# ---- block 1 ----
==> block_1/final_clocks.png <==
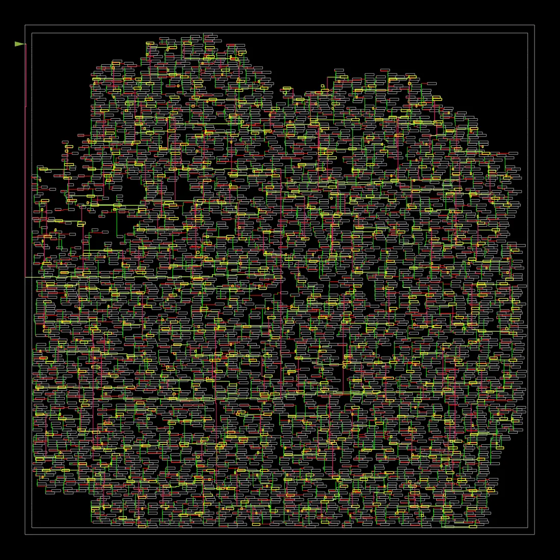

**src/rtl/frame_buf_wr_ctrl.sv**
```systemverilog
// Camera frame-buffer write sequencer: skips start-up frames, buffers pixels, issues burst writes.
// Optional FRAME_BUF_PINGPONG_EN: alternate between two banks so display reads the last full frame.
module frame_buf_wr_ctrl #(
    parameter int IMG_W       = 480,
    parameter int IMG_H       = 272,
    parameter int BURST_LEN   = 64,
    parameter int FIFO_DEPTH  = 256,
    parameter int SKIP_FRAMES = 2,
    parameter int ADDR_W      = 21,
    parameter int BANK_STRIDE = 131072
) (
    input  logic              i_sysclk,
    input  logic              i_sysrst,
    input  logic              i_init_done,
    input  logic              i_vsync,
    input  logic              i_pix_valid,
    input  logic [15:0]       i_pix_data,
    output logic              o_wr_req,
    input  logic              i_wr_ack,
    output logic [ADDR_W-1:0] o_wr_addr,
    output logic [7:0]        o_wr_len,
    output logic              o_wr_en,
    output logic [15:0]       o_wr_data,
    output logic              o_frame_done,
    output logic              o_rd_bank,
    output logic [1:0]        o_err
);

    localparam int FRAME_PIX = IMG_W * IMG_H;
    localparam int PW = $clog2(FIFO_DEPTH);
    localparam int CW = PW + 1;
    localparam int XW = $clog2(FRAME_PIX + 1);
    localparam int SW = (SKIP_FRAMES < 1) ? 1 : $clog2(SKIP_FRAMES + 1);

    localparam logic [CW-1:0]     C_BURST  = CW'(BURST_LEN);
    localparam logic [CW-1:0]     C_DEPTH  = CW'(FIFO_DEPTH);
    localparam logic [XW-1:0]     C_FRAME  = XW'(FRAME_PIX);
    localparam logic [XW-1:0]     C_LAST   = XW'(FRAME_PIX - 1);
    localparam logic [SW-1:0]     C_SKIP   = SW'(SKIP_FRAMES);
    localparam logic [7:0]        C_LEN    = 8'(BURST_LEN);
    localparam logic [ADDR_W-1:0] C_STRIDE = ADDR_W'(BANK_STRIDE);

    typedef enum logic [2:0] {S_IDLE, S_WAIT_VS, S_SKIP, S_CAPTURE, S_FLUSH, S_DONE} state_t;

    state_t            r_state, w_nextState;
    logic [15:0]       r_mem [FIFO_DEPTH];
    logic [PW-1:0]     r_wrPtr, r_rdPtr;
    logic [CW-1:0]     r_count;
    logic [XW-1:0]     r_pixCount;
    logic [SW-1:0]     r_skipCnt;
    logic [ADDR_W-1:0] r_offset, r_wrAddr;
    logic [7:0]        r_wrLen, r_beatsLeft;
    logic              r_wrReq, r_vsyncPrev, r_wrBank, r_rdBank;
    logic [1:0]        r_err;

    logic              w_vsRise, w_active, w_pop, w_pixIn, w_lastPix, w_abort;
    logic              w_push, w_overflow, w_issue, w_enterCapture;
    logic [7:0]        w_issueLen, w_keep;
    logic [ADDR_W-1:0] w_bankBase;

    assign w_vsRise   = i_vsync & ~r_vsyncPrev;
    assign w_active   = r_wrReq | (r_beatsLeft != 8'd0);
    assign w_pop      = (r_beatsLeft != 8'd0);
    assign w_pixIn    = (r_state == S_CAPTURE) && i_pix_valid && (r_pixCount < C_FRAME);
    assign w_lastPix  = w_pixIn && (r_pixCount == C_LAST);
    // A vsync rise on the final pixel completes the frame rather than aborting it.
    assign w_abort    = w_vsRise && (((r_state == S_CAPTURE) && !w_lastPix) || (r_state == S_FLUSH));
    assign w_push     = w_pixIn && !w_abort && ((r_count < C_DEPTH) || w_pop);
    assign w_overflow = w_pixIn && !w_abort && !w_push;
    assign w_enterCapture = ((w_nextState == S_CAPTURE) && (r_state != S_CAPTURE)) || w_abort;
    assign w_keep     = r_wrReq ? r_wrLen : r_beatsLeft;
    assign w_bankBase = r_wrBank ? C_STRIDE : '0;

    always_comb begin
        w_nextState = r_state;
        w_issue     = 1'b0;
        w_issueLen  = C_LEN;
        case (r_state)
            S_IDLE:    if (i_init_done) w_nextState = S_WAIT_VS;
            S_WAIT_VS: if (w_vsRise) w_nextState = (r_skipCnt == '0) ? S_CAPTURE : S_SKIP;
            S_SKIP:    if (w_vsRise && (r_skipCnt <= SW'(1))) w_nextState = S_CAPTURE;
            S_CAPTURE: begin
                if (!w_abort) begin
                    w_issue = !w_active && (r_count >= C_BURST);
                    if (w_lastPix) w_nextState = S_FLUSH;
                end
            end
            S_FLUSH: begin
                if (w_abort) begin
                    w_nextState = S_CAPTURE;
                end else if (!w_active) begin
                    if (r_count != '0) begin
                        w_issue    = 1'b1;
                        w_issueLen = (r_count >= C_BURST) ? C_LEN : 8'(r_count);
                    end else begin
                        w_nextState = S_DONE;
                    end
                end
            end
            S_DONE:    w_nextState = S_WAIT_VS;
            default:   w_nextState = S_IDLE;
        endcase
        if (!i_init_done) begin
            w_nextState = S_IDLE;
            w_issue     = 1'b0;
        end
    end

    always_ff @(posedge i_sysclk) begin
        if (w_push) r_mem[r_wrPtr] <= i_pix_data;
    end

    always_ff @(posedge i_sysclk) begin
        if (i_sysrst) begin
            r_state     <= S_IDLE;
            r_vsyncPrev <= 1'b0;
            r_skipCnt   <= C_SKIP;
            r_wrPtr     <= '0;
            r_rdPtr     <= '0;
            r_count     <= '0;
            r_pixCount  <= '0;
            r_offset    <= '0;
            r_wrAddr    <= '0;
            r_wrLen     <= '0;
            r_beatsLeft <= '0;
            r_wrReq     <= 1'b0;
            r_wrBank    <= 1'b0;
            r_rdBank    <= 1'b0;
            r_err       <= '0;
        end else begin
            r_state     <= w_nextState;
            r_vsyncPrev <= i_vsync;
            if (!i_init_done) begin
                r_wrPtr     <= '0;
                r_rdPtr     <= '0;
                r_count     <= '0;
                r_pixCount  <= '0;
                r_offset    <= '0;
                r_wrReq     <= 1'b0;
                r_beatsLeft <= '0;
            end else begin
                if ((r_state == S_SKIP) && w_vsRise) r_skipCnt <= r_skipCnt - SW'(1);
                if (w_overflow) r_err[0] <= 1'b1;
                if (w_abort)    r_err[1] <= 1'b1;

                if (w_enterCapture)  r_pixCount <= '0;
                else if (w_pixIn)    r_pixCount <= r_pixCount + XW'(1);

                if (w_issue) begin
                    r_wrReq  <= 1'b1;
                    r_wrAddr <= w_bankBase + r_offset;
                    r_wrLen  <= w_issueLen;
                end else if (r_wrReq && i_wr_ack) begin
                    r_wrReq     <= 1'b0;
                    r_beatsLeft <= r_wrLen;
                end else if (w_pop) begin
                    r_beatsLeft <= r_beatsLeft - 8'd1;
                end

                if (w_enterCapture) r_offset <= '0;
                else if (w_issue)   r_offset <= r_offset + ADDR_W'(w_issueLen);

                // On abort only the data owed to the in-flight burst survives the FIFO clear.
                if (w_abort)     r_wrPtr <= r_rdPtr + PW'(w_keep);
                else if (w_push) r_wrPtr <= r_wrPtr + PW'(1);
                if (w_pop)       r_rdPtr <= r_rdPtr + PW'(1);

                if (w_abort)                r_count <= CW'(w_keep) - CW'(w_pop);
                else if (w_push && !w_pop)  r_count <= r_count + CW'(1);
                else if (!w_push && w_pop)  r_count <= r_count - CW'(1);

`ifdef FRAME_BUF_PINGPONG_EN
                if (r_state == S_DONE) begin
                    r_rdBank <= r_wrBank;
                    r_wrBank <= ~r_wrBank;
                end
`endif
            end
        end
    end

    assign o_wr_req     = r_wrReq;
    assign o_wr_addr    = r_wrAddr;
    assign o_wr_len     = r_wrLen;
    assign o_wr_en      = w_pop;
    assign o_wr_data    = w_pop ? r_mem[r_rdPtr] : 16'h0000;
    assign o_frame_done = (r_state == S_DONE);
    assign o_rd_bank    = r_rdBank;
    assign o_err        = r_err;

endmodule
```
**config.mk**
```make
export PLATFORM = sky130hd
export DESIGN_NAME = frame_buf_wr_ctrl
export DESIGN_NICKNAME = d
export VERILOG_FILES = /design/src/rtl/frame_buf_wr_ctrl.sv
export SDC_FILE = /design/constraint.sdc
export NUM_CORES = 2
export LEC_CHECK = 0
export ABC_CLOCK_PERIOD_IN_PS = 5650
export CAP_MARGIN = 20
export CORE_MARGIN = 8
export CORE_UTILIZATION = 45
export CTS_CLUSTER_DIAMETER = 80
export DETAILED_ROUTE_END_ITERATION = 7
export PLACE_DENSITY_LB_ADDON = 0.12
export SYNTH_ARGS = -nofsm -noshare
export SYNTH_HDL_FRONTEND = slang
export SYNTH_SLANG_ARGS = --single-unit
```
**constraint.sdc**
```tcl
create_clock -name i_sysclk -period 5.65 [get_ports i_sysclk]
set_clock_uncertainty 0.2 [all_clocks]
set_input_delay 1.13 -clock i_sysclk [delete_from_list [all_inputs] [get_ports i_sysclk]]
set_output_delay 1.13 -clock i_sysclk [all_outputs]
set_load 0.005 [all_outputs]
```
# ---- block 2 ----
===== config.mk =====
export PLATFORM = sky130hd
export DESIGN_NAME = game_state_ctrl
export DESIGN_NICKNAME = d
export VERILOG_FILES = /design/src/rtl/game_state_ctrl.sv
export SDC_FILE = /design/constraint.sdc
export NUM_CORES = 1
export LEC_CHECK = 0
export ABC_AREA = 0
export CAP_MARGIN = 20
export CORE_MARGIN = 2
export CORE_UTILIZATION = 40
export DETAILED_ROUTE_END_ITERATION = 10
export HOLD_SLACK_MARGIN = 0.02
export PLACE_DENSITY_LB_ADDON = 0.3
export SLEW_MARGIN = 20
export SYNTH_ARGS = -nofsm -noshare
export SYNTH_HDL_FRONTEND = slang
export SYNTH_SLANG_ARGS = --single-unit

===== constraint.sdc =====
create_clock -name clk_i -period 2.3 [get_ports clk_i]
set_input_delay 0.46 -clock clk_i [delete_from_list [all_inputs] [get_ports clk_i]]
set_output_delay 0.46 -clock clk_i [all_outputs]
set_load 0.1 [all_outputs]

===== src/rtl/game_state_ctrl.sv =====
// ============================================================================
// game_state_ctrl : Frogger game sequencer (MENU/PLAYING/DEAD/WIN), lives,
//                   round countdown, score and frog respawn pulse.
// Revision: 1.0
// ============================================================================
`default_nettype none

module game_state_ctrl #(
  parameter int unsigned TICK_DIV      = 25_000_000,
  parameter int unsigned HOLD_CYCLES   = 50_000_000,
  parameter int unsigned START_LIVES   = 3,
  parameter int unsigned ROUND_SECONDS = 60,
  parameter int unsigned GRACE_CYCLES  = 2
) (
  input  logic       clk_i,
  input  logic       reset_i,
  input  logic       start_btn_i,
  input  logic       collision_i,
  input  logic       reached_end_i,
  output logic [1:0] state_o,
  output logic       frog_reset_o,
  output logic [2:0] lives_o,
  output logic [6:0] time_left_o,
  output logic [7:0] score_o,
  output logic       game_over_o
);

  localparam int PW = (TICK_DIV > 1) ? $clog2(TICK_DIV) : 1;
  localparam int HW = (HOLD_CYCLES > 1) ? $clog2(HOLD_CYCLES) : 1;
  localparam int GW = $clog2(GRACE_CYCLES + 1);

  localparam logic [PW-1:0] PRESC_MAX  = PW'(TICK_DIV - 1);
  localparam logic [HW-1:0] HOLD_INIT  = HW'(HOLD_CYCLES - 1);
  localparam logic [GW-1:0] GRACE_INIT = GW'(GRACE_CYCLES);
  localparam logic [2:0]    LIVES_INIT = 3'(START_LIVES);
  localparam logic [6:0]    TIME_INIT  = 7'(ROUND_SECONDS);

  typedef enum logic [1:0] {
    MENU    = 2'd0,
    PLAYING = 2'd1,
    DEAD    = 2'd2,
    WIN     = 2'd3
  } state_e;

  state_e          state_q, state_d;
  logic [2:0]      lives_q, lives_d;
  logic [6:0]      time_q, time_d;
  logic [7:0]      score_q, score_d;
  logic            frog_reset_q, frog_reset_d;
  logic            game_over_q, game_over_d;
  logic [PW-1:0]   presc_q, presc_d;
  logic [HW-1:0]   hold_q, hold_d;
  logic [GW-1:0]   grace_q, grace_d;
  logic            round_start;

  always_ff @(posedge clk_i) begin
    if (reset_i) begin
      state_q      <= MENU;
      lives_q      <= LIVES_INIT;
      time_q       <= TIME_INIT;
      score_q      <= 8'd0;
      frog_reset_q <= 1'b0;
      game_over_q  <= 1'b0;
      presc_q      <= '0;
      hold_q       <= '0;
      grace_q      <= '0;
    end else begin
      state_q      <= state_d;
      lives_q      <= lives_d;
      time_q       <= time_d;
      score_q      <= score_d;
      frog_reset_q <= frog_reset_d;
      game_over_q  <= game_over_d;
      presc_q      <= presc_d;
      hold_q       <= hold_d;
      grace_q      <= grace_d;
    end
  end

  always_comb begin
    state_d      = state_q;
    lives_d      = lives_q;
    time_d       = time_q;
    score_d      = score_q;
    frog_reset_d = 1'b0;
    game_over_d  = game_over_q;
    presc_d      = presc_q;
    hold_d       = hold_q;
    grace_d      = grace_q;
    round_start  = 1'b0;

    case (state_q)
      MENU: begin
        if (start_btn_i) begin
          lives_d     = LIVES_INIT;
          score_d     = 8'd0;
          game_over_d = 1'b0;
          round_start = 1'b1;
        end
      end
      PLAYING: begin
        if (grace_q != '0) begin
          grace_d = grace_q - 1'b1;
        end
        presc_d = (presc_q == PRESC_MAX) ? '0 : presc_q + 1'b1;
        // Hazard/goal events win over the tick, so the countdown holds on those cycles.
        if (grace_q == '0 && reached_end_i) begin
          state_d = WIN;
          score_d = (score_q == 8'hFF) ? score_q : score_q + 8'd1;
          hold_d  = HOLD_INIT;
        end else if (grace_q == '0 && collision_i) begin
          state_d = DEAD;
          lives_d = lives_q - 3'd1;
          hold_d  = HOLD_INIT;
        end else if (presc_q == PRESC_MAX) begin
          time_d = time_q - 7'd1;
          if (time_q == 7'd1) begin
            state_d = DEAD;
            lives_d = lives_q - 3'd1;
            hold_d  = HOLD_INIT;
          end
        end
      end
      DEAD: begin
        hold_d = hold_q - 1'b1;
        if (hold_q == '0) begin
          if (lives_q == 3'd0) begin
            state_d     = MENU;
            game_over_d = 1'b1;
          end else begin
            round_start = 1'b1;
          end
        end
      end
      WIN: begin
        hold_d = hold_q - 1'b1;
        if (hold_q == '0) begin
          round_start = 1'b1;
        end
      end
      default: state_d = MENU;
    endcase

    if (round_start) begin
      state_d      = PLAYING;
      time_d       = TIME_INIT;
      presc_d      = '0;
      grace_d      = GRACE_INIT;
      frog_reset_d = 1'b1;
    end
  end

  assign state_o      = state_q;
  assign frog_reset_o = frog_reset_q;
  assign lives_o      = lives_q;
  assign time_left_o  = time_q;
  assign score_o      = score_q;
  assign game_over_o  = game_over_q;

endmodule

`default_nettype wire


==> block_1/cell_classes.png <==
Scale: 1 px per um. Fill, decap, tap and diode cells in gray.
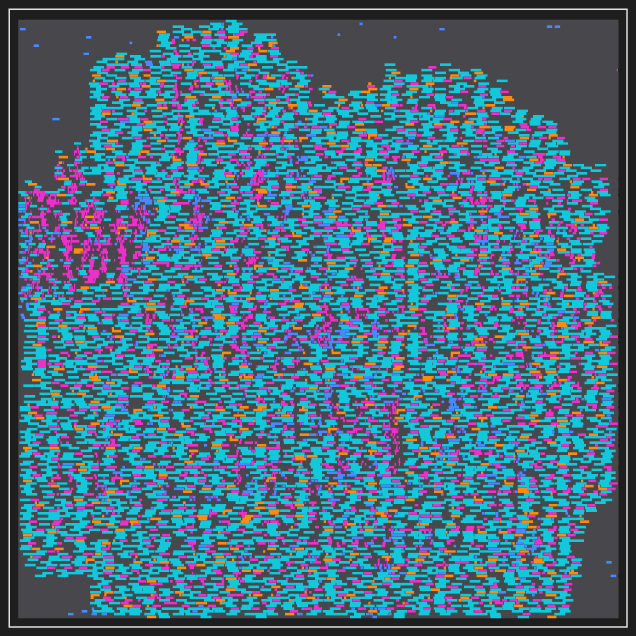
legend:
  magenta:
    class: all other logic
    cells: 3,199
    share_of_their_area: 20%
  cyan:
    class: flip-flops
    cells: 4,213
    share_of_their_area: 67%
  blue:
    class: other buffers and delay cells
    cells: 891
    share_of_their_area: 5.3%
  orange:
    class: clock drivers and dummy loads
    cells: 808
    share_of_their_area: 7.6%

About block_1/final_clocks.png:
clock insertion delay at the later pin of the skew report: 0.95 ns
clock tree sinks: 4,213

==> notes.md, block 1 <==
Purpose: to document the outcome of synthesis and place and route.

Outcome
The run finished with clean final reports.

Flow run
The total tool warning count is 87.

Floorplan
According to the tapcell log, the count of inserted taps is 4,773. In this run the standard cell core region covers 359,000 um2. The area of the die is 380,000 um2.

Global route
The met2 demand-to-capacity share in global routing is 37.4%. Entering global routing, the biggest net connects 158 pins.

Power and ir drop
Looking at the power breakdown, sequential logic takes 46.4% of the total. The clock power share is 38.6%.

Synthesis
The cell total in the yosys stat output is 7,889. The synthesized instance count is 7,889.

Setup path
OpenSTA lists the critical path endpoint as o_wr_data[8]. The capture point of the worst register-to-register path is recorded as r_offset[20]$_SDFFE_PP0P_.

Finish
The layout net count is 8,806. After routing the design area is 192,000 um2. The cell type taking the most area is sequential cells.

Routing
The routed length on met2 is 216,000 um.

Final timing
The final critical path takes up 98.6% of the cycle.

Clocking
The hold buffer count at CTS is 0.
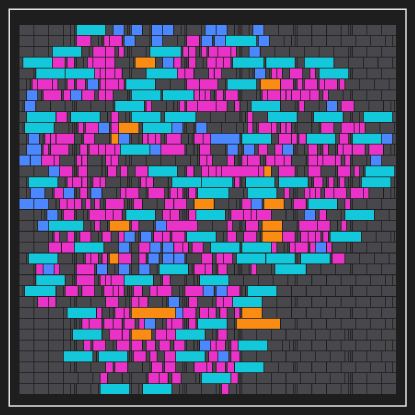
(block_2/cell_classes.png)
Scale: 4 px per um. Fill, decap, tap and diode cells in gray.
legend:
  orange:
    class: clock drivers and dummy loads
    cells: 15
    share_of_their_area: 5.0%
  cyan:
    class: flip-flops
    cells: 75
    share_of_their_area: 35%
  magenta:
    class: all other logic
    cells: 332
    share_of_their_area: 48%
  blue:
    class: other buffers and delay cells
    cells: 66
    share_of_their_area: 12%

==> notes.md, block 2 <==
Purpose: to document the outcome of synthesis and place and route.

Outcome
The flow ran to the end, and the final reports show no timing, DRC or antenna violations.

Synthesis
The synthesis report lists the Yosys warning total as 0. The biggest area contributor in the post-synthesis netlist is dfxtp_1. According to the Yosys statistics, the synthesized design has a chip area of 3600 um2. After synthesis the cells add up to 3600 um2.

Finish
The share of post-route cells with drive strength above 1 is 21.3%. Of the total standard cell area in the layout, the sequential portion is 34.3%. Per the cell usage report, the commonest logic cells after layout are dfxtp_1, nor2_1, buf_4. The top register by number of flip-flops is hold_q. The register with the most flip-flops in the layout has 26 of them. The area of the multi-input gates is 2000 um2. The number of non-clock inverters is 13.

Global route
The number of global-route vias before repair is 3,058. The most congested layer reported by global routing is met2.

Setup path
The number of cells on the worst reg-to-reg path is 8. STA classifies the critical path endpoint as a flop. For reference, the critical path cell chain is ha_4 -> nand4_1 -> or4_4 -> nor3_4 -> o211ai_1 -> buf_4 -> or4_1 -> a31oi_1.

Clocking
Looking at the post-CTS report, the setup buffer insertion count equals 0. Per the CTS log, the root buffer master is clkbuf_8. The clock net in this run drives a total of 75 sinks.

Flow run
The max-cap check violation count is 0. The stage logs contain a warning count of 31.

Routing
The routed metal-1 wirelength is 3890 um. The routed length on met2 is 3750 um.

Final timing
The final layout reports a setup TNS of 0 ns.

Power and ir drop
In this run, power in combinational logic comes to 0.803 mW.

# ---- block 3 ----
==> block_3/cell_classes.png <==
Scale: 4 px per um. Fill, decap, tap and diode cells in gray.
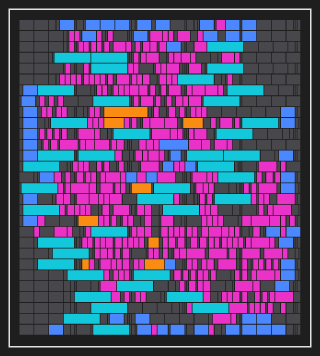

===== src/rtl/freq_regulator_gen2.sv =====
// Ring-oscillator period regulator: measures ring_clk in reference cycles and nudges the divider into [fmax, fmin].
// Optional build macro FREQREG_AVG_EN averages four periods per decision.
module freq_regulator_gen2 #(
  parameter int W      = 8,
  parameter int SETTLE = 4,
  parameter int STEP   = 1
) (
  input  logic         clk_frequency,
  input  logic         rst_frequency,
  input  logic         init,
  input  logic         ring_clk,
  input  logic [W-1:0] setperiod,
  input  logic [W-1:0] fmin,
  input  logic [W-1:0] fmax,
  output logic [W-1:0] adjusteddiv,
  output logic         increment,
  output logic         decrement,
  output logic         co,
  output logic         locked,
  output logic [W-1:0] final_sett,
  output logic         sat
);

  typedef enum logic [2:0] {
    S_IDLE,
    S_ARM,
    S_MEASURE,
    S_DECIDE,
    S_LOCKED
  } state_t;

  localparam logic [W-1:0] PMAX     = {W{1'b1}};
  localparam logic [W:0]   STEP_X   = (W+1)'(STEP);
  localparam logic [3:0]   SETTLE_X = 4'(SETTLE);

  function automatic logic [W-1:0] p_inc_sat(input logic [W-1:0] v);
    return (v == PMAX) ? v : v + W'(1);
  endfunction

  // Bit W of the result flags overflow (add) or borrow (subtract).
  function automatic logic [W:0] div_up(input logic [W-1:0] v);
    return {1'b0, v} + STEP_X;
  endfunction

  function automatic logic [W:0] div_dn(input logic [W-1:0] v);
    return {1'b0, v} - STEP_X;
  endfunction

  state_t       state_q, state_d;
  logic         sync1_q, sync2_q, prev_q;
  logic         rise;
  logic [W-1:0] p_q, p_d;
  logic         to_q, to_d;
  logic [3:0]   lcnt_q, lcnt_d, lcnt_nx;
  logic [W-1:0] div_q, div_d;
  logic         inc_q, inc_d;
  logic         dec_q, dec_d;
  logic         co_q, co_d;
  logic         lock_q, lock_d;
  logic [W-1:0] fs_q, fs_d;
  logic         sat_q, sat_d;
  logic [W:0]   up_r, dn_r;
  logic [W-1:0] dval;
  logic         decide, too_slow, too_fast;

`ifdef FREQREG_AVG_EN
  logic [W+1:0] acc_q, acc_d, sum;
  logic [1:0]   grp_q, grp_d;
`endif

  assign rise = sync2_q & ~prev_q;

  always_comb begin
    state_d  = state_q;
    p_d      = p_q;
    to_d     = to_q;
    lcnt_d   = lcnt_q;
    div_d    = div_q;
    inc_d    = 1'b0;
    dec_d    = 1'b0;
    co_d     = 1'b0;
    lock_d   = lock_q;
    fs_d     = fs_q;
    sat_d    = sat_q;
    up_r     = div_up(div_q);
    dn_r     = div_dn(div_q);
    lcnt_nx  = lcnt_q + 4'd1;
    dval     = '0;
    decide   = 1'b0;
    too_slow = 1'b0;
    too_fast = 1'b0;
`ifdef FREQREG_AVG_EN
    acc_d    = acc_q;
    grp_d    = grp_q;
    sum      = '0;
`endif
    if (!init) begin
      state_d = S_IDLE;
      lock_d  = 1'b0;
    end else begin
      case (state_q)
        S_IDLE: begin
          div_d   = setperiod;
          lcnt_d  = '0;
          p_d     = '0;
          to_d    = 1'b0;
`ifdef FREQREG_AVG_EN
          acc_d   = '0;
          grp_d   = '0;
`endif
          state_d = S_ARM;
        end
        // ARM and LOCKED wait for the start edge; a dead ring times out here too.
        S_ARM, S_LOCKED: begin
          if (rise) begin
            p_d     = '0;
            state_d = S_MEASURE;
          end else begin
            p_d = p_inc_sat(p_q);
            if (p_q == PMAX) begin
              to_d    = 1'b1;
              co_d    = 1'b1;
              state_d = S_DECIDE;
            end
          end
        end
        S_MEASURE: begin
          p_d = p_inc_sat(p_q);
          if (rise || (p_q == PMAX)) begin
            to_d    = (p_q == PMAX);
            co_d    = 1'b1;
            state_d = S_DECIDE;
          end
        end
        S_DECIDE: begin
          p_d     = '0;
          state_d = lock_q ? S_LOCKED : S_ARM;
`ifdef FREQREG_AVG_EN
          sum = acc_q + {2'b00, p_q};
          if (to_q || (grp_q == 2'd3)) begin
            decide = 1'b1;
            dval   = W'(sum >> 2);
            acc_d  = '0;
            grp_d  = '0;
          end else begin
            acc_d  = sum;
            grp_d  = grp_q + 2'd1;
          end
`else
          decide = 1'b1;
          dval   = p_q;
`endif
          too_slow = to_q || (dval > fmin);
          too_fast = !too_slow && (dval < fmax);
          if (decide) begin
            if (too_slow || too_fast) begin
              lcnt_d  = '0;
              lock_d  = 1'b0;
              state_d = S_ARM;
              if (too_slow) begin
                if (dn_r[W]) begin
                  sat_d = 1'b1;
                end else begin
                  div_d = dn_r[W-1:0];
                  dec_d = 1'b1;
                  sat_d = 1'b0;
                end
              end else begin
                if (up_r[W]) begin
                  sat_d = 1'b1;
                end else begin
                  div_d = up_r[W-1:0];
                  inc_d = 1'b1;
                  sat_d = 1'b0;
                end
              end
            end else begin
              sat_d = 1'b0;
              if (!lock_q) begin
                lcnt_d = lcnt_nx;
                if (lcnt_nx == SETTLE_X) begin
                  lock_d  = 1'b1;
                  fs_d    = div_q;
                  state_d = S_LOCKED;
                end
              end
            end
          end
        end
        default: state_d = S_IDLE;
      endcase
    end
  end

  always_ff @(posedge clk_frequency or posedge rst_frequency) begin
    if (rst_frequency) begin
      state_q <= S_IDLE;
      sync1_q <= 1'b0;
      sync2_q <= 1'b0;
      prev_q  <= 1'b0;
      p_q     <= '0;
      to_q    <= 1'b0;
      lcnt_q  <= '0;
      div_q   <= '0;
      inc_q   <= 1'b0;
      dec_q   <= 1'b0;
      co_q    <= 1'b0;
      lock_q  <= 1'b0;
      fs_q    <= '0;
      sat_q   <= 1'b0;
    end else begin
      state_q <= state_d;
      sync1_q <= ring_clk;
      sync2_q <= sync1_q;
      prev_q  <= sync2_q;
      p_q     <= p_d;
      to_q    <= to_d;
      lcnt_q  <= lcnt_d;
      div_q   <= div_d;
      inc_q   <= inc_d;
      dec_q   <= dec_d;
      co_q    <= co_d;
      lock_q  <= lock_d;
      fs_q    <= fs_d;
      sat_q   <= sat_d;
    end
  end

`ifdef FREQREG_AVG_EN
  always_ff @(posedge clk_frequency or posedge rst_frequency) begin
    if (rst_frequency) begin
      acc_q <= '0;
      grp_q <= '0;
    end else begin
      acc_q <= acc_d;
      grp_q <= grp_d;
    end
  end
`endif

  assign adjusteddiv = div_q;
  assign increment   = inc_q;
  assign decrement   = dec_q;
  assign co          = co_q;
  assign locked      = lock_q;
  assign final_sett  = fs_q;
  assign sat         = sat_q;

endmodule


===== config.mk =====
export PLATFORM = sky130hd
export DESIGN_NAME = freq_regulator_gen2
export DESIGN_NICKNAME = d
export VERILOG_FILES = /design/src/rtl/freq_regulator_gen2.sv
export SDC_FILE = /design/constraint.sdc
export NUM_CORES = 1
export LEC_CHECK = 0
export ABC_AREA = 1
export CORE_AREA = 2 2 73 82
export CTS_CLUSTER_DIAMETER = 50
export DETAILED_ROUTE_END_ITERATION = 10
export DIE_AREA = 0 0 75 84
export PLACE_DENSITY = 0.79
export SLEW_MARGIN = 20
export SYNTH_ARGS = -nofsm -noshare
export SYNTH_HDL_FRONTEND = slang
export SYNTH_SLANG_ARGS = --single-unit

===== constraint.sdc =====
create_clock -name clk_frequency -period 2.8 [get_ports clk_frequency]
set_clock_uncertainty 0.2 [all_clocks]
set_input_delay 0.56 -clock clk_frequency [delete_from_list [all_inputs] [get_ports clk_frequency]]
set_output_delay 0.56 -clock clk_frequency [all_outputs]
set_load 0.02 [all_outputs]

# ---- block 4 ----
File: config.mk
export PLATFORM = sky130hd
export DESIGN_NAME = dmem_access_ctrl
export DESIGN_NICKNAME = d
export VERILOG_FILES = /design/src/rtl/dmem_ctrl_pkg.sv /design/src/rtl/dmem_access_ctrl_timeout_cnt.sv /design/src/rtl/dmem_access_ctrl.sv
export SDC_FILE = /design/constraint.sdc
export NUM_CORES = 1
export LEC_CHECK = 0
export CORE_ASPECT_RATIO = 0.5
export CORE_UTILIZATION = 41
export DETAILED_ROUTE_END_ITERATION = 8
export GPL_ROUTABILITY_DRIVEN = 0
export HOLD_SLACK_MARGIN = 0.02
export PLACE_DENSITY = 0.93
export SLEW_MARGIN = 20
export SYNTH_ARGS = -nofsm -noshare
export SYNTH_HDL_FRONTEND = slang
export SYNTH_HIERARCHICAL = 1
export SYNTH_SLANG_ARGS = --single-unit
File: constraint.sdc
create_clock -name clk -period 2.5 [get_ports clk]
set_clock_uncertainty 0.05 [all_clocks]
set_input_delay 0.5 -clock clk [delete_from_list [all_inputs] [get_ports clk]]
set_output_delay 0.5 -clock clk [all_outputs]
set_load 0.02 [all_outputs]
File: src/rtl/dmem_ctrl_pkg.sv
// Shared types and defaults for the data-memory access controller.
// Optional misalignment check is enabled with DMEM_MISALIGN_CHECK_EN.
package dmem_ctrl_pkg;

    localparam int DEF_DATA_W  = 32;
    localparam int DEF_ADDR_W  = 32;
    localparam int DEF_TIMEOUT = 16;

    typedef enum logic [1:0] {
        IDLE = 2'd0,
        REQ  = 2'd1,
        DONE = 2'd2
    } state_e;

    // Bits needed to hold values 0..value-1; never less than one bit.
    function automatic int clog2(input int value);
        int result;
        int rem;
        result = 0;
        rem    = value - 1;
        while (rem > 0) begin
            result = result + 1;
            rem    = rem >>> 1;
        end
        if (result < 1) begin
            result = 1;
        end else begin
            result = result;
        end
        return result;
    endfunction

endpackage

File: src/rtl/dmem_access_ctrl_timeout_cnt.sv
// Clearable up-counter for REQ-phase cycles with a terminal-count flag at TIMEOUT-1.
module dmem_timeout_cnt
    import dmem_ctrl_pkg::*;
#(
    parameter int TIMEOUT = DEF_TIMEOUT
) (
    input  logic clk,
    input  logic rst_n,
    input  logic clr_i,
    input  logic en_i,
    output logic tc_o
);

    localparam int                CNT_W  = clog2(TIMEOUT);
    localparam logic [CNT_W-1:0]  TC_VAL = CNT_W'(TIMEOUT - 1);

    logic [CNT_W-1:0] cnt_q;
    logic [CNT_W-1:0] cnt_d;

    // Next count: clear has priority, otherwise advance when enabled.
    always_comb begin
        cnt_d = cnt_q;
        if (clr_i) begin
            cnt_d = {CNT_W{1'b0}};
        end else if (en_i) begin
            cnt_d = cnt_q + {{(CNT_W-1){1'b0}}, 1'b1};
        end else begin
            cnt_d = cnt_q;
        end
    end

    // Count register.
    always_ff @(posedge clk or negedge rst_n) begin
        if (!rst_n) begin
            cnt_q <= {CNT_W{1'b0}};
        end else begin
            cnt_q <= cnt_d;
        end
    end

    assign tc_o = (cnt_q == TC_VAL);

endmodule

File: src/rtl/dmem_access_ctrl.sv
// MEM-stage data-memory sequencer: request/ready handshake, pipeline stall, load return, timeout.
// Define DMEM_MISALIGN_CHECK_EN to reject accesses whose addr_m[1:0] is non-zero.
module dmem_access_ctrl
    import dmem_ctrl_pkg::*;
#(
    parameter int DATA_W  = DEF_DATA_W,
    parameter int ADDR_W  = DEF_ADDR_W,
    parameter int TIMEOUT = DEF_TIMEOUT
) (
    input  logic              clk,
    input  logic              rst_n,
    input  logic              mem_read_m,
    input  logic              mem_write_m,
    input  logic [ADDR_W-1:0] addr_m,
    input  logic [DATA_W-1:0] wdata_m,
    output logic              dmem_req,
    output logic              dmem_we,
    output logic [ADDR_W-1:0] dmem_addr,
    output logic [DATA_W-1:0] dmem_wdata,
    input  logic              dmem_ready,
    input  logic [DATA_W-1:0] dmem_rdata,
    output logic              stall,
    output logic [DATA_W-1:0] rdata_m,
    output logic              rdata_valid,
    output logic              bus_error,
    output logic              misalign
);

    state_e              state_q, state_d;
    logic                req_q, req_d;
    logic                we_q, we_d;
    logic [ADDR_W-1:0]   addr_q, addr_d;
    logic [DATA_W-1:0]   wdata_q, wdata_d;
    logic [DATA_W-1:0]   rdata_q, rdata_d;
    logic                rvalid_q, rvalid_d;
    logic                berr_q, berr_d;
    logic                mis_q, mis_d;

    logic                access_s;
    logic                misaligned_s;
    logic                cnt_clr_s;
    logic                cnt_en_s;
    logic                cnt_tc_s;

    assign access_s = mem_read_m | mem_write_m;

`ifdef DMEM_MISALIGN_CHECK_EN
    assign misaligned_s = (addr_m[1:0] != 2'b00);
`else
    assign misaligned_s = 1'b0;
`endif

    // Stall covers the IDLE cycle that launches an access and every REQ cycle; DONE lets the pipeline move.
    assign stall = ((state_q == IDLE) && access_s) || (state_q == REQ);

    dmem_timeout_cnt #(
        .TIMEOUT (TIMEOUT)
    ) u_timeout_cnt (
        .clk   (clk),
        .rst_n (rst_n),
        .clr_i (cnt_clr_s),
        .en_i  (cnt_en_s),
        .tc_o  (cnt_tc_s)
    );

    // Next-state and output-register logic for the access sequence.
    always_comb begin
        state_d   = state_q;
        req_d     = req_q;
        we_d      = we_q;
        addr_d    = addr_q;
        wdata_d   = wdata_q;
        rdata_d   = rdata_q;
        rvalid_d  = 1'b0;
        berr_d    = 1'b0;
        mis_d     = 1'b0;
        cnt_clr_s = 1'b0;
        cnt_en_s  = 1'b0;
        case (state_q)
            IDLE: begin
                if (access_s && misaligned_s) begin
                    mis_d   = 1'b1;
                    state_d = DONE;
                    if (!mem_write_m) begin
                        rdata_d = {DATA_W{1'b0}};
                    end else begin
                        rdata_d = rdata_q;
                    end
                end else if (access_s) begin
                    addr_d    = addr_m;
                    wdata_d   = wdata_m;
                    we_d      = mem_write_m;
                    req_d     = 1'b1;
                    cnt_clr_s = 1'b1;
                    state_d   = REQ;
                end else begin
                    state_d = IDLE;
                end
            end
            REQ: begin
                // Completion is checked first so a ready on the terminal-count cycle wins over the timeout.
                if (dmem_ready) begin
                    req_d   = 1'b0;
                    state_d = DONE;
                    if (!we_q) begin
                        rdata_d  = dmem_rdata;
                        rvalid_d = 1'b1;
                    end else begin
                        rdata_d  = rdata_q;
                    end
                end else if (cnt_tc_s) begin
                    req_d   = 1'b0;
                    berr_d  = 1'b1;
                    state_d = DONE;
                    if (!we_q) begin
                        rdata_d = {DATA_W{1'b0}};
                    end else begin
                        rdata_d = rdata_q;
                    end
                end else begin
                    cnt_en_s = 1'b1;
                    state_d  = REQ;
                end
            end
            DONE: begin
                state_d = IDLE;
            end
            default: begin
                req_d   = 1'b0;
                state_d = IDLE;
            end
        endcase
    end

    // State and registered outputs.
    always_ff @(posedge clk or negedge rst_n) begin
        if (!rst_n) begin
            state_q  <= IDLE;
            req_q    <= 1'b0;
            we_q     <= 1'b0;
            addr_q   <= {ADDR_W{1'b0}};
            wdata_q  <= {DATA_W{1'b0}};
            rdata_q  <= {DATA_W{1'b0}};
            rvalid_q <= 1'b0;
            berr_q   <= 1'b0;
            mis_q    <= 1'b0;
        end else begin
            state_q  <= state_d;
            req_q    <= req_d;
            we_q     <= we_d;
            addr_q   <= addr_d;
            wdata_q  <= wdata_d;
            rdata_q  <= rdata_d;
            rvalid_q <= rvalid_d;
            berr_q   <= berr_d;
            mis_q    <= mis_d;
        end
    end

    assign dmem_req    = req_q;
    assign dmem_we     = we_q;
    assign dmem_addr   = addr_q;
    assign dmem_wdata  = wdata_q;
    assign rdata_m     = rdata_q;
    assign rdata_valid = rvalid_q;
    assign bus_error   = berr_q;
    assign misalign    = mis_q;

endmodule

# ---- block 5 ----
==> config.mk <==
export PLATFORM = sky130hd
export DESIGN_NAME = mem_port_arbiter
export DESIGN_NICKNAME = d
export VERILOG_FILES = /design/src/rtl/mem_port_arbiter_pkg.sv /design/src/rtl/mem_lat_counter.sv /design/src/rtl/mem_port_arbiter.sv
export SDC_FILE = /design/constraint.sdc
export NUM_CORES = 1
export LEC_CHECK = 0
export ABC_AREA = 1
export ABC_CLOCK_PERIOD_IN_PS = 1500
export CAP_MARGIN = 5
export CORE_ASPECT_RATIO = 1.25
export CORE_UTILIZATION = 32
export DETAILED_ROUTE_END_ITERATION = 7
export GPL_ROUTABILITY_DRIVEN = 0
export PLACE_DENSITY = 0.76
export SYNTH_ARGS = -nofsm -noshare
export SYNTH_HDL_FRONTEND = slang
export SYNTH_SLANG_ARGS = --single-unit
==> constraint.sdc <==
create_clock -name clk -period 1.5 [get_ports clk]
set_clock_uncertainty 0.1 [all_clocks]
set_input_delay 0.45 -clock clk [delete_from_list [all_inputs] [get_ports clk]]
set_output_delay 0.45 -clock clk [all_outputs]
set_load 0.05 [all_outputs]
==> src/rtl/mem_port_arbiter_pkg.sv <==
// rtl/mem_port_arbiter_pkg.sv - shared encodings for the IF/LS memory port arbiter
package mem_port_arbiter_pkg;

  typedef logic [1:0] arb_state_t;

  localparam arb_state_t ST_IDLE  = 2'd0;
  localparam arb_state_t ST_ISSUE = 2'd1;
  localparam arb_state_t ST_WAIT  = 2'd2;

  localparam logic OWN_IF = 1'b0;
  localparam logic OWN_LS = 1'b1;

  function automatic int streak_inc(int cur, int max);
    return (cur < max) ? cur + 1 : max;
  endfunction

endpackage

==> src/rtl/mem_lat_counter.sv <==
// rtl/mem_lat_counter.sv - loadable down-counter timing the memory read latency
module mem_lat_counter
  import mem_port_arbiter_pkg::*;
#(
  parameter int MEM_LAT = 2
) (
  input  logic clk,
  input  logic reset,
  input  logic load_i,
  input  logic en_i,
  output logic zero_o
);

  localparam int CW = $clog2(MEM_LAT + 1);
  localparam logic [CW-1:0] LOAD_VAL = CW'(MEM_LAT - 1);

  logic [CW-1:0] cnt_q, cnt_d;

  always_comb begin
    cnt_d = cnt_q;
    if (load_i) begin
      cnt_d = LOAD_VAL;
    end else if (en_i && cnt_q != '0) begin
      cnt_d = cnt_q - CW'(1);
    end
  end

  always_ff @(posedge clk) begin
    if (reset) begin
      cnt_q <= '0;
    end else begin
      cnt_q <= cnt_d;
    end
  end

  assign zero_o = (cnt_q == '0);

endmodule

==> src/rtl/mem_port_arbiter.sv <==
// rtl/mem_port_arbiter.sv - shares one single-ported memory between fetch and load/store
module mem_port_arbiter
  import mem_port_arbiter_pkg::*;
#(
  parameter int ADDR_W         = 32,
  parameter int DATA_W         = 32,
  parameter int MEM_LAT        = 2,
  parameter int MAX_DATA_BURST = 4
) (
  input  logic                clk,
  input  logic                reset,
  input  logic                if_req,
  input  logic [ADDR_W-1:0]   if_addr,
  input  logic                if_flush,
  output logic                if_ready,
  output logic [DATA_W-1:0]   if_rdata,
  input  logic                ls_req,
  input  logic                ls_we,
  input  logic [ADDR_W-1:0]   ls_addr,
  input  logic [DATA_W-1:0]   ls_wdata,
  input  logic [DATA_W/8-1:0] ls_be,
  output logic                ls_ready,
  output logic [DATA_W-1:0]   ls_rdata,
  output logic                mem_en,
  output logic                mem_we,
  output logic [ADDR_W-1:0]   mem_addr,
  output logic [DATA_W-1:0]   mem_wdata,
  output logic [DATA_W/8-1:0] mem_be,
  input  logic [DATA_W-1:0]   mem_rdata,
  output logic                busy
);

  localparam int BE_W = DATA_W / 8;
  localparam int SW   = $clog2(MAX_DATA_BURST + 1);

  arb_state_t        state_q, state_d;
  logic [SW-1:0]     streak_q, streak_d;
  logic              drop_q, drop_d;
  logic              owner_q;
  logic              we_q;
  logic [ADDR_W-1:0] mem_addr_q;
  logic [DATA_W-1:0] mem_wdata_q;
  logic [BE_W-1:0]   mem_be_q;

  logic grant, ls_win, lat_zero, resp;

  // LS wins unless it has starved a waiting fetch for a full burst
  assign ls_win = ls_req && !(if_req && streak_q == SW'(MAX_DATA_BURST));
  assign grant  = (state_q == ST_IDLE) && (ls_req || if_req);

  mem_lat_counter #(
    .MEM_LAT (MEM_LAT)
  ) u_lat (
    .clk    (clk),
    .reset  (reset),
    .load_i (state_q == ST_ISSUE),
    .en_i   (state_q == ST_WAIT),
    .zero_o (lat_zero)
  );

  always_comb begin
    state_d = state_q;
    case (state_q)
      ST_IDLE:  if (ls_req || if_req) state_d = ST_ISSUE;
      ST_ISSUE: state_d = ST_WAIT;
      ST_WAIT:  if (lat_zero) state_d = ST_IDLE;
      default:  state_d = ST_IDLE;
    endcase
  end

  always_comb begin
    streak_d = streak_q;
    if (state_q == ST_IDLE) begin
      if (!if_req) begin
        streak_d = '0;
      end else if (ls_win) begin
        streak_d = SW'(streak_inc(int'(streak_q), MAX_DATA_BURST));
      end else begin
        streak_d = '0;
      end
    end
  end

  // A flush only matters while a fetch is actually in flight
  always_comb begin
    drop_d = drop_q;
    if (grant) begin
      drop_d = 1'b0;
    end else if (state_q != ST_IDLE && owner_q == OWN_IF && if_flush) begin
      drop_d = 1'b1;
    end
  end

  always_ff @(posedge clk) begin
    if (reset) begin
      state_q     <= ST_IDLE;
      streak_q    <= '0;
      drop_q      <= 1'b0;
      owner_q     <= OWN_IF;
      we_q        <= 1'b0;
      mem_addr_q  <= '0;
      mem_wdata_q <= '0;
      mem_be_q    <= '0;
    end else begin
      state_q  <= state_d;
      streak_q <= streak_d;
      drop_q   <= drop_d;
      if (grant) begin
        owner_q     <= ls_win ? OWN_LS : OWN_IF;
        we_q        <= ls_win && ls_we;
        mem_addr_q  <= ls_win ? ls_addr : if_addr;
        mem_wdata_q <= ls_win ? ls_wdata : '0;
        mem_be_q    <= ls_win ? ls_be : '1;
      end
    end
  end

  assign resp      = (state_q == ST_WAIT) && lat_zero;
  assign if_ready  = resp && (owner_q == OWN_IF) && !drop_q && !if_flush;
  assign ls_ready  = resp && (owner_q == OWN_LS);
  assign if_rdata  = mem_rdata;
  assign ls_rdata  = mem_rdata;
  assign mem_en    = (state_q == ST_ISSUE);
  assign mem_we    = mem_en && we_q;
  assign mem_addr  = mem_addr_q;
  assign mem_wdata = mem_wdata_q;
  assign mem_be    = mem_be_q;
  assign busy      = (state_q != ST_IDLE);

endmodule

==> block_3/clock_map.png <==
Scale: 6 px per um.
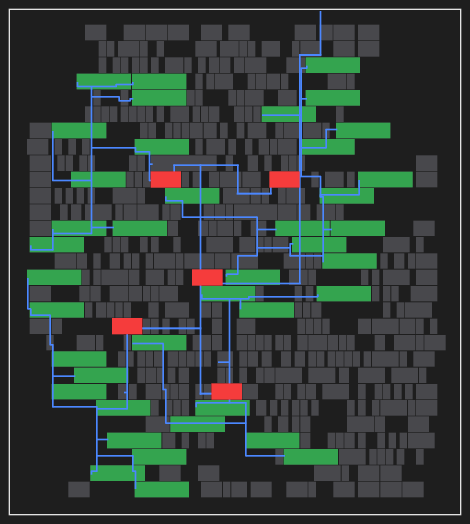
legend:
  red:
    item: cells driving clock nets
    count: 5
  green:
    item: flip-flops
    count: 40
  blue:
    item: clock wires
    length: 548 um
routed clock nets: 6

About block_3/cell_classes.png:
legend:
  cyan:
    class: flip-flops
    cells: 40
    share_of_their_area: 29%
  blue:
    class: other buffers and delay cells
    cells: 56
    share_of_their_area: 16%
  magenta:
    class: all other logic
    cells: 344
    share_of_their_area: 51%
  orange:
    class: clock drivers and dummy loads
    cells: 8
    share_of_their_area: 3.3%

==> notes.md, block 3 <==
Purpose: to document the outcome of synthesis and place and route.

Final timing
Setup violations remaining at the end of the flow were counted as 0. The worst path uses 92.8% of the clock period. Counting endpoints that fail hold in the final report gives 0.

Power and ir drop
The leakage component of the power was reported as 1.82 nW. Per report_power, the top consumer among the power groups is combinational cells. Summed over all sequential cells, the power is 0.752 mW. Power attributed to the clock group is 0.480 mW.

The switching part of the total power is 38.5%.

Routing
In this run, the number of DRC markers left after iteration 0 of detailed routing was 169. After detailed routing, the wire length on met1 is 2960 um. The wire length per cell after detailed routing is 12.0 um. The top routing layer in use is met4. The detail route stage leaves a number of antenna-violating nets equal to 0.

Synthesis
The cell with the most instances after synthesis is nand2_1. Synthesis handed over a netlist of 391 instances. In this run, the synthesized area fraction spent on and/or/nand/nor cells is recorded as 33.4%. The synthesis warning total is 0.

The area share of fa/ha/maj cells after synthesis is 8.98%. The and-or/or-and share of the synthesized area is 8.66%. The proportion of synthesized chip area in sequential cells is 35.9%. Per the synth stats, the proportion of register bits with asynchronous set or reset is 100%.

Finish
In the layout the commonest cells are nand2_1, inv_1, clkdlybuf4s50_1. The area growth from synthesis to layout is 26.0%. The multi-input combinational cell count is 288. Of the total standard cell area in the layout, the multi-input combinational portion is 43.9%.

The clock buffer count is 5. The cell type taking the most area is combinational gates.

Place
The wire-length estimate of the detail-placed layout is 4900 um.

Setup path
The category of the critical setup timing path is in2reg. The data arrival time reported for the critical path is 2.59 ns. The critical path goes through clkdlybuf4s50_1 -> inv_1 -> ha_1 -> nand2_1 -> inv_1 -> nand2_1 -> nand2_1 -> nand2_1 -> nand2_1 -> nand2_1 -> nand2_1 -> nand2_1 -> nand2_1 -> nor2_1 -> nor2_4 -> nand2_1 -> nand2_1.

In this run the number of cells on the critical path is 17. Looking at the critical path, the highest net fanout was 7.

Clocking
For this design, the sink count on the clock tree is 40. The H-tree was split into 2 levels. On the reported timing paths, the clock transition at the registers reads 0.08 ns.

Clock tree synthesis selected as its root buffer the cell clkbuf_8.

Hold path
The launch point of the worst min-delay path is recorded as sync1_q$_DFF_PP0_.

Floorplan
The number of well taps is 77. The effective utilization at floorplan is 50.2%. The floorplan row count is 29.

The count of boundary I/O pins is 49.

Outcome
The run finished with clean final reports.

Global route
The most congested layer reported by global routing is met2.
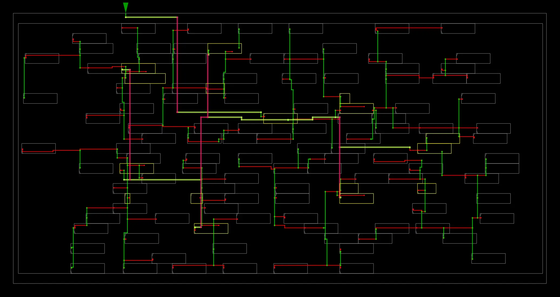
(block_4/final_clocks.png)
CTS buffer count: 9
clock insertion delay at the later pin of the skew report: 0.34 ns
power in the clock group: 1.48 mW

==> notes.md, block 4 <==
Purpose: to document the outcome of synthesis and place and route.

Outcome
The flow ran to the end, and the final reports show no timing, DRC or antenna violations.

Finish
Multi-input logic gates represent a cell area share of 20.5%. Leaving out filler cells and counting taps, the final layout contains 596. The number of flip-flops and latches is 106.

The area of the multi-input gates is 1360 um2. In the final layout, clock buffers and inverters account for 4.78% of the cell area. Per the final layout report, the fraction of cells sized above drive strength 1 comes to 20.8%. The sequential fraction of total cell area is 40.0%. The area growth from synthesis to layout is 58.0%. Per the layout report, the design carries 211 non-clock buffers. The proportion of final cell area spent on non-clock buffers is 32.0%.

Synthesis
The synthesized-area fraction occupied by and/or/nand/nor cells is 2.75%. The area fraction of the dominant cell type after synthesis is 63.3%. A synthesized cell averages 16.8 um2. The synthesis warning total is 6. Yosys reports a chip area of 4190 um2.

Floorplan
The count of boundary I/O pins is 203. The floorplan row count is 25.

Setup path
STA classifies the critical path endpoint as an output pin. The worst-case reg-to-reg path depth is 6. The required time at the worst-slack endpoint is 1.95 ns. The start point of the critical path is mem_write_m. The number of gates on the worst path with buffers counted is 4.

Final timing
The final hold slack is 0.0952 ns. Of the available clock period, the critical path in the final layout requires 92.0%. The minimum clock period after layout is 2.30 ns.

Routing
After detailed routing, the met3 layer carries 262 um of wire. The tally of nets with antenna violations remaining after routing is 0. Before antenna repair, the detailed router went through 4 iterations. The DRC violation count after routing is 0.

Clocking
The clock-pin slew of the registers on the worst-case setup and hold paths is 0.07 ns. The clock tree from TritonCTS is yes. Looking at the post-CTS report, the setup buffer insertion count equals 0.

Power and ir drop
In this run, power in flip-flops and latches comes to 3.03 mW. The power report puts the leakage power at 2.92 nW.

Global route
The wire length of the first global-routing pass is 16,800 um. Summed over all routing layers, the global router reports a total usage of 20.8%.

Place
The number of buffers inserted by port buffering is 201.
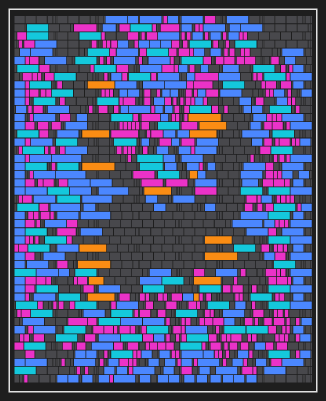
(block_5/cell_classes.png)
Scale: 3 px per um. Fill, decap, tap and diode cells in gray.
legend:
  magenta:
    class: all other logic
    cells: 368
    share_of_their_area: 30%
  cyan:
    class: flip-flops
    cells: 78
    share_of_their_area: 21%
  orange:
    class: clock drivers and dummy loads
    cells: 16
    share_of_their_area: 4.9%
  blue:
    class: other buffers and delay cells
    cells: 231
    share_of_their_area: 44%

==> notes.md, block 5 <==
Purpose: to document the outcome of synthesis and place and route.

Outcome
The run finished, with violations left. The checks that failed: setup timing.

Clocking
The report lists the number of cells resized after CTS as 110. TritonCTS built the clock tree.

Setup path
For reference, the critical path is captured by ls_ready.

Hold path
In this run the worst hold path is classified as reg2reg. Looking at the hold checks, the worst path lands on we_q$_SDFFE_PP0P_.

Place
Detailed placement finished with a half-perimeter wire length of 8040 um. The number of buffers inserted by port buffering is 178.

Finish
Non-clock buffering takes up 42.7% of total cell area after layout. The flip-flop and latch area is 1570 um2. The layout filler cell count is 967. The sequential fraction of total cell area is 20.2%.

Power and ir drop
The dominant power group in this design is combinational cells. Summed over all cells, the static leakage comes to 3.42 nW.

Final timing
The setup slack of the critical path after layout is -0.369 ns. The final tally of setup violations is 72.

Synthesis
The and-or/or-and share of the synthesized area is 5.04%. Per the Yosys statistics, synthesis produced 541 cells. By count the netlist is led by nand3_1, inv_1, nand2_1, dfxtp_1, buf_4.

Global route
met2 is the most crowded layer.

==> screenshots <==
Pin placement.
Plate I
Scale: 2 px per um. Pins as bars across the die edge, other pins in gray.
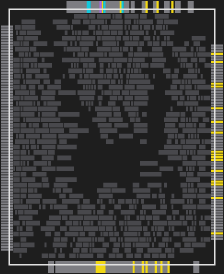
Plate II
Scale: 3 px per um. Pins as bars across the die edge, other pins in gray.
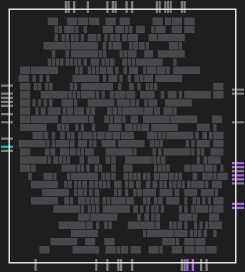
Plate III
Scale: 2 px per um. Pins as bars across the die edge, other pins in gray.
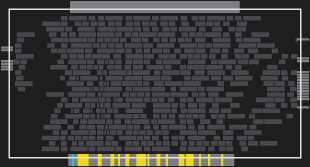
| from | picture |
|---|---|
| block 3 | Plate II |
| block 5 | Plate I |
| block 4 | Plate III |

Key to Plate I:
legend:
  yellow:
    port: `mem_addr`
    pins: 32
    direction: output
    edge: 16 right, 11 bottom, 5 top
  purple:
    port: `mem_we`
    pins: 1
    direction: output
    edge: top
  cyan:
    port: `mem_be`
    pins: 4
    direction: output
    edge: top
all pins by edge: 83 left, 72 right, 68 bottom, 52 top


# ---- block 6 ----
==> block_6/met2.png <==
Scale: 4 px per um. Cells faint in the background.
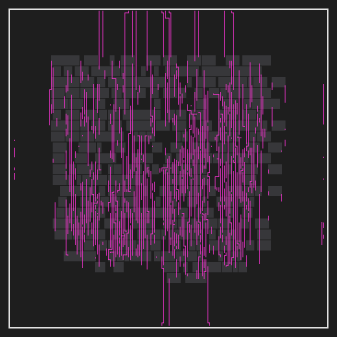

`src/rtl/fpu_add_sub_aligner_pkg.sv`:
```
// Shared half-precision types and field widths for the FPU add/sub datapath.
package fpu_lib;

    localparam int EXP_WIDTH  = 5;
    localparam int MANT_WIDTH = 10;
    localparam int SIG_WIDTH  = 11;

    typedef struct packed {
        logic                  sign;
        logic [EXP_WIDTH-1:0]  exp;
        logic [MANT_WIDTH-1:0] mant;
    } fp16_t;

endpackage

```
`src/rtl/fpu_add_sub_aligner_if.sv`:
```
// Operand/result bundle between the add/sub front end and the aligner.
interface fpu_add_sub_aligner_if;
    import fpu_lib::*;

    logic  inValid;
    fp16_t largeNum;
    fp16_t smallNum;
    logic  outValid;
    fp16_t alignedSmallNum;
    logic  sticky;

    modport master (
        output inValid, largeNum, smallNum,
        input  outValid, alignedSmallNum, sticky
    );

    modport slave (
        input  inValid, largeNum, smallNum,
        output outValid, alignedSmallNum, sticky
    );

endinterface

```
`src/rtl/fpu_add_sub_aligner_shifter.sv`:
```
// Logical right shift of a significand that also reports whether any set bit fell off.
module fpuStickyRightShifter
    import fpu_lib::*;
(
    input  logic [SIG_WIDTH-1:0] data,
    input  logic [EXP_WIDTH-1:0] shamt,
    output logic [SIG_WIDTH-1:0] shifted,
    output logic                 sticky
);

    logic [SIG_WIDTH-1:0] lost_mask;

    // Shifts of SIG_WIDTH or more clear the result and make the mask all ones.
    always_comb begin
        shifted   = data >> shamt;
        lost_mask = ~({SIG_WIDTH{1'b1}} << shamt);
        sticky    = |(data & lost_mask);
    end

endmodule

```
`src/rtl/fpu_add_sub_aligner.sv`:
```
// Aligns the smaller-exponent operand to the larger one's exponent, one-cycle registered.
module fpu_add_sub_aligner
    import fpu_lib::*;
(
    input  logic                 clock,
    input  logic                 reset_n,
    fpu_add_sub_aligner_if.slave bus
);

    logic [EXP_WIDTH-1:0] shift;
    logic [SIG_WIDTH-1:0] small_sig;
    logic [SIG_WIDTH-1:0] shifted_sig;
    logic                 shift_sticky;

    // Denormals keep the raw exponent 0; a small exponent above the large one passes through.
    always_comb begin
        small_sig = {(bus.smallNum.exp != '0), bus.smallNum.mant};
        if (bus.smallNum.exp > bus.largeNum.exp)
            shift = '0;
        else
            shift = bus.largeNum.exp - bus.smallNum.exp;
    end

    fpuStickyRightShifter u_shifter (
        .data    (small_sig),
        .shamt   (shift),
        .shifted (shifted_sig),
        .sticky  (shift_sticky)
    );

    always_ff @(posedge clock) begin
        if (!reset_n) begin
            bus.outValid        <= 1'b0;
            bus.alignedSmallNum <= '0;
            bus.sticky          <= 1'b0;
        end else begin
            bus.outValid <= bus.inValid;
            if (bus.inValid) begin
                bus.alignedSmallNum.sign <= bus.smallNum.sign;
                bus.alignedSmallNum.exp  <= bus.largeNum.exp;
                bus.alignedSmallNum.mant <= shifted_sig[MANT_WIDTH-1:0];
                bus.sticky               <= shift_sticky;
            end
        end
    end

endmodule

```
`src/flat_wrapper.sv`:
```
// flat-port wrapper written by rule: the top's interface ports become plain ports
module fpu_add_sub_aligner_flat import fpu_lib::*;
  (clock, reset_n, bus_inValid, bus_largeNum, bus_smallNum, bus_outValid, bus_alignedSmallNum, bus_sticky);
  fpu_add_sub_aligner_if bus_i ();
  input  logic clock;
  input  logic reset_n;
  input wire logic [$bits(bus_i.inValid)-1:0] bus_inValid;
  input wire logic [$bits(bus_i.largeNum)-1:0] bus_largeNum;
  input wire logic [$bits(bus_i.smallNum)-1:0] bus_smallNum;
  output wire logic [$bits(bus_i.outValid)-1:0] bus_outValid;
  output wire logic [$bits(bus_i.alignedSmallNum)-1:0] bus_alignedSmallNum;
  output wire logic [$bits(bus_i.sticky)-1:0] bus_sticky;
  assign bus_i.inValid = bus_inValid;
  assign bus_i.largeNum = bus_largeNum;
  assign bus_i.smallNum = bus_smallNum;
  assign bus_outValid = bus_i.outValid;
  assign bus_alignedSmallNum = bus_i.alignedSmallNum;
  assign bus_sticky = bus_i.sticky;
  fpu_add_sub_aligner u_core (.clock(clock), .reset_n(reset_n), .bus(bus_i));
endmodule
```
`config.mk`:
```
export PLATFORM = sky130hd
export DESIGN_NAME = fpu_add_sub_aligner_flat
export DESIGN_NICKNAME = d
export VERILOG_FILES = /design/src/rtl/fpu_add_sub_aligner_pkg.sv /design/src/rtl/fpu_add_sub_aligner_if.sv /design/src/rtl/fpu_add_sub_aligner_shifter.sv /design/src/rtl/fpu_add_sub_aligner.sv /design/src/flat_wrapper.sv
export SDC_FILE = /design/constraint.sdc
export NUM_CORES = 1
export LEC_CHECK = 0
export CAP_MARGIN = 20
export CORE_MARGIN = 10
export CORE_UTILIZATION = 47
export DETAILED_ROUTE_END_ITERATION = 10
export GPL_TIMING_DRIVEN = 0
export PLACE_DENSITY = 0.81
export SLEW_MARGIN = 20
export SYNTH_ARGS = -nofsm -noshare
export SYNTH_HDL_FRONTEND = slang
export SYNTH_SLANG_ARGS = --single-unit
```
`constraint.sdc`:
```
create_clock -name clock -period 2.77 [get_ports clock]
set_input_delay 0.554 -clock clock [delete_from_list [all_inputs] [get_ports clock]]
set_output_delay 0.554 -clock clock [all_outputs]
set_load 0.005 [all_outputs]
```
# ---- block 7 ----
[config.mk]
export PLATFORM = sky130hd
export DESIGN_NAME = fifo_wr_arbiter
export DESIGN_NICKNAME = d
export VERILOG_FILES = /design/src/rtl/fifo_ctrl_pkg.sv /design/src/rtl/rr_pick.sv /design/src/rtl/fifo_wr_arbiter.sv
export SDC_FILE = /design/constraint.sdc
export NUM_CORES = 1
export LEC_CHECK = 0
export ABC_AREA = 1
export CAP_MARGIN = 20
export CORE_MARGIN = 1
export CORE_UTILIZATION = 48
export CTS_BUF_LIST = sky130_fd_sc_hd__clkbuf_4
export CTS_CLUSTER_DIAMETER = 150
export DETAILED_ROUTE_END_ITERATION = 10
export GPL_ROUTABILITY_DRIVEN = 1
export PLACE_DENSITY = 0.86
export SLEW_MARGIN = 20
export SYNTH_ARGS = -nofsm -noshare
export SYNTH_HDL_FRONTEND = slang
export SYNTH_SLANG_ARGS = --single-unit
[constraint.sdc]
create_clock -name clk -period 4.5 [get_ports clk]
set_input_delay 0.45 -clock clk [delete_from_list [all_inputs] [get_ports clk]]
set_output_delay 0.45 -clock clk [all_outputs]
set_load 0.01 [all_outputs]
[src/rtl/fifo_ctrl_pkg.sv]
// Shared types and helpers for the FIFO write-side control blocks.
package fifo_ctrl_pkg;

  localparam int unsigned FIFO_DATA_W = 8;

  // Output stage occupancy: ST_LOADED means the stage holds a word for the FIFO.
  typedef enum logic {
    ST_EMPTY  = 1'b0,
    ST_LOADED = 1'b1
  } arb_state_e;

  function automatic int unsigned rr_next(input int unsigned ptr, input int unsigned num_req);
    return (ptr + 1 >= num_req) ? 0 : ptr + 1;
  endfunction

endpackage

[src/rtl/rr_pick.sv]
// Combinational rotating-priority pick: the search starts one past ptr_i and wraps.
module rr_pick
  import fifo_ctrl_pkg::*;
#(
  parameter int unsigned NUM_REQ = 4,
  parameter int unsigned IDX_W   = (NUM_REQ > 1) ? $clog2(NUM_REQ) : 1
) (
  input  logic [NUM_REQ-1:0] req_i,
  input  logic [IDX_W-1:0]   ptr_i,
  output logic [NUM_REQ-1:0] gnt_o,
  output logic [IDX_W-1:0]   idx_o,
  output logic               valid_o
);

  logic [IDX_W-1:0] cand;

  always_comb begin
    gnt_o   = '0;
    idx_o   = '0;
    valid_o = 1'b0;
    cand    = ptr_i;
    for (int k = 0; k < NUM_REQ; k++) begin
      cand = IDX_W'(rr_next(32'(cand), NUM_REQ));
      if (!valid_o && req_i[cand]) begin
        valid_o     = 1'b1;
        gnt_o[cand] = 1'b1;
        idx_o       = cand;
      end
    end
  end

endmodule

[src/rtl/fifo_wr_arbiter.sv]
// Round-robin arbiter sharing one FIFO write port among NUM_REQ producers.
// Optional saturating statistics counters when FIFO_WR_ARB_STATS_EN is defined.
module fifo_wr_arbiter
  import fifo_ctrl_pkg::*;
#(
  parameter int unsigned NUM_REQ = 4,
  parameter int unsigned DATA_W  = FIFO_DATA_W,
  parameter int unsigned CNT_W   = 16
) (
  input  logic                      clk,
  input  logic                      reset,
  input  logic                      enable,
  input  logic [NUM_REQ-1:0]        req_valid,
  input  logic [NUM_REQ*DATA_W-1:0] req_data,
  output logic [NUM_REQ-1:0]        req_ready,
  input  logic                      fifo_full,
  output logic                      fifo_wr_en,
  output logic [DATA_W-1:0]         fifo_wr_data,
`ifdef FIFO_WR_ARB_STATS_EN
  output logic [CNT_W-1:0]          stat_words,
  output logic [CNT_W-1:0]          stat_stall,
`endif
  output logic                      busy
);

  localparam int unsigned IDX_W = (NUM_REQ > 1) ? $clog2(NUM_REQ) : 1;

  arb_state_e         state_q, state_d;
  logic [DATA_W-1:0]  out_data_q, out_data_d;
  logic [IDX_W-1:0]   rr_ptr_q, rr_ptr_d;

  logic [NUM_REQ-1:0] pick_gnt;
  logic [IDX_W-1:0]   pick_idx;
  logic               pick_valid;
  logic               out_valid;
  logic               stage_free;
  logic               transfer;
  logic [DATA_W-1:0]  win_data;

  rr_pick #(
    .NUM_REQ (NUM_REQ),
    .IDX_W   (IDX_W)
  ) u_rr_pick (
    .req_i   (req_valid),
    .ptr_i   (rr_ptr_q),
    .gnt_o   (pick_gnt),
    .idx_o   (pick_idx),
    .valid_o (pick_valid)
  );

  assign out_valid    = (state_q == ST_LOADED);
  assign fifo_wr_en   = out_valid & ~fifo_full;
  assign fifo_wr_data = out_data_q;
  // A new word may load on the same edge the held word drains.
  assign stage_free   = ~out_valid | fifo_wr_en;
  assign req_ready    = (enable & stage_free & pick_valid) ? pick_gnt : '0;
  assign transfer     = |req_ready;
  assign busy         = out_valid | (|req_valid);

  always_comb begin
    win_data = '0;
    for (int i = 0; i < NUM_REQ; i++) begin
      if (pick_idx == IDX_W'(i)) begin
        win_data = req_data[i*DATA_W +: DATA_W];
      end
    end
  end

  always_comb begin
    state_d    = state_q;
    out_data_d = out_data_q;
    rr_ptr_d   = rr_ptr_q;
    unique case (state_q)
      ST_EMPTY: begin
        if (transfer) state_d = ST_LOADED;
      end
      ST_LOADED: begin
        if (fifo_wr_en && !transfer) state_d = ST_EMPTY;
      end
      default: state_d = ST_EMPTY;
    endcase
    if (transfer) begin
      out_data_d = win_data;
      rr_ptr_d   = pick_idx;
    end
  end

  always_ff @(posedge clk or negedge reset) begin
    if (!reset) begin
      state_q    <= ST_EMPTY;
      out_data_q <= '0;
      rr_ptr_q   <= IDX_W'(NUM_REQ - 1);
    end else begin
      state_q    <= state_d;
      out_data_q <= out_data_d;
      rr_ptr_q   <= rr_ptr_d;
    end
  end

`ifdef FIFO_WR_ARB_STATS_EN
  logic [CNT_W-1:0] stat_words_q, stat_words_d;
  logic [CNT_W-1:0] stat_stall_q, stat_stall_d;

  always_comb begin
    stat_words_d = stat_words_q;
    stat_stall_d = stat_stall_q;
    if (fifo_wr_en && (stat_words_q != '1)) stat_words_d = stat_words_q + 1'b1;
    if (out_valid && fifo_full && (stat_stall_q != '1)) stat_stall_d = stat_stall_q + 1'b1;
  end

  always_ff @(posedge clk or negedge reset) begin
    if (!reset) begin
      stat_words_q <= '0;
      stat_stall_q <= '0;
    end else begin
      stat_words_q <= stat_words_d;
      stat_stall_q <= stat_stall_d;
    end
  end

  assign stat_words = stat_words_q;
  assign stat_stall = stat_stall_q;
`endif

endmodule
# ---- block 8 ----
==> src/rtl/adder_result_sink.sv <==
// adder_result_sink: captures the adder's result stream into a FIFO,
// keeps a running sum and count, and flags drops on overflow.
//
// Ports:
//   clk        sole clock, rising edge
//   reset      synchronous active-low reset
//   valid, c   adder result strobe and word
//   clr        synchronous soft clear
//   out_ready  reader accepts head word
//   out_valid  FIFO non-empty
//   out_data   FIFO head word (fall-through)
//   level      occupancy 0..DEPTH
//   acc        wrapping sum of accepted words
//   n_acc      wrapping count of accepted words
//   drop_err   sticky overflow flag
module adder_result_sink #(
  parameter int C_W   = 7,
  parameter int DEPTH = 8,
  parameter int ACC_W = 16,
  parameter int CNT_W = 16
) (
  input  logic                     clk,
  input  logic                     reset,
  input  logic                     valid,
  input  logic [C_W-1:0]           c,
  input  logic                     clr,
  input  logic                     out_ready,
  output logic                     out_valid,
  output logic [C_W-1:0]           out_data,
  output logic [$clog2(DEPTH):0]   level,
  output logic [ACC_W-1:0]         acc,
  output logic [CNT_W-1:0]         n_acc,
  output logic                     drop_err
);

  localparam int AW = $clog2(DEPTH);
  localparam int LW = AW + 1;

  logic [C_W-1:0] mem [DEPTH];
  logic [AW-1:0]  wr_ptr;
  logic [AW-1:0]  rd_ptr;

  logic full;
  logic pop;
  logic push;
  logic drop;
  logic wipe;

  assign wipe      = ~reset | clr;
  assign full      = (level == LW'(DEPTH));
  assign out_valid = (level != '0);
  assign out_data  = mem[rd_ptr];

  // A pop in the same cycle frees the slot a full FIFO needs.
  assign pop  = out_valid & out_ready;
  assign push = valid & (~full | pop);
  assign drop = valid & ~push;

  // Storage is intentionally left out of reset.
  always_ff @(posedge clk) begin
    if (push && !wipe) begin
      mem[wr_ptr] <= c;
    end
  end

  always_ff @(posedge clk) begin
    if (wipe) begin
      wr_ptr   <= '0;
      rd_ptr   <= '0;
      level    <= '0;
      acc      <= '0;
      n_acc    <= '0;
      drop_err <= 1'b0;
    end else begin
      if (push) begin
        wr_ptr <= wr_ptr + AW'(1);
        acc    <= acc + ACC_W'(c);
        n_acc  <= n_acc + CNT_W'(1);
      end
      if (pop) begin
        rd_ptr <= rd_ptr + AW'(1);
      end
      if (drop) begin
        drop_err <= 1'b1;
      end
      unique case ({push, pop})
        2'b10:   level <= level + LW'(1);
        2'b01:   level <= level - LW'(1);
        default: level <= level;
      endcase
    end
  end

endmodule

==> config.mk <==
export PLATFORM = sky130hd
export DESIGN_NAME = adder_result_sink
export DESIGN_NICKNAME = d
export VERILOG_FILES = /design/src/rtl/adder_result_sink.sv
export SDC_FILE = /design/constraint.sdc
export NUM_CORES = 1
export LEC_CHECK = 0
export ABC_AREA = 1
export CAP_MARGIN = 20
export CORE_MARGIN = 5
export CORE_UTILIZATION = 55
export CTS_CLUSTER_SIZE = 8
export DETAILED_ROUTE_END_ITERATION = 12
export PLACE_DENSITY = 0.87
export SLEW_MARGIN = 40
export SYNTH_ARGS = -nofsm -noshare
export SYNTH_HDL_FRONTEND = slang
export SYNTH_SLANG_ARGS = --single-unit
==> constraint.sdc <==
create_clock -name clk -period 2.7 [get_ports clk]
set_input_delay 0.27 -clock clk [delete_from_list [all_inputs] [get_ports clk]]
set_output_delay 0.27 -clock clk [all_outputs]
set_load 0.01 [all_outputs]

==> layout pictures side by side <==
Clock network drawn from the DEF.
(a)
Scale: 10 px per um.
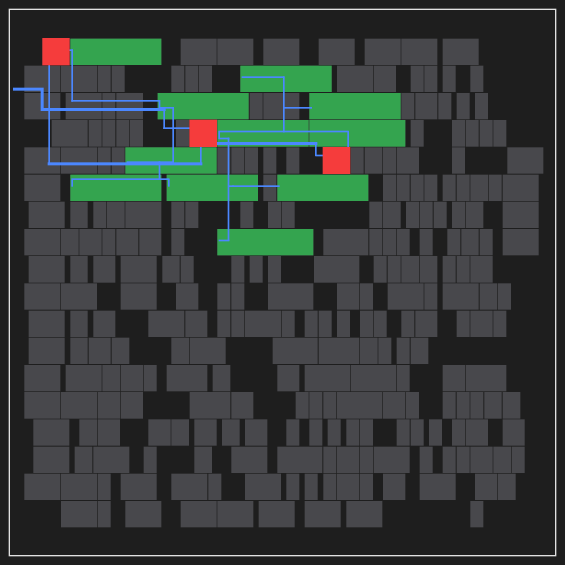
(b)
Scale: 6 px per um.
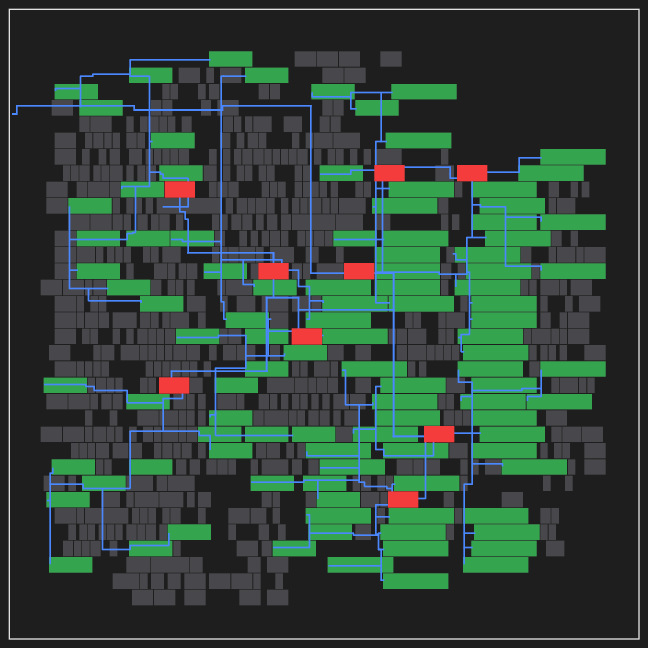
(c)
Scale: 8 px per um.
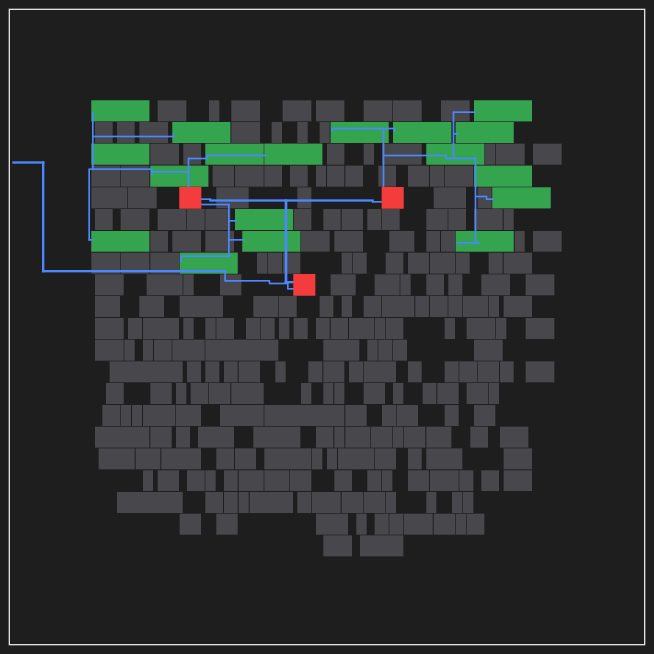
The one with the most sequential cells is (b).
The one with the fewest sequential cells is (a).
(c) is block 6.
(a) is block 7.
(b) is block 8.

Key to (c):
legend:
  green:
    item: flip-flops
    count: 18
  red:
    item: cells driving clock nets
    count: 3
  blue:
    item: clock wires
    length: 219 um
routed clock nets: 4

==> block_8/pins.png <==
Scale: 3 px per um. Pins as bars across the die edge, other pins in gray.
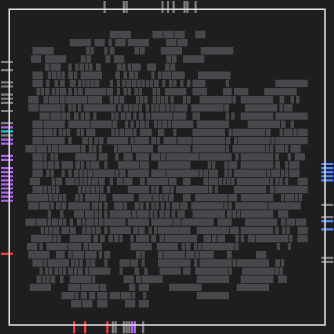
legend:
  cyan:
    port: `drop_err`
    pins: 1
    direction: output
    edge: left
  purple:
    port: `n_acc`
    pins: 16
    direction: output
    edge: 14 left, 2 bottom
  red:
    port: `level`
    pins: 4
    direction: output
    edge: 3 bottom, 1 left
  blue:
    port: `out_data`
    pins: 7
    direction: output
    edge: right

==> notes.md, block 8 <==
Purpose: to document the outcome of synthesis and place and route.

Outcome
The run finished with clean final reports.

Place
The number of placed cells counting well taps is 725. In this run the cell area measured after placement is 5600 um2. Setup slack on the worst path after placement came out at 0.431 ns.

Final timing
The worst path in the final design needs a cycle of 2.43 ns, including I/O delays and setup. The worst relative slew slack is 72.8%. The post-route setup TNS is 0 ns.

The timing-limited maximum frequency is 412 MHz. The final tally of setup violations is 0.

Global route
Entering global routing, the biggest net connects 38 pins. The global-route met3 utilization is 4.81%.

Floorplan
The floorplan report gives the top-level pin count as 57.

Setup path
The critical path runs through a total of 6 cells. The cell repeated most along the worst path is nand2_1. The capture point of the worst reg-to-reg path is level[3]$_SDFFE_PP0P_.

Synthesis
The number of storage elements in the synthesis netlist is 102. Yosys mapped the design onto 37 distinct sky130hd cell types. Sorting the Yosys area breakdown by cell type puts at the top edfxtp_1.

Clocking
The TritonCTS buffer count is 9. TritonCTS built the clock tree.

Finish
The clock network takes up 3.41% of total cell area after layout. The layout report lists the non-clock buffer share of cell area as 11.4%.

Power and ir drop
The switching part of the total power is 24.7%. The relative contribution of combinational cells to total power is 10.2%. The power in combinational cells is 0.301 mW.

Routing
The wire length per cell after detailed routing is 14.8 um. The top routing layer in use is met4.
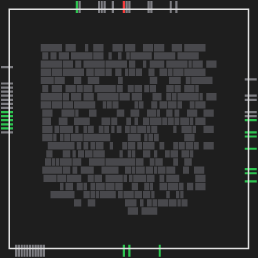
(block_6/pins.png)
Scale: 3 px per um. Pins as bars across the die edge, other pins in gray.
legend:
  green:
    port: `bus_smallNum`
    pins: 16
    direction: input
    edge: 7 right, 5 left, 3 bottom, 1 top
  red:
    port: `bus_sticky`
    pins: 1
    direction: output
    edge: top

About block_6/met2.png:
main direction: vertical
wire length on this layer: 2,530 um
longest straight run: 34.0 um
share of all routed wire: 48%
nets with wire on the layer: 260

==> notes.md, block 6 <==
Purpose: to document the outcome of synthesis and place and route.

Outcome
The flow ran to the end, and the final reports show no timing, DRC or antenna violations.

Global route
Global routing used 19.5% of the available met1 tracks. The initial antenna violation count was 0.

Floorplan
In this run the core area contains 21 standard-cell rows. The core box area is 3360 um2. According to the floorplan report, the die height is 79.2 um. The flow inserted 46 tap cells. The floorplan step set the die width to 79.2 um.

Clocking
In this run the post-CTS setup repair buffer count came out at 7. In this run the number of H-tree levels came out at 1. The clock insertion delay at the later pin of the skew report is 0.29 ns. In this run the deepest clock path goes through 2 buffers.

The timing report gives the clock slew at the launch and capture registers of the worst setup and hold paths as 0.10 ns.

Finish
The number of non-clock inverters is 12. The register with the most flip-flops in the layout has 16 of them. The share of the final layout cell area in multi-input gates is 54.8%. The most frequently placed logic cell in the final layout is clkdlybuf4s50_1. Once layout is done, the placed cells without fillers occupy 2310 um2. In the final layout, the registers with the most flip-flops are u_core.bus.alignedSmallNum x16, u_core.bus.outValid x1, u_core.bus.sticky x1. After the flow finishes, the layout carries non-filler instances totaling 314. More flip-flops sit in one register than any other, and that register is u_core.bus.alignedSmallNum.

Synthesis
A synthesized cell averages 7.63 um2. The warning tally printed by Yosys for this design is 0. The area fraction of the dominant cell type after synthesis is 21.9%.

Setup path
The category of the critical setup timing path is in2reg. The arrival time of data at the critical path endpoint is 2.91 ns. The critical path goes through clkdlybuf4s50_1 -> inv_1 -> ha_1 -> buf_6 -> or4b_4 -> o21ai_4 -> buf_6 -> nor3b_1 -> a221oi_2 -> o22ai_1 -> and2_1.

The critical path maximum fanout is 10.

Power and ir drop
For this design the static power due to leakage is 0.911 nW. The sequential fraction of design power is 30.8%. The total clock network power is 0.159 mW.

Summed over all combinational cells, the power is 0.501 mW.

Final timing
The post-route fraction of the period consumed by the critical path is 97.6%. The flow reports an fmax of 370 MHz. The worst relative slew slack is 62.6%.

Place
Setup slack on the worst path after placement came out at -0.682 ns. After detailed placement, the total cell area comes to 2110 um2. Per the gpl log, the routability congestion estimate is 0.963. As logged by OpenROAD, the buffers inserted on ports number 40.

Hold path
The hold path endpoint is u_core.bus.alignedSmallNum[5]$_SDFFE_PN0P_.

Routing
The per-cell via count in the routed design is 5.90.
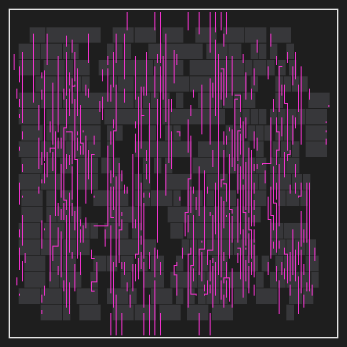
(block_7/met2.png)
Scale: 6 px per um. Cells faint in the background.
longest straight run: 36.7 um
nets with wire on the layer: 257

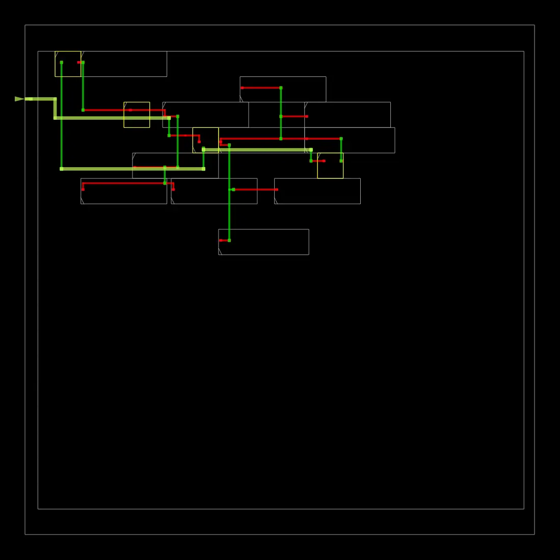
(block_7/final_clocks.png)
num sequential: 11
clock tree sinks: 11

==> notes.md, block 7 <==
Purpose: to document the outcome of synthesis and place and route.

Finish
The most frequently placed logic cell in the final layout is nand2_1. The register with the most flip-flops in the layout has 8 of them. Summing all non-filler instances in the final layout gives an area of 1880 um2. The layout net count is 318. After the flow finishes, the layout carries non-filler instances totaling 299.

Power and ir drop
The group drawing the most power is combinational cells. The share of total power dissipated in combinational logic is 83.1%. The flow reported a cell area power density of 888 nW/um2.

Global route
The met2 demand-to-capacity share in global routing is 44.9%. The pin count of the biggest net entering global routing is 19. The initial antenna violation count is 0.

Clocking
The hold buffer count at CTS is 0.

Setup path
The worst-case register-to-register setup slack is 1.65 ns.

Final timing
The worst clock skew on the final layout is 0.000733 ns. The hold violation total from the final report is 0. Counting I/O delays and the setup requirement, the final critical path takes 3.44 ns. The final layout reports a setup TNS of 0 ns. The setup slack of the critical path after layout is 1.06 ns.

Floorplan
The core box area is 2540 um2. The count of boundary I/O pins is 54. The effective utilization at floorplan is 52.0%.

Hold path
The hold path endpoint is fifo_wr_data[4]$_DFFE_PN0P_.

Routing
The tally of nets with antenna violations remaining after routing is 0. The top routing layer in use is met4. The number of detailed-routing iterations run before antenna repair is 4.

Synthesis
The cell accounting for the most synthesized area is nand2_1. The mean cell area of the mapped netlist is 6.12 um2.

Outcome
The run finished with clean final reports.

Flow run
Across all stage logs, warnings added up to 33.

Place
Per the gpl log, the routability congestion estimate is 0.952.

# ---- block 9 ----
==> block_9/clock_map.png <==
Scale: 4 px per um.
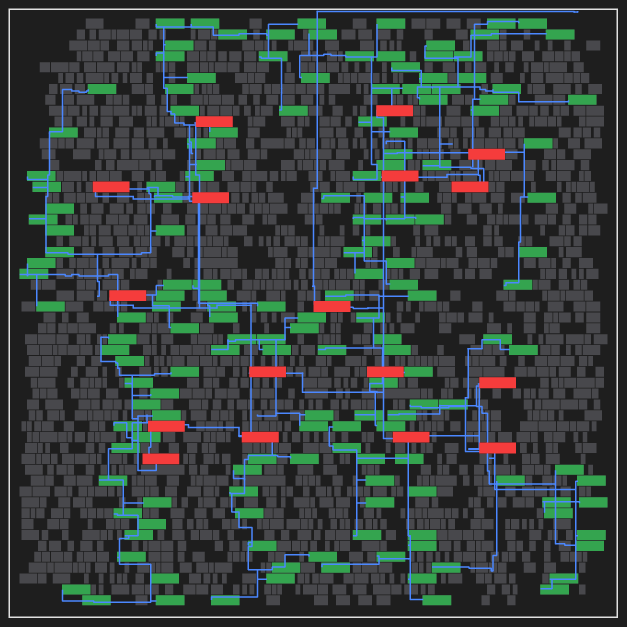

`src/rtl/clock_div_prog_multi.sv`:
```
// Multi-channel programmable clock divider: per-channel square wave, period tick,
// glitch-free divisor updates at period boundaries, and a global re-phase strobe.
module clock_div_prog_multi #(
  parameter int unsigned NUM_CH      = 3,
  parameter int unsigned CNT_W       = 17,
  parameter int unsigned DEFAULT_DIV = 100000
) (
  input  logic              CLK_IN,
  input  logic              RESET,
  input  logic              DIV_WR,
  input  logic [2:0]        DIV_CH,
  input  logic [CNT_W-1:0]  DIV_DATA,
  input  logic              SYNC,
  output logic [NUM_CH-1:0] CLK_OUT,
  output logic [NUM_CH-1:0] TICK,
  output logic [NUM_CH-1:0] PENDING,
  output logic              DIV_ERR
);

  localparam logic [CNT_W-1:0] DEF = CNT_W'(DEFAULT_DIV);
  localparam logic [CNT_W-1:0] ONE = CNT_W'(1);
  localparam logic [CNT_W-1:0] TWO = CNT_W'(2);

  logic [CNT_W-1:0]  cnt      [NUM_CH];
  logic [CNT_W-1:0]  div_act  [NUM_CH];
  logic [CNT_W-1:0]  div_pend [NUM_CH];
  logic [CNT_W-1:0]  cnt_n    [NUM_CH];
  logic [CNT_W-1:0]  act_n    [NUM_CH];
  logic [CNT_W-1:0]  pval_n   [NUM_CH];
  logic [CNT_W-1:0]  half_n   [NUM_CH];
  logic [NUM_CH-1:0] hit;
  logic [NUM_CH-1:0] pend_n;
  logic [NUM_CH-1:0] clk_n;
  logic [NUM_CH-1:0] tick_n;
  logic              wr_ok;
  logic              err_n;

  assign wr_ok = DIV_WR && (32'(DIV_CH) < NUM_CH);
  assign err_n = DIV_ERR | (wr_ok && (DIV_DATA < TWO));

  always_comb begin
    hit    = '0;
    pend_n = '0;
    clk_n  = '0;
    tick_n = '0;
    for (int unsigned i = 0; i < NUM_CH; i++) begin
      hit[i]    = wr_ok && (32'(DIV_CH) == i);
      cnt_n[i]  = cnt[i] + ONE;
      act_n[i]  = div_act[i];
      pval_n[i] = hit[i] ? DIV_DATA : div_pend[i];
      pend_n[i] = PENDING[i] | hit[i];
      // A disabled channel (divisor < 2) has no boundary, so it takes a
      // same-cycle write directly, just like SYNC does.
      if (SYNC || (div_act[i] < TWO)) begin
        cnt_n[i] = '0;
        if (hit[i]) begin
          act_n[i]  = DIV_DATA;
          pend_n[i] = 1'b0;
        end else if (PENDING[i]) begin
          act_n[i]  = div_pend[i];
          pend_n[i] = 1'b0;
        end
      end else if (cnt[i] == div_act[i] - ONE) begin
        cnt_n[i] = '0;
        if (PENDING[i]) begin
          act_n[i]  = div_pend[i];
          pend_n[i] = hit[i];
        end
      end
      half_n[i] = (act_n[i] >> 1) + {{(CNT_W-1){1'b0}}, act_n[i][0]};
      clk_n[i]  = (act_n[i] >= TWO) && (cnt_n[i] < half_n[i]);
      tick_n[i] = (act_n[i] >= TWO) && (cnt_n[i] == act_n[i] - ONE);
    end
  end

  always_ff @(posedge CLK_IN) begin
    if (RESET) begin
      for (int unsigned i = 0; i < NUM_CH; i++) begin
        cnt[i]      <= '0;
        div_act[i]  <= DEF;
        div_pend[i] <= DEF;
      end
      CLK_OUT <= '1;
      TICK    <= '0;
      PENDING <= '0;
      DIV_ERR <= 1'b0;
    end else begin
      cnt      <= cnt_n;
      div_act  <= act_n;
      div_pend <= pval_n;
      CLK_OUT  <= clk_n;
      TICK     <= tick_n;
      PENDING  <= pend_n;
      DIV_ERR  <= err_n;
    end
  end

endmodule

```
`config.mk`:
```
export PLATFORM = sky130hd
export DESIGN_NAME = clock_div_prog_multi
export DESIGN_NICKNAME = d
export VERILOG_FILES = /design/src/rtl/clock_div_prog_multi.sv
export SDC_FILE = /design/constraint.sdc
export NUM_CORES = 1
export LEC_CHECK = 0
export CAP_MARGIN = 5
export CORE_MARGIN = 2
export CORE_UTILIZATION = 63
export CTS_CLUSTER_SIZE = 30
export DETAILED_ROUTE_END_ITERATION = 8
export HOLD_SLACK_MARGIN = 0.08
export PLACE_DENSITY_LB_ADDON = 0.25
export SLEW_MARGIN = 20
export SYNTH_ARGS = -nofsm -noshare
export SYNTH_HDL_FRONTEND = slang
export SYNTH_SLANG_ARGS = --single-unit
```
`constraint.sdc`:
```
create_clock -name CLK_IN -period 8.4 [get_ports CLK_IN]
set_input_delay 1.68 -clock CLK_IN [delete_from_list [all_inputs] [get_ports CLK_IN]]
set_output_delay 1.68 -clock CLK_IN [all_outputs]
set_load 0.05 [all_outputs]
```
# ---- block 10 ----
$ cat src/rtl/riscv_csr_file_if.sv
// CSR access port between riscv_core (master) and the machine-mode CSR file (slave).
interface riscv_csr_file_if;
  logic        csr_rd;
  logic [11:0] csr_rd_addr;
  logic [31:0] csr_rd_data;
  logic        csr_wr;
  logic [11:0] csr_wr_addr;
  logic [31:0] csr_wr_data;
  logic        csr_illegal;

  modport master (
    output csr_rd, csr_rd_addr, csr_wr, csr_wr_addr, csr_wr_data,
    input  csr_rd_data, csr_illegal
  );

  modport slave (
    input  csr_rd, csr_rd_addr, csr_wr, csr_wr_addr, csr_wr_data,
    output csr_rd_data, csr_illegal
  );
endinterface

$ cat src/rtl/riscv_csr_file.sv
// Machine-mode CSR file: trap/interrupt state, 64-bit cycle/instret counters,
// read-only ID registers, and the registered external-interrupt request.
module riscv_csr_file #(
  parameter int              XLEN      = 32,
  parameter logic [31:0]     HARTID    = 32'h0,
  parameter logic [31:0]     MISA_VAL  = 32'h40000100,
  parameter logic [31:0]     MTVEC_RST = 32'h0
) (
  input  logic              clk,
  input  logic              reset,
  riscv_csr_file_if.slave   bus,
  input  logic              instr_retired,
  input  logic              EIP,
  input  logic              trap_take,
  input  logic [XLEN-1:0]   trap_pc,
  input  logic [XLEN-1:0]   trap_cause,
  input  logic              mret,
  output logic              irq_req,
  output logic [XLEN-1:0]   mtvec_o,
  output logic [XLEN-1:0]   mepc_o
);

  // Only the architecturally implemented bits are stored; the rest read as 0.
  logic            mie_bit_reg;    // mstatus.MIE
  logic            mpie_bit_reg;   // mstatus.MPIE
  logic            meie_reg;       // mie.MEIE
  logic [XLEN-1:0] mtvec_reg;
  logic [XLEN-1:0] mscratch_reg;
  logic [XLEN-1:0] mepc_reg;
  logic [XLEN-1:0] mcause_reg;
  logic            irq_req_reg;

  logic [63:0]     cnt_val [2];    // [0] = mcycle, [1] = minstret

  logic            wr_300, wr_304, wr_305, wr_340, wr_341, wr_342;

  assign wr_300 = bus.csr_wr && (bus.csr_wr_addr == 12'h300);
  assign wr_304 = bus.csr_wr && (bus.csr_wr_addr == 12'h304);
  assign wr_305 = bus.csr_wr && (bus.csr_wr_addr == 12'h305);
  assign wr_340 = bus.csr_wr && (bus.csr_wr_addr == 12'h340);
  assign wr_341 = bus.csr_wr && (bus.csr_wr_addr == 12'h341);
  assign wr_342 = bus.csr_wr && (bus.csr_wr_addr == 12'h342);

  // Trap state: trap_take beats mret, which beats a CSR write to the same register.
  always_ff @(posedge clk) begin
    if (reset) begin
      mie_bit_reg  <= 1'b0;
      mpie_bit_reg <= 1'b0;
      mepc_reg     <= '0;
      mcause_reg   <= '0;
    end else if (trap_take) begin
      mepc_reg     <= trap_pc;
      mcause_reg   <= trap_cause;
      mpie_bit_reg <= mie_bit_reg;
      mie_bit_reg  <= 1'b0;
    end else if (mret) begin
      mie_bit_reg  <= mpie_bit_reg;
      mpie_bit_reg <= 1'b1;
    end else begin
      if (wr_300) begin
        mie_bit_reg  <= bus.csr_wr_data[3];
        mpie_bit_reg <= bus.csr_wr_data[7];
      end
      if (wr_341) mepc_reg   <= bus.csr_wr_data;
      if (wr_342) mcause_reg <= bus.csr_wr_data;
    end
  end

  // Plain read/write CSRs that traps never touch.
  always_ff @(posedge clk) begin
    if (reset) begin
      meie_reg     <= 1'b0;
      mtvec_reg    <= MTVEC_RST;
      mscratch_reg <= '0;
    end else begin
      if (wr_304) meie_reg     <= bus.csr_wr_data[11];
      if (wr_305) mtvec_reg    <= bus.csr_wr_data;
      if (wr_340) mscratch_reg <= bus.csr_wr_data;
    end
  end

  // Interrupt request is registered from the current enables, so it lags a
  // trap-induced MIE clear by one cycle.
  always_ff @(posedge clk) begin
    if (reset) irq_req_reg <= 1'b0;
    else       irq_req_reg <= EIP && meie_reg && mie_bit_reg;
  end

  // Two 64-bit counters sharing one structure; a CSR write to one half wins for
  // that half while the other half still takes the normal increment/carry.
  genvar gi;
  generate
    for (gi = 0; gi < 2; gi++) begin : g_cnt
      localparam logic [11:0] LO_ADDR = (gi == 0) ? 12'hB00 : 12'hB02;
      localparam logic [11:0] HI_ADDR = LO_ADDR + 12'h080;
      logic        step;
      logic [63:0] cnt_reg;
      logic [63:0] cnt_next;

      assign step = (gi == 0) ? 1'b1 : instr_retired;

      // Increment, then overlay any same-cycle write per half.
      always_comb begin
        cnt_next = cnt_reg + {63'b0, step};
        if (bus.csr_wr && (bus.csr_wr_addr == LO_ADDR)) cnt_next[31:0]  = bus.csr_wr_data;
        if (bus.csr_wr && (bus.csr_wr_addr == HI_ADDR)) cnt_next[63:32] = bus.csr_wr_data;
      end

      // Counter register.
      always_ff @(posedge clk) begin
        if (reset) cnt_reg <= '0;
        else       cnt_reg <= cnt_next;
      end

      assign cnt_val[gi] = cnt_reg;
    end
  endgenerate

  // Combinational read mux; always reflects pre-edge state.
  always_comb begin
    logic mapped;
    mapped          = 1'b1;
    bus.csr_rd_data = '0;
    case (bus.csr_rd_addr)
      12'h300: bus.csr_rd_data = {19'b0, 2'b11, 3'b0, mpie_bit_reg, 3'b0, mie_bit_reg, 3'b0};
      12'h301: bus.csr_rd_data = MISA_VAL;
      12'h304: bus.csr_rd_data = {20'b0, meie_reg, 11'b0};
      12'h305: bus.csr_rd_data = mtvec_reg;
      12'h340: bus.csr_rd_data = mscratch_reg;
      12'h341: bus.csr_rd_data = mepc_reg;
      12'h342: bus.csr_rd_data = mcause_reg;
      12'h344: bus.csr_rd_data = {20'b0, EIP, 11'b0};
      12'hB00, 12'hC00: bus.csr_rd_data = cnt_val[0][31:0];
      12'hB80, 12'hC80: bus.csr_rd_data = cnt_val[0][63:32];
      12'hB02, 12'hC02: bus.csr_rd_data = cnt_val[1][31:0];
      12'hB82, 12'hC82: bus.csr_rd_data = cnt_val[1][63:32];
      12'hF14: bus.csr_rd_data = HARTID;
      default: mapped = 1'b0;
    endcase
    bus.csr_illegal = bus.csr_rd && !mapped;
  end

  assign irq_req = irq_req_reg;
  assign mtvec_o = {mtvec_reg[XLEN-1:2], 2'b00};
  assign mepc_o  = {mepc_reg[XLEN-1:2], 2'b00};

endmodule

$ cat src/flat_wrapper.sv
// flat-port wrapper written by rule: the top's interface ports become plain ports
module riscv_csr_file_flat 
#(
  parameter int              XLEN      = 32,
  parameter logic [31:0]     HARTID    = 32'h0,
  parameter logic [31:0]     MISA_VAL  = 32'h40000100,
  parameter logic [31:0]     MTVEC_RST = 32'h0
)
  (clk, reset, instr_retired, EIP, trap_take, trap_pc, trap_cause, mret, irq_req, mtvec_o, mepc_o, bus_csr_rd, bus_csr_rd_addr, bus_csr_wr, bus_csr_wr_addr, bus_csr_wr_data, bus_csr_rd_data, bus_csr_illegal);
  riscv_csr_file_if bus_i ();
  input  logic clk;
  input  logic reset;
  input  logic instr_retired;
  input  logic EIP;
  input  logic trap_take;
  input  logic [XLEN-1:0] trap_pc;
  input  logic [XLEN-1:0] trap_cause;
  input  logic mret;
  output logic irq_req;
  output logic [XLEN-1:0] mtvec_o;
  output logic [XLEN-1:0] mepc_o;
  input wire logic [$bits(bus_i.csr_rd)-1:0] bus_csr_rd;
  input wire logic [$bits(bus_i.csr_rd_addr)-1:0] bus_csr_rd_addr;
  input wire logic [$bits(bus_i.csr_wr)-1:0] bus_csr_wr;
  input wire logic [$bits(bus_i.csr_wr_addr)-1:0] bus_csr_wr_addr;
  input wire logic [$bits(bus_i.csr_wr_data)-1:0] bus_csr_wr_data;
  output wire logic [$bits(bus_i.csr_rd_data)-1:0] bus_csr_rd_data;
  output wire logic [$bits(bus_i.csr_illegal)-1:0] bus_csr_illegal;
  assign bus_i.csr_rd = bus_csr_rd;
  assign bus_i.csr_rd_addr = bus_csr_rd_addr;
  assign bus_i.csr_wr = bus_csr_wr;
  assign bus_i.csr_wr_addr = bus_csr_wr_addr;
  assign bus_i.csr_wr_data = bus_csr_wr_data;
  assign bus_csr_rd_data = bus_i.csr_rd_data;
  assign bus_csr_illegal = bus_i.csr_illegal;
  riscv_csr_file #(.XLEN(XLEN), .HARTID(HARTID), .MISA_VAL(MISA_VAL), .MTVEC_RST(MTVEC_RST)) u_core (.clk(clk), .reset(reset), .bus(bus_i), .instr_retired(instr_retired), .EIP(EIP), .trap_take(trap_take), .trap_pc(trap_pc), .trap_cause(trap_cause), .mret(mret), .irq_req(irq_req), .mtvec_o(mtvec_o), .mepc_o(mepc_o));
endmodule
$ cat config.mk
export PLATFORM = sky130hd
export DESIGN_NAME = riscv_csr_file_flat
export DESIGN_NICKNAME = d
export VERILOG_FILES = /design/src/rtl/riscv_csr_file_if.sv /design/src/rtl/riscv_csr_file.sv /design/src/flat_wrapper.sv
export SDC_FILE = /design/constraint.sdc
export NUM_CORES = 1
export LEC_CHECK = 0
export CORE_AREA = 2 2 185 187
export CTS_BUF_LIST = sky130_fd_sc_hd__clkbuf_4 sky130_fd_sc_hd__clkbuf_8
export DETAILED_ROUTE_END_ITERATION = 10
export DIE_AREA = 0 0 187 189
export DONT_BUFFER_PORTS = 1
export GPL_ROUTABILITY_DRIVEN = 0
export PLACE_DENSITY = 0.68
export SLEW_MARGIN = 40
export SYNTH_ARGS = -nofsm -noshare
export SYNTH_HDL_FRONTEND = slang
export SYNTH_SLANG_ARGS = --single-unit
$ cat constraint.sdc
create_clock -name clk -period 3.2 [get_ports clk]
set_clock_uncertainty 0.05 [all_clocks]
set_input_delay 0.64 -clock clk [delete_from_list [all_inputs] [get_ports clk]]
set_output_delay 0.64 -clock clk [all_outputs]
set_load 0.01 [all_outputs]
# ---- block 11 ----
===== config.mk =====
export PLATFORM = sky130hd
export DESIGN_NAME = pipe_stage_reg
export DESIGN_NICKNAME = d
export VERILOG_FILES = /design/src/rtl/pipe_pkg.sv /design/src/rtl/pipe_stage_reg.sv
export SDC_FILE = /design/constraint.sdc
export NUM_CORES = 1
export LEC_CHECK = 0
export CAP_MARGIN = 20
export CORE_MARGIN = 2
export CORE_UTILIZATION = 40
export DETAILED_ROUTE_END_ITERATION = 8
export GPL_TIMING_DRIVEN = 0
export RECOVER_POWER = 50
export SETUP_SLACK_MARGIN = 0.3
export SLEW_MARGIN = 40
export SYNTH_ARGS = -nofsm -noshare
export SYNTH_HDL_FRONTEND = slang
export SYNTH_SLANG_ARGS = --single-unit

===== constraint.sdc =====
create_clock -name clk_i -period 2.6 [get_ports clk_i]
set_input_delay 0.39 -clock clk_i [delete_from_list [all_inputs] [get_ports clk_i]]
set_output_delay 0.39 -clock clk_i [all_outputs]
set_load 0.005 [all_outputs]

===== src/rtl/pipe_pkg.sv =====
// Shared types for the pipeline stage registers: stage occupancy states and
// the packed payloads carried between IF/ID/EX/MEM/WB.
package pipe_pkg;

  typedef enum logic [1:0] {
    PS_EMPTY     = 2'd0,
    PS_FULL      = 2'd1,
    PS_SKID_FULL = 2'd2
  } pipe_state_e;

  // addi x0, x0, 0: the canonical NOP used to build bubble payloads.
  localparam logic [31:0] NOP_INSTR = 32'h0000_0013;

  typedef struct packed {
    logic [31:0] pc;
    logic [31:0] instr;
  } if_id_t;

  typedef struct packed {
    logic [31:0] pc;
    logic [31:0] rs1_val;
    logic [31:0] rs2_val;
    logic [31:0] imm;
    logic [4:0]  rd;
    logic [3:0]  alu_op;
    logic        reg_we;
    logic        mem_re;
    logic        mem_we;
  } id_ex_t;

  typedef struct packed {
    logic [31:0] alu_res;
    logic [31:0] store_val;
    logic [4:0]  rd;
    logic        reg_we;
    logic        mem_re;
    logic        mem_we;
  } ex_mem_t;

  typedef struct packed {
    logic [31:0] wb_val;
    logic [4:0]  rd;
    logic        reg_we;
  } mem_wb_t;

  localparam if_id_t IF_ID_NOP = '{pc: 32'h0, instr: NOP_INSTR};

endpackage


===== src/rtl/pipe_stage_reg.sv =====
// Pipeline stage register with valid/ready handshake, synchronous flush and
// an optional 2-entry skid buffer that registers the backward ready path.
module pipe_stage_reg
  import pipe_pkg::*;
#(
  parameter int unsigned      WIDTH   = 32,
  parameter bit               SKID    = 1'b1,
  parameter logic [WIDTH-1:0] RST_VAL = '0
) (
  input  logic             clk_i,
  input  logic             rst_i,
  input  logic             flush_i,
  input  logic             valid_i,
  output logic             ready_o,
  input  logic [WIDTH-1:0] data_i,
  output logic             valid_o,
  input  logic             ready_i,
  output logic [WIDTH-1:0] data_o,
  output logic [1:0]       count_o
);

  // Handshake: a transfer happens on a rising edge where valid and ready are
  // both high; a producer holds valid and data stable until it is accepted.

  pipe_state_e      state_q, state_d;
  logic [WIDTH-1:0] main_q, main_d;

  always_ff @(posedge clk_i or negedge rst_i) begin
    if (!rst_i) begin
      state_q <= PS_EMPTY;
      main_q  <= RST_VAL;
    end else begin
      state_q <= state_d;
      main_q  <= main_d;
    end
  end

  assign valid_o = (state_q != PS_EMPTY);
  assign data_o  = main_q;

  always_comb begin
    count_o = 2'd0;
    case (state_q)
      PS_FULL:      count_o = 2'd1;
      PS_SKID_FULL: count_o = 2'd2;
      default:      count_o = 2'd0;
    endcase
  end

  if (SKID) begin : g_skid
    logic [WIDTH-1:0] skid_q, skid_d;

    always_ff @(posedge clk_i or negedge rst_i) begin
      if (!rst_i) skid_q <= RST_VAL;
      else        skid_q <= skid_d;
    end

    // Ready depends on state only, so downstream stall logic never reaches
    // upstream combinationally; reset still forces it low immediately.
    assign ready_o = rst_i & (state_q != PS_SKID_FULL);

    always_comb begin
      state_d = state_q;
      main_d  = main_q;
      skid_d  = skid_q;
      if (flush_i) begin
        state_d = PS_EMPTY;
        main_d  = RST_VAL;
        skid_d  = RST_VAL;
      end else begin
        case (state_q)
          PS_EMPTY: begin
            if (valid_i) begin
              state_d = PS_FULL;
              main_d  = data_i;
            end
          end
          PS_FULL: begin
            if (valid_i && ready_i) begin
              main_d = data_i;
            end else if (valid_i) begin
              state_d = PS_SKID_FULL;
              skid_d  = data_i;
            end else if (ready_i) begin
              state_d = PS_EMPTY;
            end
          end
          PS_SKID_FULL: begin
            if (ready_i) begin
              state_d = PS_FULL;
              main_d  = skid_q;
            end
          end
          default: state_d = PS_EMPTY;
        endcase
      end
    end
  end else begin : g_noskid
    logic up_xfer, dn_xfer;

    assign ready_o = rst_i & (!valid_o | ready_i);
    assign up_xfer = valid_i & ready_o;
    assign dn_xfer = valid_o & ready_i;

    always_comb begin
      state_d = state_q;
      main_d  = main_q;
      if (flush_i) begin
        state_d = PS_EMPTY;
        main_d  = RST_VAL;
      end else if (up_xfer) begin
        state_d = PS_FULL;
        main_d  = data_i;
      end else if (dn_xfer) begin
        state_d = PS_EMPTY;
      end
    end
  end

endmodule


# ---- block 12 ----
==> src/rtl/sr_latch_ctrl_pkg.sv <==
// sr_latch_ctrl_pkg: FSM state encodings, op codes and a clog2 helper for sr_latch_ctrl
package sr_latch_ctrl_pkg;
    typedef enum logic [1:0] {ST_IDLE, ST_PULSE, ST_SETTLE, ST_DONE} state_t;
    localparam logic OP_SET   = 1'b1;
    localparam logic OP_RESET = 1'b0;
    function automatic int clog2(input int v);
        int r;
        r = 0;
        while ((1 << r) < v) r++;
        return r;
    endfunction
endpackage

==> src/rtl/sr_latch_ctrl_rr_arbiter.sv <==
// rr_arbiter: combinational round-robin pick of the first request at or after ptr (wrapping)
module rr_arbiter
    import sr_latch_ctrl_pkg::*;
#(
    parameter int N_REQ = 4,
    parameter int PW    = clog2(N_REQ)
) (
    input  logic [N_REQ-1:0] req,
    input  logic [PW-1:0]    ptr,
    output logic [N_REQ-1:0] gnt,
    output logic [PW-1:0]    gidx,
    output logic             any
);
    // scan downwards so the lowest offset from ptr is the final winner
    always_comb begin
        gidx = '0;
        for (int k = N_REQ - 1; k >= 0; k--)
            if (req[(int'(ptr) + k) % N_REQ]) gidx = PW'((int'(ptr) + k) % N_REQ);
        any = |req;
        gnt = any ? N_REQ'(1) << gidx : '0;
    end
endmodule

==> src/rtl/sr_latch_ctrl.sv <==
// sr_latch_ctrl: round-robin serialised s/r pulse driver for a NOR SR latch bank (optional q readback via SR_LATCH_CTRL_READBACK_EN)
module sr_latch_ctrl
    import sr_latch_ctrl_pkg::*;
#(
    parameter int N_REQ      = 4,
    parameter int N_FLAG     = 8,
    parameter int IDXW       = 3,
    parameter int PULSE_CYC  = 1,
    parameter int SETTLE_CYC = 2
) (
    input  logic                   clock,
    input  logic                   reset_,
    input  logic [N_REQ-1:0]       req,
    input  logic [N_REQ-1:0]       op,
    input  logic [N_REQ*IDXW-1:0]  idx,
    output logic [N_REQ-1:0]       ack,
    output logic                   err,
    output logic                   busy,
    output logic [N_FLAG-1:0]      s_out,
    output logic [N_FLAG-1:0]      r_out,
    input  logic [N_FLAG-1:0]      q_in
);
    localparam int PW = clog2(N_REQ);
    localparam int CW = clog2(PULSE_CYC > SETTLE_CYC ? PULSE_CYC : SETTLE_CYC) + 1;

    state_t            state;
    logic [PW-1:0]     ptr, gidx;
    logic [N_REQ-1:0]  gnt, g_oh;
    logic              any, c_op, fail;
    logic [IDXW-1:0]   c_idx, g_sel;
    logic [N_FLAG-1:0] g_mask, c_mask;
    logic [CW-1:0]     cnt;

    rr_arbiter #(.N_REQ(N_REQ), .PW(PW)) u_arb (
        .req  (req),
        .ptr  (ptr),
        .gnt  (gnt),
        .gidx (gidx),
        .any  (any)
    );

    // an index beyond the bank shifts the one-hot mask to zero, which doubles as the range check
    assign g_sel  = idx[gidx*IDXW +: IDXW];
    assign g_mask = N_FLAG'(1) << g_sel;
    assign c_mask = N_FLAG'(1) << c_idx;

`ifdef SR_LATCH_CTRL_READBACK_EN
    assign fail = ~|c_mask || ((|(q_in & c_mask)) != (c_op == OP_SET));
`else
    logic unused_q;
    assign unused_q = ^q_in;
    assign fail     = ~|c_mask;
`endif

    // FSM with registered drive and handshake; drive clears by default so s/r only exist in PULSE
    always_ff @(posedge clock or negedge reset_) begin
        if (!reset_) begin
            state <= ST_IDLE;
            ptr   <= '0;
            cnt   <= '0;
            g_oh  <= '0;
            c_op  <= 1'b0;
            c_idx <= '0;
            ack   <= '0;
            err   <= 1'b0;
            busy  <= 1'b0;
            s_out <= '0;
            r_out <= '0;
        end else begin
            ack   <= '0;
            err   <= 1'b0;
            s_out <= '0;
            r_out <= '0;
            case (state)
                ST_IDLE: if (any) begin
                    state <= ST_PULSE;
                    g_oh  <= gnt;
                    c_op  <= op[gidx];
                    c_idx <= g_sel;
                    ptr   <= (gidx == PW'(N_REQ - 1)) ? '0 : gidx + 1'b1;
                    cnt   <= '0;
                    busy  <= 1'b1;
                    s_out <= (op[gidx] == OP_SET)   ? g_mask : '0;
                    r_out <= (op[gidx] == OP_RESET) ? g_mask : '0;
                end
                ST_PULSE: if (cnt == CW'(PULSE_CYC - 1)) begin
                    state <= ST_SETTLE;
                    cnt   <= '0;
                end else begin
                    s_out <= s_out;
                    r_out <= r_out;
                    cnt   <= cnt + 1'b1;
                end
                ST_SETTLE: if (cnt == CW'(SETTLE_CYC - 1)) begin
                    state <= ST_DONE;
                    ack   <= g_oh;
                    err   <= fail;
                end else begin
                    cnt <= cnt + 1'b1;
                end
                default: begin
                    state <= ST_IDLE;
                    busy  <= 1'b0;
                end
            endcase
        end
    end
endmodule
==> config.mk <==
export PLATFORM = sky130hd
export DESIGN_NAME = sr_latch_ctrl
export DESIGN_NICKNAME = d
export VERILOG_FILES = /design/src/rtl/sr_latch_ctrl_pkg.sv /design/src/rtl/sr_latch_ctrl_rr_arbiter.sv /design/src/rtl/sr_latch_ctrl.sv
export SDC_FILE = /design/constraint.sdc
export NUM_CORES = 1
export LEC_CHECK = 0
export CAP_MARGIN = 0
export CORE_ASPECT_RATIO = 0.75
export CORE_MARGIN = 2
export CORE_UTILIZATION = 50
export CTS_CLUSTER_DIAMETER = 60
export DETAILED_ROUTE_END_ITERATION = 16
export GPL_TIMING_DRIVEN = 0
export PLACE_DENSITY = 0.93
export RECOVER_POWER = 25
export SLEW_MARGIN = 20
export SYNTH_ARGS = -nofsm -noshare
export SYNTH_HDL_FRONTEND = slang
export SYNTH_HIERARCHICAL = 1
export SYNTH_SLANG_ARGS = --single-unit
==> constraint.sdc <==
create_clock -name clock -period 6.8 [get_ports clock]
set_clock_uncertainty 0.1 [all_clocks]
set_input_delay 1.02 -clock clock [delete_from_list [all_inputs] [get_ports clock]]
set_output_delay 1.02 -clock clock [all_outputs]
set_load 0.01 [all_outputs]
==> block_9/met2.png <==
Scale: 2 px per um. Cells faint in the background.
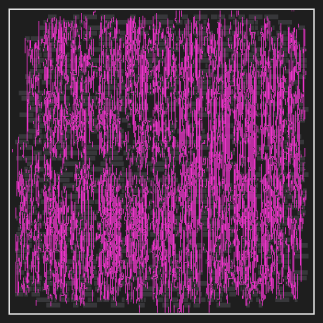
share of all routed wire: 46%
main direction: vertical
wire length on this layer: 19,800 um
nets with wire on the layer: 1,598
longest straight run: 63.9 um

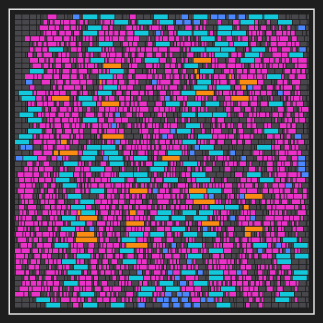
(block_9/cell_classes.png)
Scale: 2 px per um. Fill, decap, tap and diode cells in gray.
legend:
  cyan:
    class: flip-flops
    cells: 163
    share_of_their_area: 22%
  orange:
    class: clock drivers and dummy loads
    cells: 32
    share_of_their_area: 4.2%
  blue:
    class: other buffers and delay cells
    cells: 70
    share_of_their_area: 4.2%
  magenta:
    class: all other logic
    cells: 1,574
    share_of_their_area: 69%

## Picture notes: block_9/clock_map.png
legend:
  blue:
    item: clock wires
    length: 2,320 um
  green:
    item: flip-flops
    count: 163
  red:
    item: cells driving clock nets
    count: 17
routed clock nets: 18

==> notes.md, block 9 <==
Purpose: to document the outcome of synthesis and place and route.

Outcome
The flow ran to the end, and the final reports show no timing, DRC or antenna violations.

Final timing
The worst path meets setup with 1.18 ns of slack. The post-route setup TNS is 0 ns. For the final database, setup skew stands at 0.0112 ns.

Setup repair after global routing left no endpoint under its margin. Dividing the final minimum period by the clock period gives 85.9%.

Floorplan
According to the floorplan log, the row count is 54. 34 I/O pins were placed.

Finish
The library cells used most frequently in the layout, excluding fill and tap cells, are nor2_1, nand2_1, dfxtp_1. In the finished layout, the clock tree contains a buffer count of 19. The number of antenna diodes in the final layout is 0. The layout net count is 1,909.

Power and ir drop
For this design the total switching power over the nets is 0.605 mW. The script computed the net switching share of total power as 29.9%. The total clock network power is 0.849 mW. The sequential fraction of design power is 40.5%.

Setup path
The worst register-to-register path begins at div_act[3]$_SDFF_PP0_. At the worst endpoint, the required time is 8.78 ns. The start point of the critical path is div_act[3]$_SDFF_PP0_. At the worst endpoint, the arrival time is 7.60 ns.

Per the timing report, the biggest fanout along the worst path comes to 10.

Routing
The first detailed-routing pass ran for 6 iterations. The routed metal-1 wirelength is 17,800 um. For this block, the routed nets add up to 43,400 um of wire.

Place
The worst slack at placement is 1.05 ns.

Global route
The global-route usage over all layers is 37.8%.

Clocking
For reference, the clock transition at the flip-flops on the worst setup and hold paths is 0.07 ns. The number of clock sinks came to 163. The clock tree synthesis step divided the H-tree into 4 levels.

Synthesis
The synthesized netlist was found by Yosys to have 1,854 cells. The cell accounting for the most synthesized area is dfxtp_1. The biggest combinational cell group after synthesis is simple AND/OR/NAND/NOR gates.

Post-synth the commonest register cell is dfxtp_1.
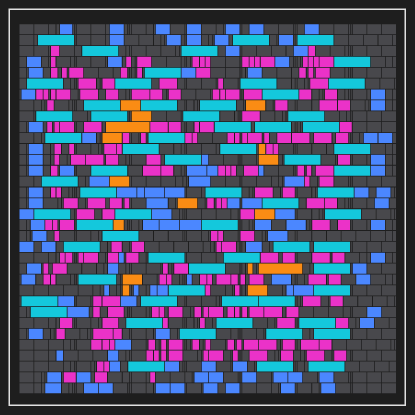
(block_11/cell_classes.png)
Scale: 4 px per um. Fill, decap, tap and diode cells in gray.
legend:
  blue:
    class: other buffers and delay cells
    cells: 113
    share_of_their_area: 25%
  orange:
    class: clock drivers and dummy loads
    cells: 16
    share_of_their_area: 4.8%
  cyan:
    class: flip-flops
    cells: 66
    share_of_their_area: 36%
  magenta:
    class: all other logic
    cells: 211
    share_of_their_area: 34%

==> notes.md, block 11 <==
Purpose: to document the outcome of synthesis and place and route.

Outcome
The flow ran to the end, and the final reports show no timing, DRC or antenna violations.

Finish
The area of the multi-input gates is 1530 um2. The sequential fraction of total cell area is 35.3%. The final design was reported to hold multi-input combinational gates totalling 210. The layout report gives the multi-input gate share of total cell area as 32.7%. The layout filler cell count is 783. Between the synthesized netlist and the finished layout, the area growth was recorded as 30.7%.

The proportion of final cell area spent on non-clock buffers is 24.4%. The final report gives the core utilization as 53.7%.

Global route
The total congestion overflow is 0. The number of global-route vias before repair is 2,617. The global-route usage over all layers is 18.3%.

The pin count of the biggest net entering global routing is 36. The initial antenna violation count is 0. The wire length of the first global-routing pass is 13,900 um.

Setup path
The worst setup path is captured at an output pin. The destination of the critical timing path is count_o[1].

Power and ir drop
The power report lists the sequential group at 1.12 mW. The design draws 2.54 mW. The power report shows net switching accounting for 25.6% of the total. The clock power share is 38.3%. The total power density per cell area is 541 nW/um2.

Clocking
On the reported timing paths, the clock transition at the registers reads 0.07 ns. Gates resized during post-CTS repair numbered 2.

Synthesis
The mean cell area of the mapped netlist is 11.4 um2. Among the non-sequential cells, AND-OR/OR-AND gates take the most area. The area fraction of the dominant cell type after synthesis is 46.1%.

Routing
The routed design has 8730 um of wire. After detailed routing, the number of vias per cell comes to 5.36. The top routing layer in use is met4. The routed length on met3 is 361 um.
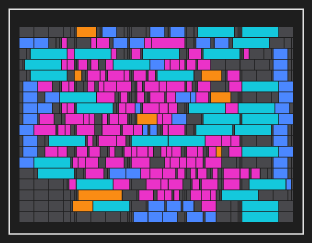
(block_12/cell_classes.png)
Scale: 4 px per um. Fill, decap, tap and diode cells in gray.
legend:
  magenta:
    class: all other logic
    cells: 133
    share_of_their_area: 40%
  orange:
    class: clock drivers and dummy loads
    cells: 8
    share_of_their_area: 4.7%
  cyan:
    class: flip-flops
    cells: 32
    share_of_their_area: 35%
  blue:
    class: other buffers and delay cells
    cells: 49
    share_of_their_area: 20%

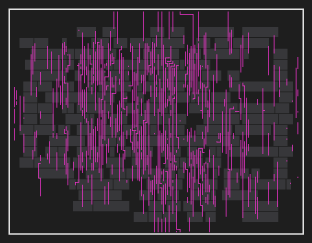
(block_12/met2.png)
Scale: 4 px per um. Cells faint in the background.
main direction: vertical
longest straight run: 26.4 um
wire length on this layer: 1,990 um

==> notes.md, block 12 <==
Purpose: to document the outcome of synthesis and place and route.

Floorplan
The floorplan row count is 18. According to the tapcell log, the count of inserted taps is 40.

Routing
The highest metal layer carrying signal wires in the routed design is met4. The wire length per cell after detailed routing is 16.0 um. The routed length on met3 is 266 um.

Finish
The filler cells instantiated in the layout total 260. The number of non-clock inverters is 9.

Clocking
The count of instances resized after the clock tree is built is 0. CTS placed an instance of clkbuf_8 at the clock tree root. The clock insertion delay at the later pin of the skew report is 0.29 ns.

Setup path
The worst register-to-register path has a depth of 9. The start point of the critical path is req[3]. The cell family contributing the most delay on the critical path is AND-OR/OR-AND gates. The worst register-to-register path ends at s_out[1]$_DFFE_PN0N_.

Synthesis
Yosys stat counts 174 cells in the synthesized netlist. The number of nets in the synthesized netlist is 212. The biggest combinational cell group after synthesis is AND-OR/OR-AND gates.

Place
Routability-driven placement finished with a final weighted congestion of 0.799.

Flow run
Per the run summary, max-cap violations total 1.

Outcome
The final reports fail on capacitance limit, slew limit. The run finished, with violations left.

Power and ir drop
The clock network consumes a total of 0.181 mW. The net switching power figure is 0.306 mW.

Final timing
Max-slew check failures listed in the final report amount to 33.
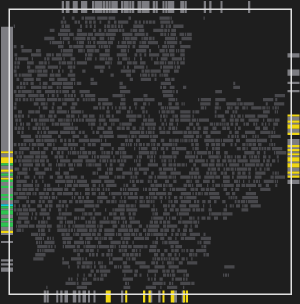
(block_10/pins.png)
Scale: 1.5 px per um. Pins as bars across the die edge, other pins in gray.
legend:
  yellow:
    port: `bus_csr_rd_data`
    pins: 32
    direction: output
    edge: 14 right, 11 bottom, 7 left
  cyan:
    port: `bus_csr_wr`
    pins: 1
    direction: input
    edge: left
  green:
    port: `bus_csr_wr_addr`
    pins: 12
    direction: input
    edge: left
all pins by edge: 107 left, 51 top, 38 right, 30 bottom

==> notes.md, block 10 <==
Purpose: to document the outcome of synthesis and place and route.

Outcome
The flow ran to the end, and the final reports show no timing, DRC or antenna violations.

Final timing
Setup repair after global routing left no endpoint under its margin. Across all setup checks in the final design, the least slack found is 0.110 ns.

Synthesis
The cell total in the yosys stat output is 1,838. The cell-mix breakdown from Yosys lists the simple-gate area share as 26.5%. In this run, distinct cell masters in the synthesized netlist total 62.

Clocking
The clock insertion delay at the later pin of the skew report is 0.60 ns. In the CTS report, the clock slew at the register clock pins of the worst setup and hold paths is listed as 0.06 ns. The hold buffer count at CTS is 0. The H-tree depth reported by CTS is 2.

Floorplan
The count of boundary I/O pins is 226. The number of well taps is 448. The floorplan has 67 rows. The core region is 33,300 um2.

Global route
The met1 demand-to-capacity share in global routing is 38.7%. Across every metal layer, demand over resource in global routing totals 30.7%.

Setup path
The launch point of the worst register-to-register path is recorded as u_core.g_cnt[0].cnt_reg[8]$_SDFF_PP0_. The slowest library cell on the worst path is or3_1. The arrival time of data at the critical path endpoint is 2.40 ns.

The worst setup path is captured at an output pin.

Routing
The routed design shows a via density per instance of 6.33.

Power and ir drop
The sequential fraction of design power is 47.9%.

# ---- block 13 ----
==> block_13/clock_map.png <==
Scale: 8 px per um.
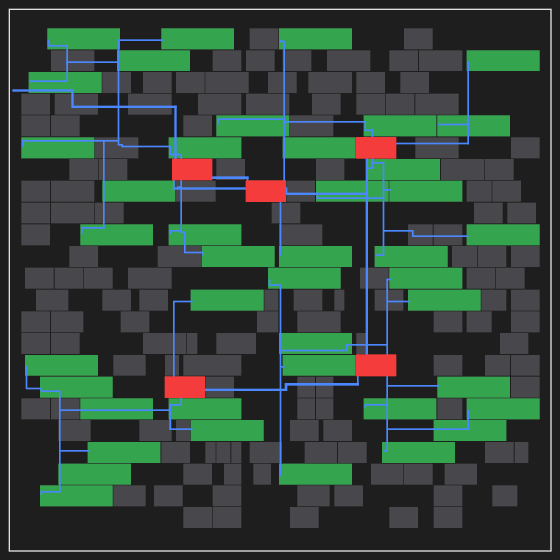
==> block_13/pins.png <==
Scale: 4 px per um. Pins as bars across the die edge, other pins in gray.
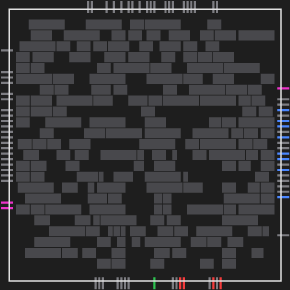
===== src/rtl/alu_exec_stage.sv =====
// Execute stage around an external combinational ALU: issue slot (S1) feeding the ALU,
// result slot (S2) toward writeback, plus the architectural {CR, OV, NG, ZR} status register.
module alu_exec_stage #(
  parameter int unsigned DATA_W  = 8,
  parameter int unsigned RADDR_W = 3
) (
  input  logic               clk,
  input  logic               rst_n,
  input  logic               flush,
  input  logic               in_valid,
  output logic               in_ready,
  input  logic [3:0]         in_op,
  input  logic [DATA_W-1:0]  in_a,
  input  logic [DATA_W-1:0]  in_b,
  input  logic [RADDR_W-1:0] in_rd,
  input  logic               in_setf,
  output logic [DATA_W-1:0]  alu_ina,
  output logic [DATA_W-1:0]  alu_inb,
  output logic [3:0]         alu_op,
  input  logic [DATA_W-1:0]  alu_out,
  input  logic               alu_cr,
  input  logic               alu_ov,
  input  logic               alu_ng,
  input  logic               alu_zr,
  output logic               wb_valid,
  input  logic               wb_ready,
  output logic [DATA_W-1:0]  wb_data,
  output logic [RADDR_W-1:0] wb_rd,
  output logic               wb_err,
  output logic [3:0]         flags
);

  localparam int unsigned OP_W   = 4;
  localparam int unsigned FLAG_W = 4;

  localparam logic [OP_W-1:0] OP_AND = 4'b0000;
  localparam logic [OP_W-1:0] OP_OR  = 4'b0001;
  localparam logic [OP_W-1:0] OP_ADD = 4'b0010;
  localparam logic [OP_W-1:0] OP_LS  = 4'b0011;
  localparam logic [OP_W-1:0] OP_SRS = 4'b0100;
  localparam logic [OP_W-1:0] OP_URS = 4'b0101;
  localparam logic [OP_W-1:0] OP_SUB = 4'b0110;
  localparam logic [OP_W-1:0] OP_SLT = 4'b0111;
  localparam logic [OP_W-1:0] OP_RRO = 4'b1000;
  localparam logic [OP_W-1:0] OP_LRO = 4'b1001;

  logic               s1_valid;
  logic [DATA_W-1:0]  s1_a;
  logic [DATA_W-1:0]  s1_b;
  logic [OP_W-1:0]    s1_op;
  logic [RADDR_W-1:0] s1_rd;
  logic               s1_setf;

  logic s2_free;
  logic s1_adv;
  logic in_fire;
  logic s1_legal;
  logic s1_arith;

  // Opcode classification of the op currently sitting in S1
  always_comb begin
    s1_legal = 1'b0;
    s1_arith = 1'b0;
    case (s1_op)
      OP_ADD, OP_SUB: begin
        s1_legal = 1'b1;
        s1_arith = 1'b1;
      end
      OP_AND, OP_OR, OP_SLT, OP_LS, OP_URS, OP_SRS, OP_RRO, OP_LRO: s1_legal = 1'b1;
      default: s1_legal = 1'b0;
    endcase
  end

  // Handshake; flush blocks acceptance so in_ready never depends on in_valid
  always_comb begin
    s2_free  = !wb_valid || wb_ready;
    s1_adv   = s1_valid && s2_free;
    in_ready = !flush && (!s1_valid || s1_adv);
    in_fire  = in_valid && in_ready;
  end

  assign alu_ina = s1_a;
  assign alu_inb = s1_b;
  assign alu_op  = s1_op;

  // S1 issue register
  always_ff @(posedge clk or negedge rst_n) begin
    if (!rst_n) begin
      s1_valid <= 1'b0;
      s1_a     <= '0;
      s1_b     <= '0;
      s1_op    <= '0;
      s1_rd    <= '0;
      s1_setf  <= 1'b0;
    end else if (flush) begin
      s1_valid <= 1'b0;
    end else if (in_fire) begin
      s1_valid <= 1'b1;
      s1_a     <= in_a;
      s1_b     <= in_b;
      s1_op    <= in_op;
      s1_rd    <= in_rd;
      s1_setf  <= in_setf;
    end else if (s1_adv) begin
      s1_valid <= 1'b0;
    end
  end

  // S2 result register; illegal opcodes report an error with a zero result
  always_ff @(posedge clk or negedge rst_n) begin
    if (!rst_n) begin
      wb_valid <= 1'b0;
      wb_data  <= '0;
      wb_rd    <= '0;
      wb_err   <= 1'b0;
    end else if (flush) begin
      wb_valid <= 1'b0;
    end else if (s1_adv) begin
      wb_valid <= 1'b1;
      wb_data  <= s1_legal ? alu_out : '0;
      wb_rd    <= s1_rd;
      wb_err   <= !s1_legal;
    end else if (wb_ready) begin
      wb_valid <= 1'b0;
    end
  end

  // Status register commits on the same edge that loads S2; CR/OV only from ADD/SUB
  always_ff @(posedge clk or negedge rst_n) begin
    if (!rst_n) begin
      flags <= FLAG_W'(0);
    end else if (!flush && s1_adv && s1_setf && s1_legal) begin
      flags[1] <= alu_ng;
      flags[0] <= alu_zr;
      if (s1_arith) begin
        flags[3] <= alu_cr;
        flags[2] <= alu_ov;
      end
    end
  end

endmodule


===== config.mk =====
export PLATFORM = sky130hd
export DESIGN_NAME = alu_exec_stage
export DESIGN_NICKNAME = d
export VERILOG_FILES = /design/src/rtl/alu_exec_stage.sv
export SDC_FILE = /design/constraint.sdc
export NUM_CORES = 1
export LEC_CHECK = 0
export CAP_MARGIN = 20
export CORE_MARGIN = 1
export CORE_UTILIZATION = 40
export DETAILED_ROUTE_END_ITERATION = 8
export PLACE_DENSITY_LB_ADDON = 0.15
export SLEW_MARGIN = 20
export SYNTH_ARGS = -nofsm -noshare
export SYNTH_HDL_FRONTEND = slang
export SYNTH_SLANG_ARGS = --single-unit

===== constraint.sdc =====
create_clock -name clk -period 2.28 [get_ports clk]
set_input_delay 0.342 -clock clk [delete_from_list [all_inputs] [get_ports clk]]
set_output_delay 0.342 -clock clk [all_outputs]
set_load 0.02 [all_outputs]

==> notes.md <==
Purpose: to document the outcome of synthesis and place and route.

Synthesis
The number of distinct library cell variants in the gate-level netlist after synthesis is 21. Summing the sequential cell areas from Yosys gives 61.2% of the chip area. The most used flip-flop cell after synthesis is dfrtp_1. The cell accounting for the most synthesized area is dfrtp_1. The synthesized instance count is 103. The area fraction of the dominant cell type after synthesis is 61.2%.

Routing
For this run, design rule violations remaining after detail routing come to 0. The wire length per cell after detailed routing is 14.9 um. Signal nets in the final route climb as high as met4.

The wire length after detailed routing is 3500 um. In this run, the number of DRC markers left after iteration 0 of detailed routing was 27.

Setup path
The number of gates on the worst path with buffers counted is 4. The number of buffer and inverter stages on the critical path is 2. The signal on the critical path passes through clkdlybuf4s50_1 -> nor2b_1 -> a21oi_1 -> clkdlybuf4s50_1. The worst-case reg-to-reg path depth is 3.

Power and ir drop
In this run the power spent charging and discharging nets is 0.619 mW.

Final timing
The final hold slack is 0.186 ns.

Outcome
The flow ran to the end, and the final reports show no timing, DRC or antenna violations.

Finish
The number of non-filler instances in the completed layout is 235. Counting plain and timing-repair buffers in the layout gives 78.

Flow run
The report counts max-capacitance violations totalling 0.

Global route
The pin count of the biggest net entering global routing is 43. The global-route usage over all layers is 16.2%.

Clocking
The library cell used as clock root buffer is clkbuf_8. The clock-pin slew of the registers on the worst-case setup and hold paths is 0.08 ns.

Place
Per the placement log, port buffering inserted 78 buffers.

Floorplan
In this run the vertical extent of the chip is 67.5 um.
## Picture notes: block_13/clock_map.png
legend:
  red:
    item: cells driving clock nets
    count: 5
  blue:
    item: clock wires
    length: 487 um
  green:
    item: flip-flops
    count: 42
routed clock nets: 6

## Picture notes: block_13/pins.png
legend:
  red:
    port: `flags`
    pins: 4
    direction: output
    edge: bottom
  blue:
    port: `alu_out`
    pins: 8
    direction: input
    edge: right
  magenta:
    port: `in_rd`
    pins: 3
    direction: input
    edge: 2 left, 1 right
  green:
    port: `in_setf`
    pins: 1
    direction: input
    edge: bottom
all pins by edge: 22 left, 21 right, 20 top, 16 bottom



==> gallery <==
The metal 2 layer.
image #1
Scale: 4 px per um. Cells faint in the background.
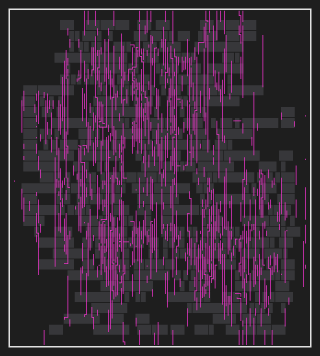
image #2
Scale: 6 px per um. Cells faint in the background.
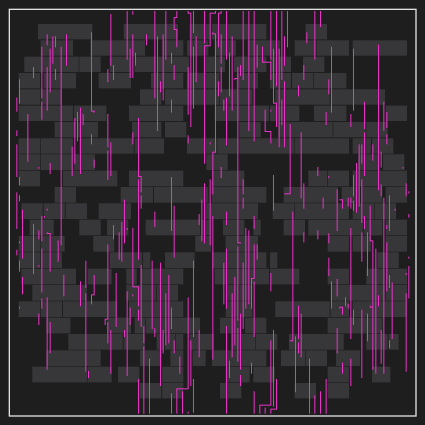
image #3
Scale: 4 px per um. Cells faint in the background.
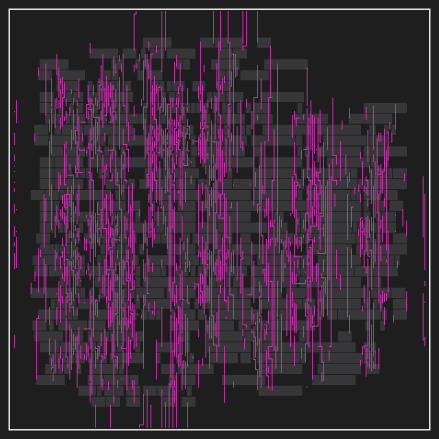
image #4
Scale: 1 px per um. Cells faint in the background.
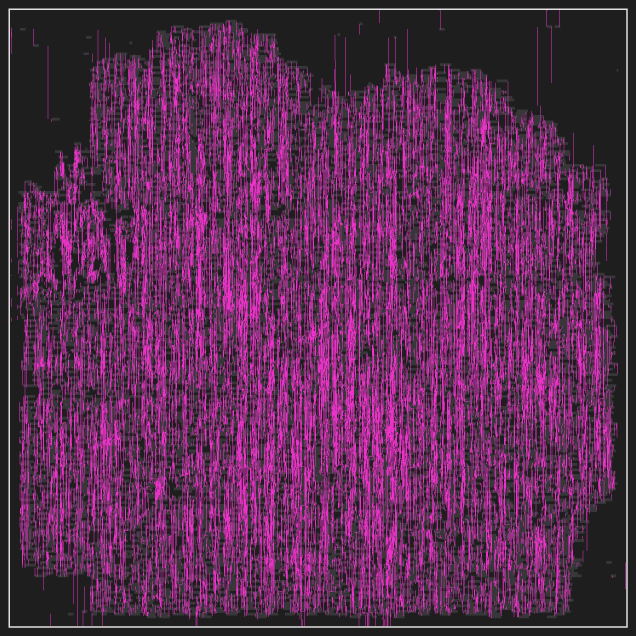
image #5
Scale: 3 px per um. Cells faint in the background.
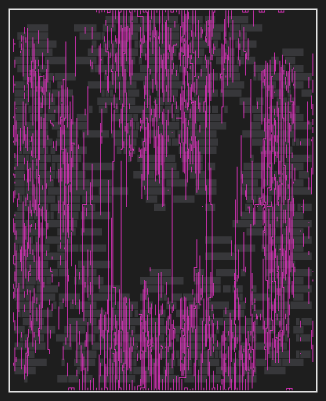
image #6
Scale: 4 px per um. Cells faint in the background.
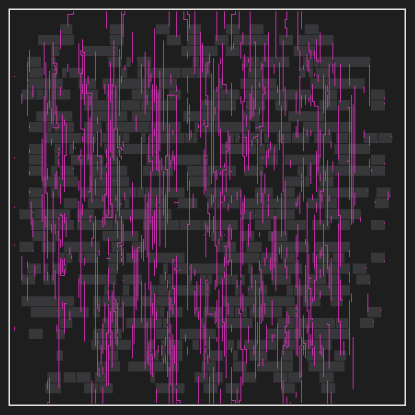
image #1 -> block 3
image #3 -> block 8
image #2 -> block 13
image #6 -> block 11
image #4 -> block 1
image #5 -> block 5
The one with the largest die is image #4.
The one with the smallest die is image #2.


## Gallery

Cell classes on the final placement.
picture 1
Scale: 4 px per um. Fill, decap, tap and diode cells in gray.
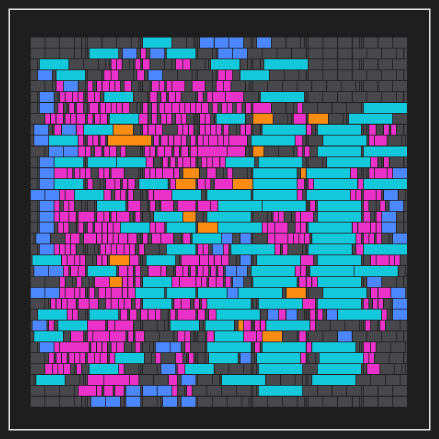
picture 2
Scale: 3 px per um. Fill, decap, tap and diode cells in gray.
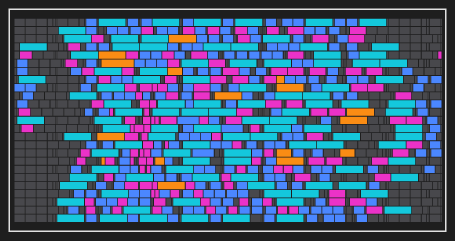
picture 3
Scale: 6 px per um. Fill, decap, tap and diode cells in gray.
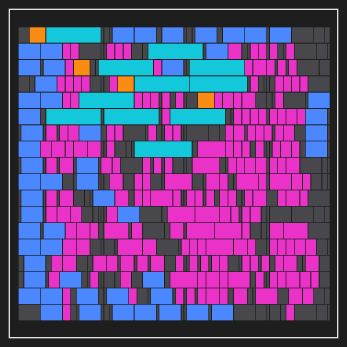
picture 4
Scale: 6 px per um. Fill, decap, tap and diode cells in gray.
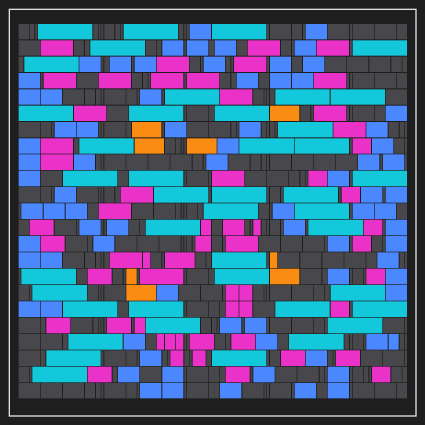
picture 5
Scale: 2 px per um. Fill, decap, tap and diode cells in gray.
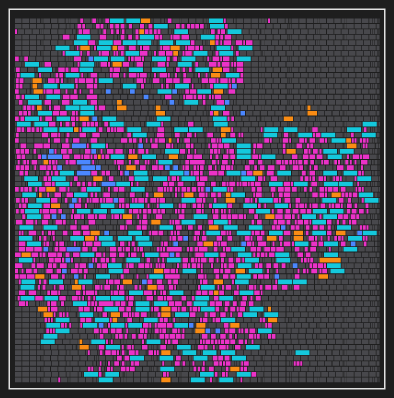
picture 6
Scale: 4 px per um. Fill, decap, tap and diode cells in gray.
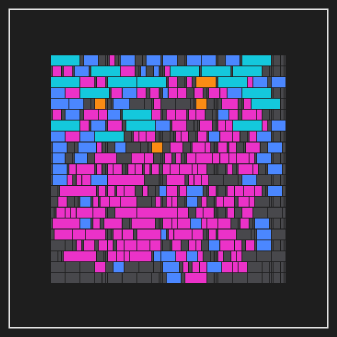
| picture | from |
|---|---|
| picture 1 | block 8 |
| picture 5 | block 10 |
| picture 2 | block 4 |
| picture 6 | block 6 |
| picture 3 | block 7 |
| picture 4 | block 13 |
The one with the smallest die is picture 3.
The one with the most cells is picture 5.

Key to picture 3:
legend:
  orange:
    class: clock drivers and dummy loads
    cells: 4
    share_of_their_area: 1.6%
  blue:
    class: other buffers and delay cells
    cells: 53
    share_of_their_area: 29%
  magenta:
    class: all other logic
    cells: 201
    share_of_their_area: 55%
  cyan:
    class: flip-flops
    cells: 11
    share_of_their_area: 15%

Power is estimated from default activity; no workload was simulated.
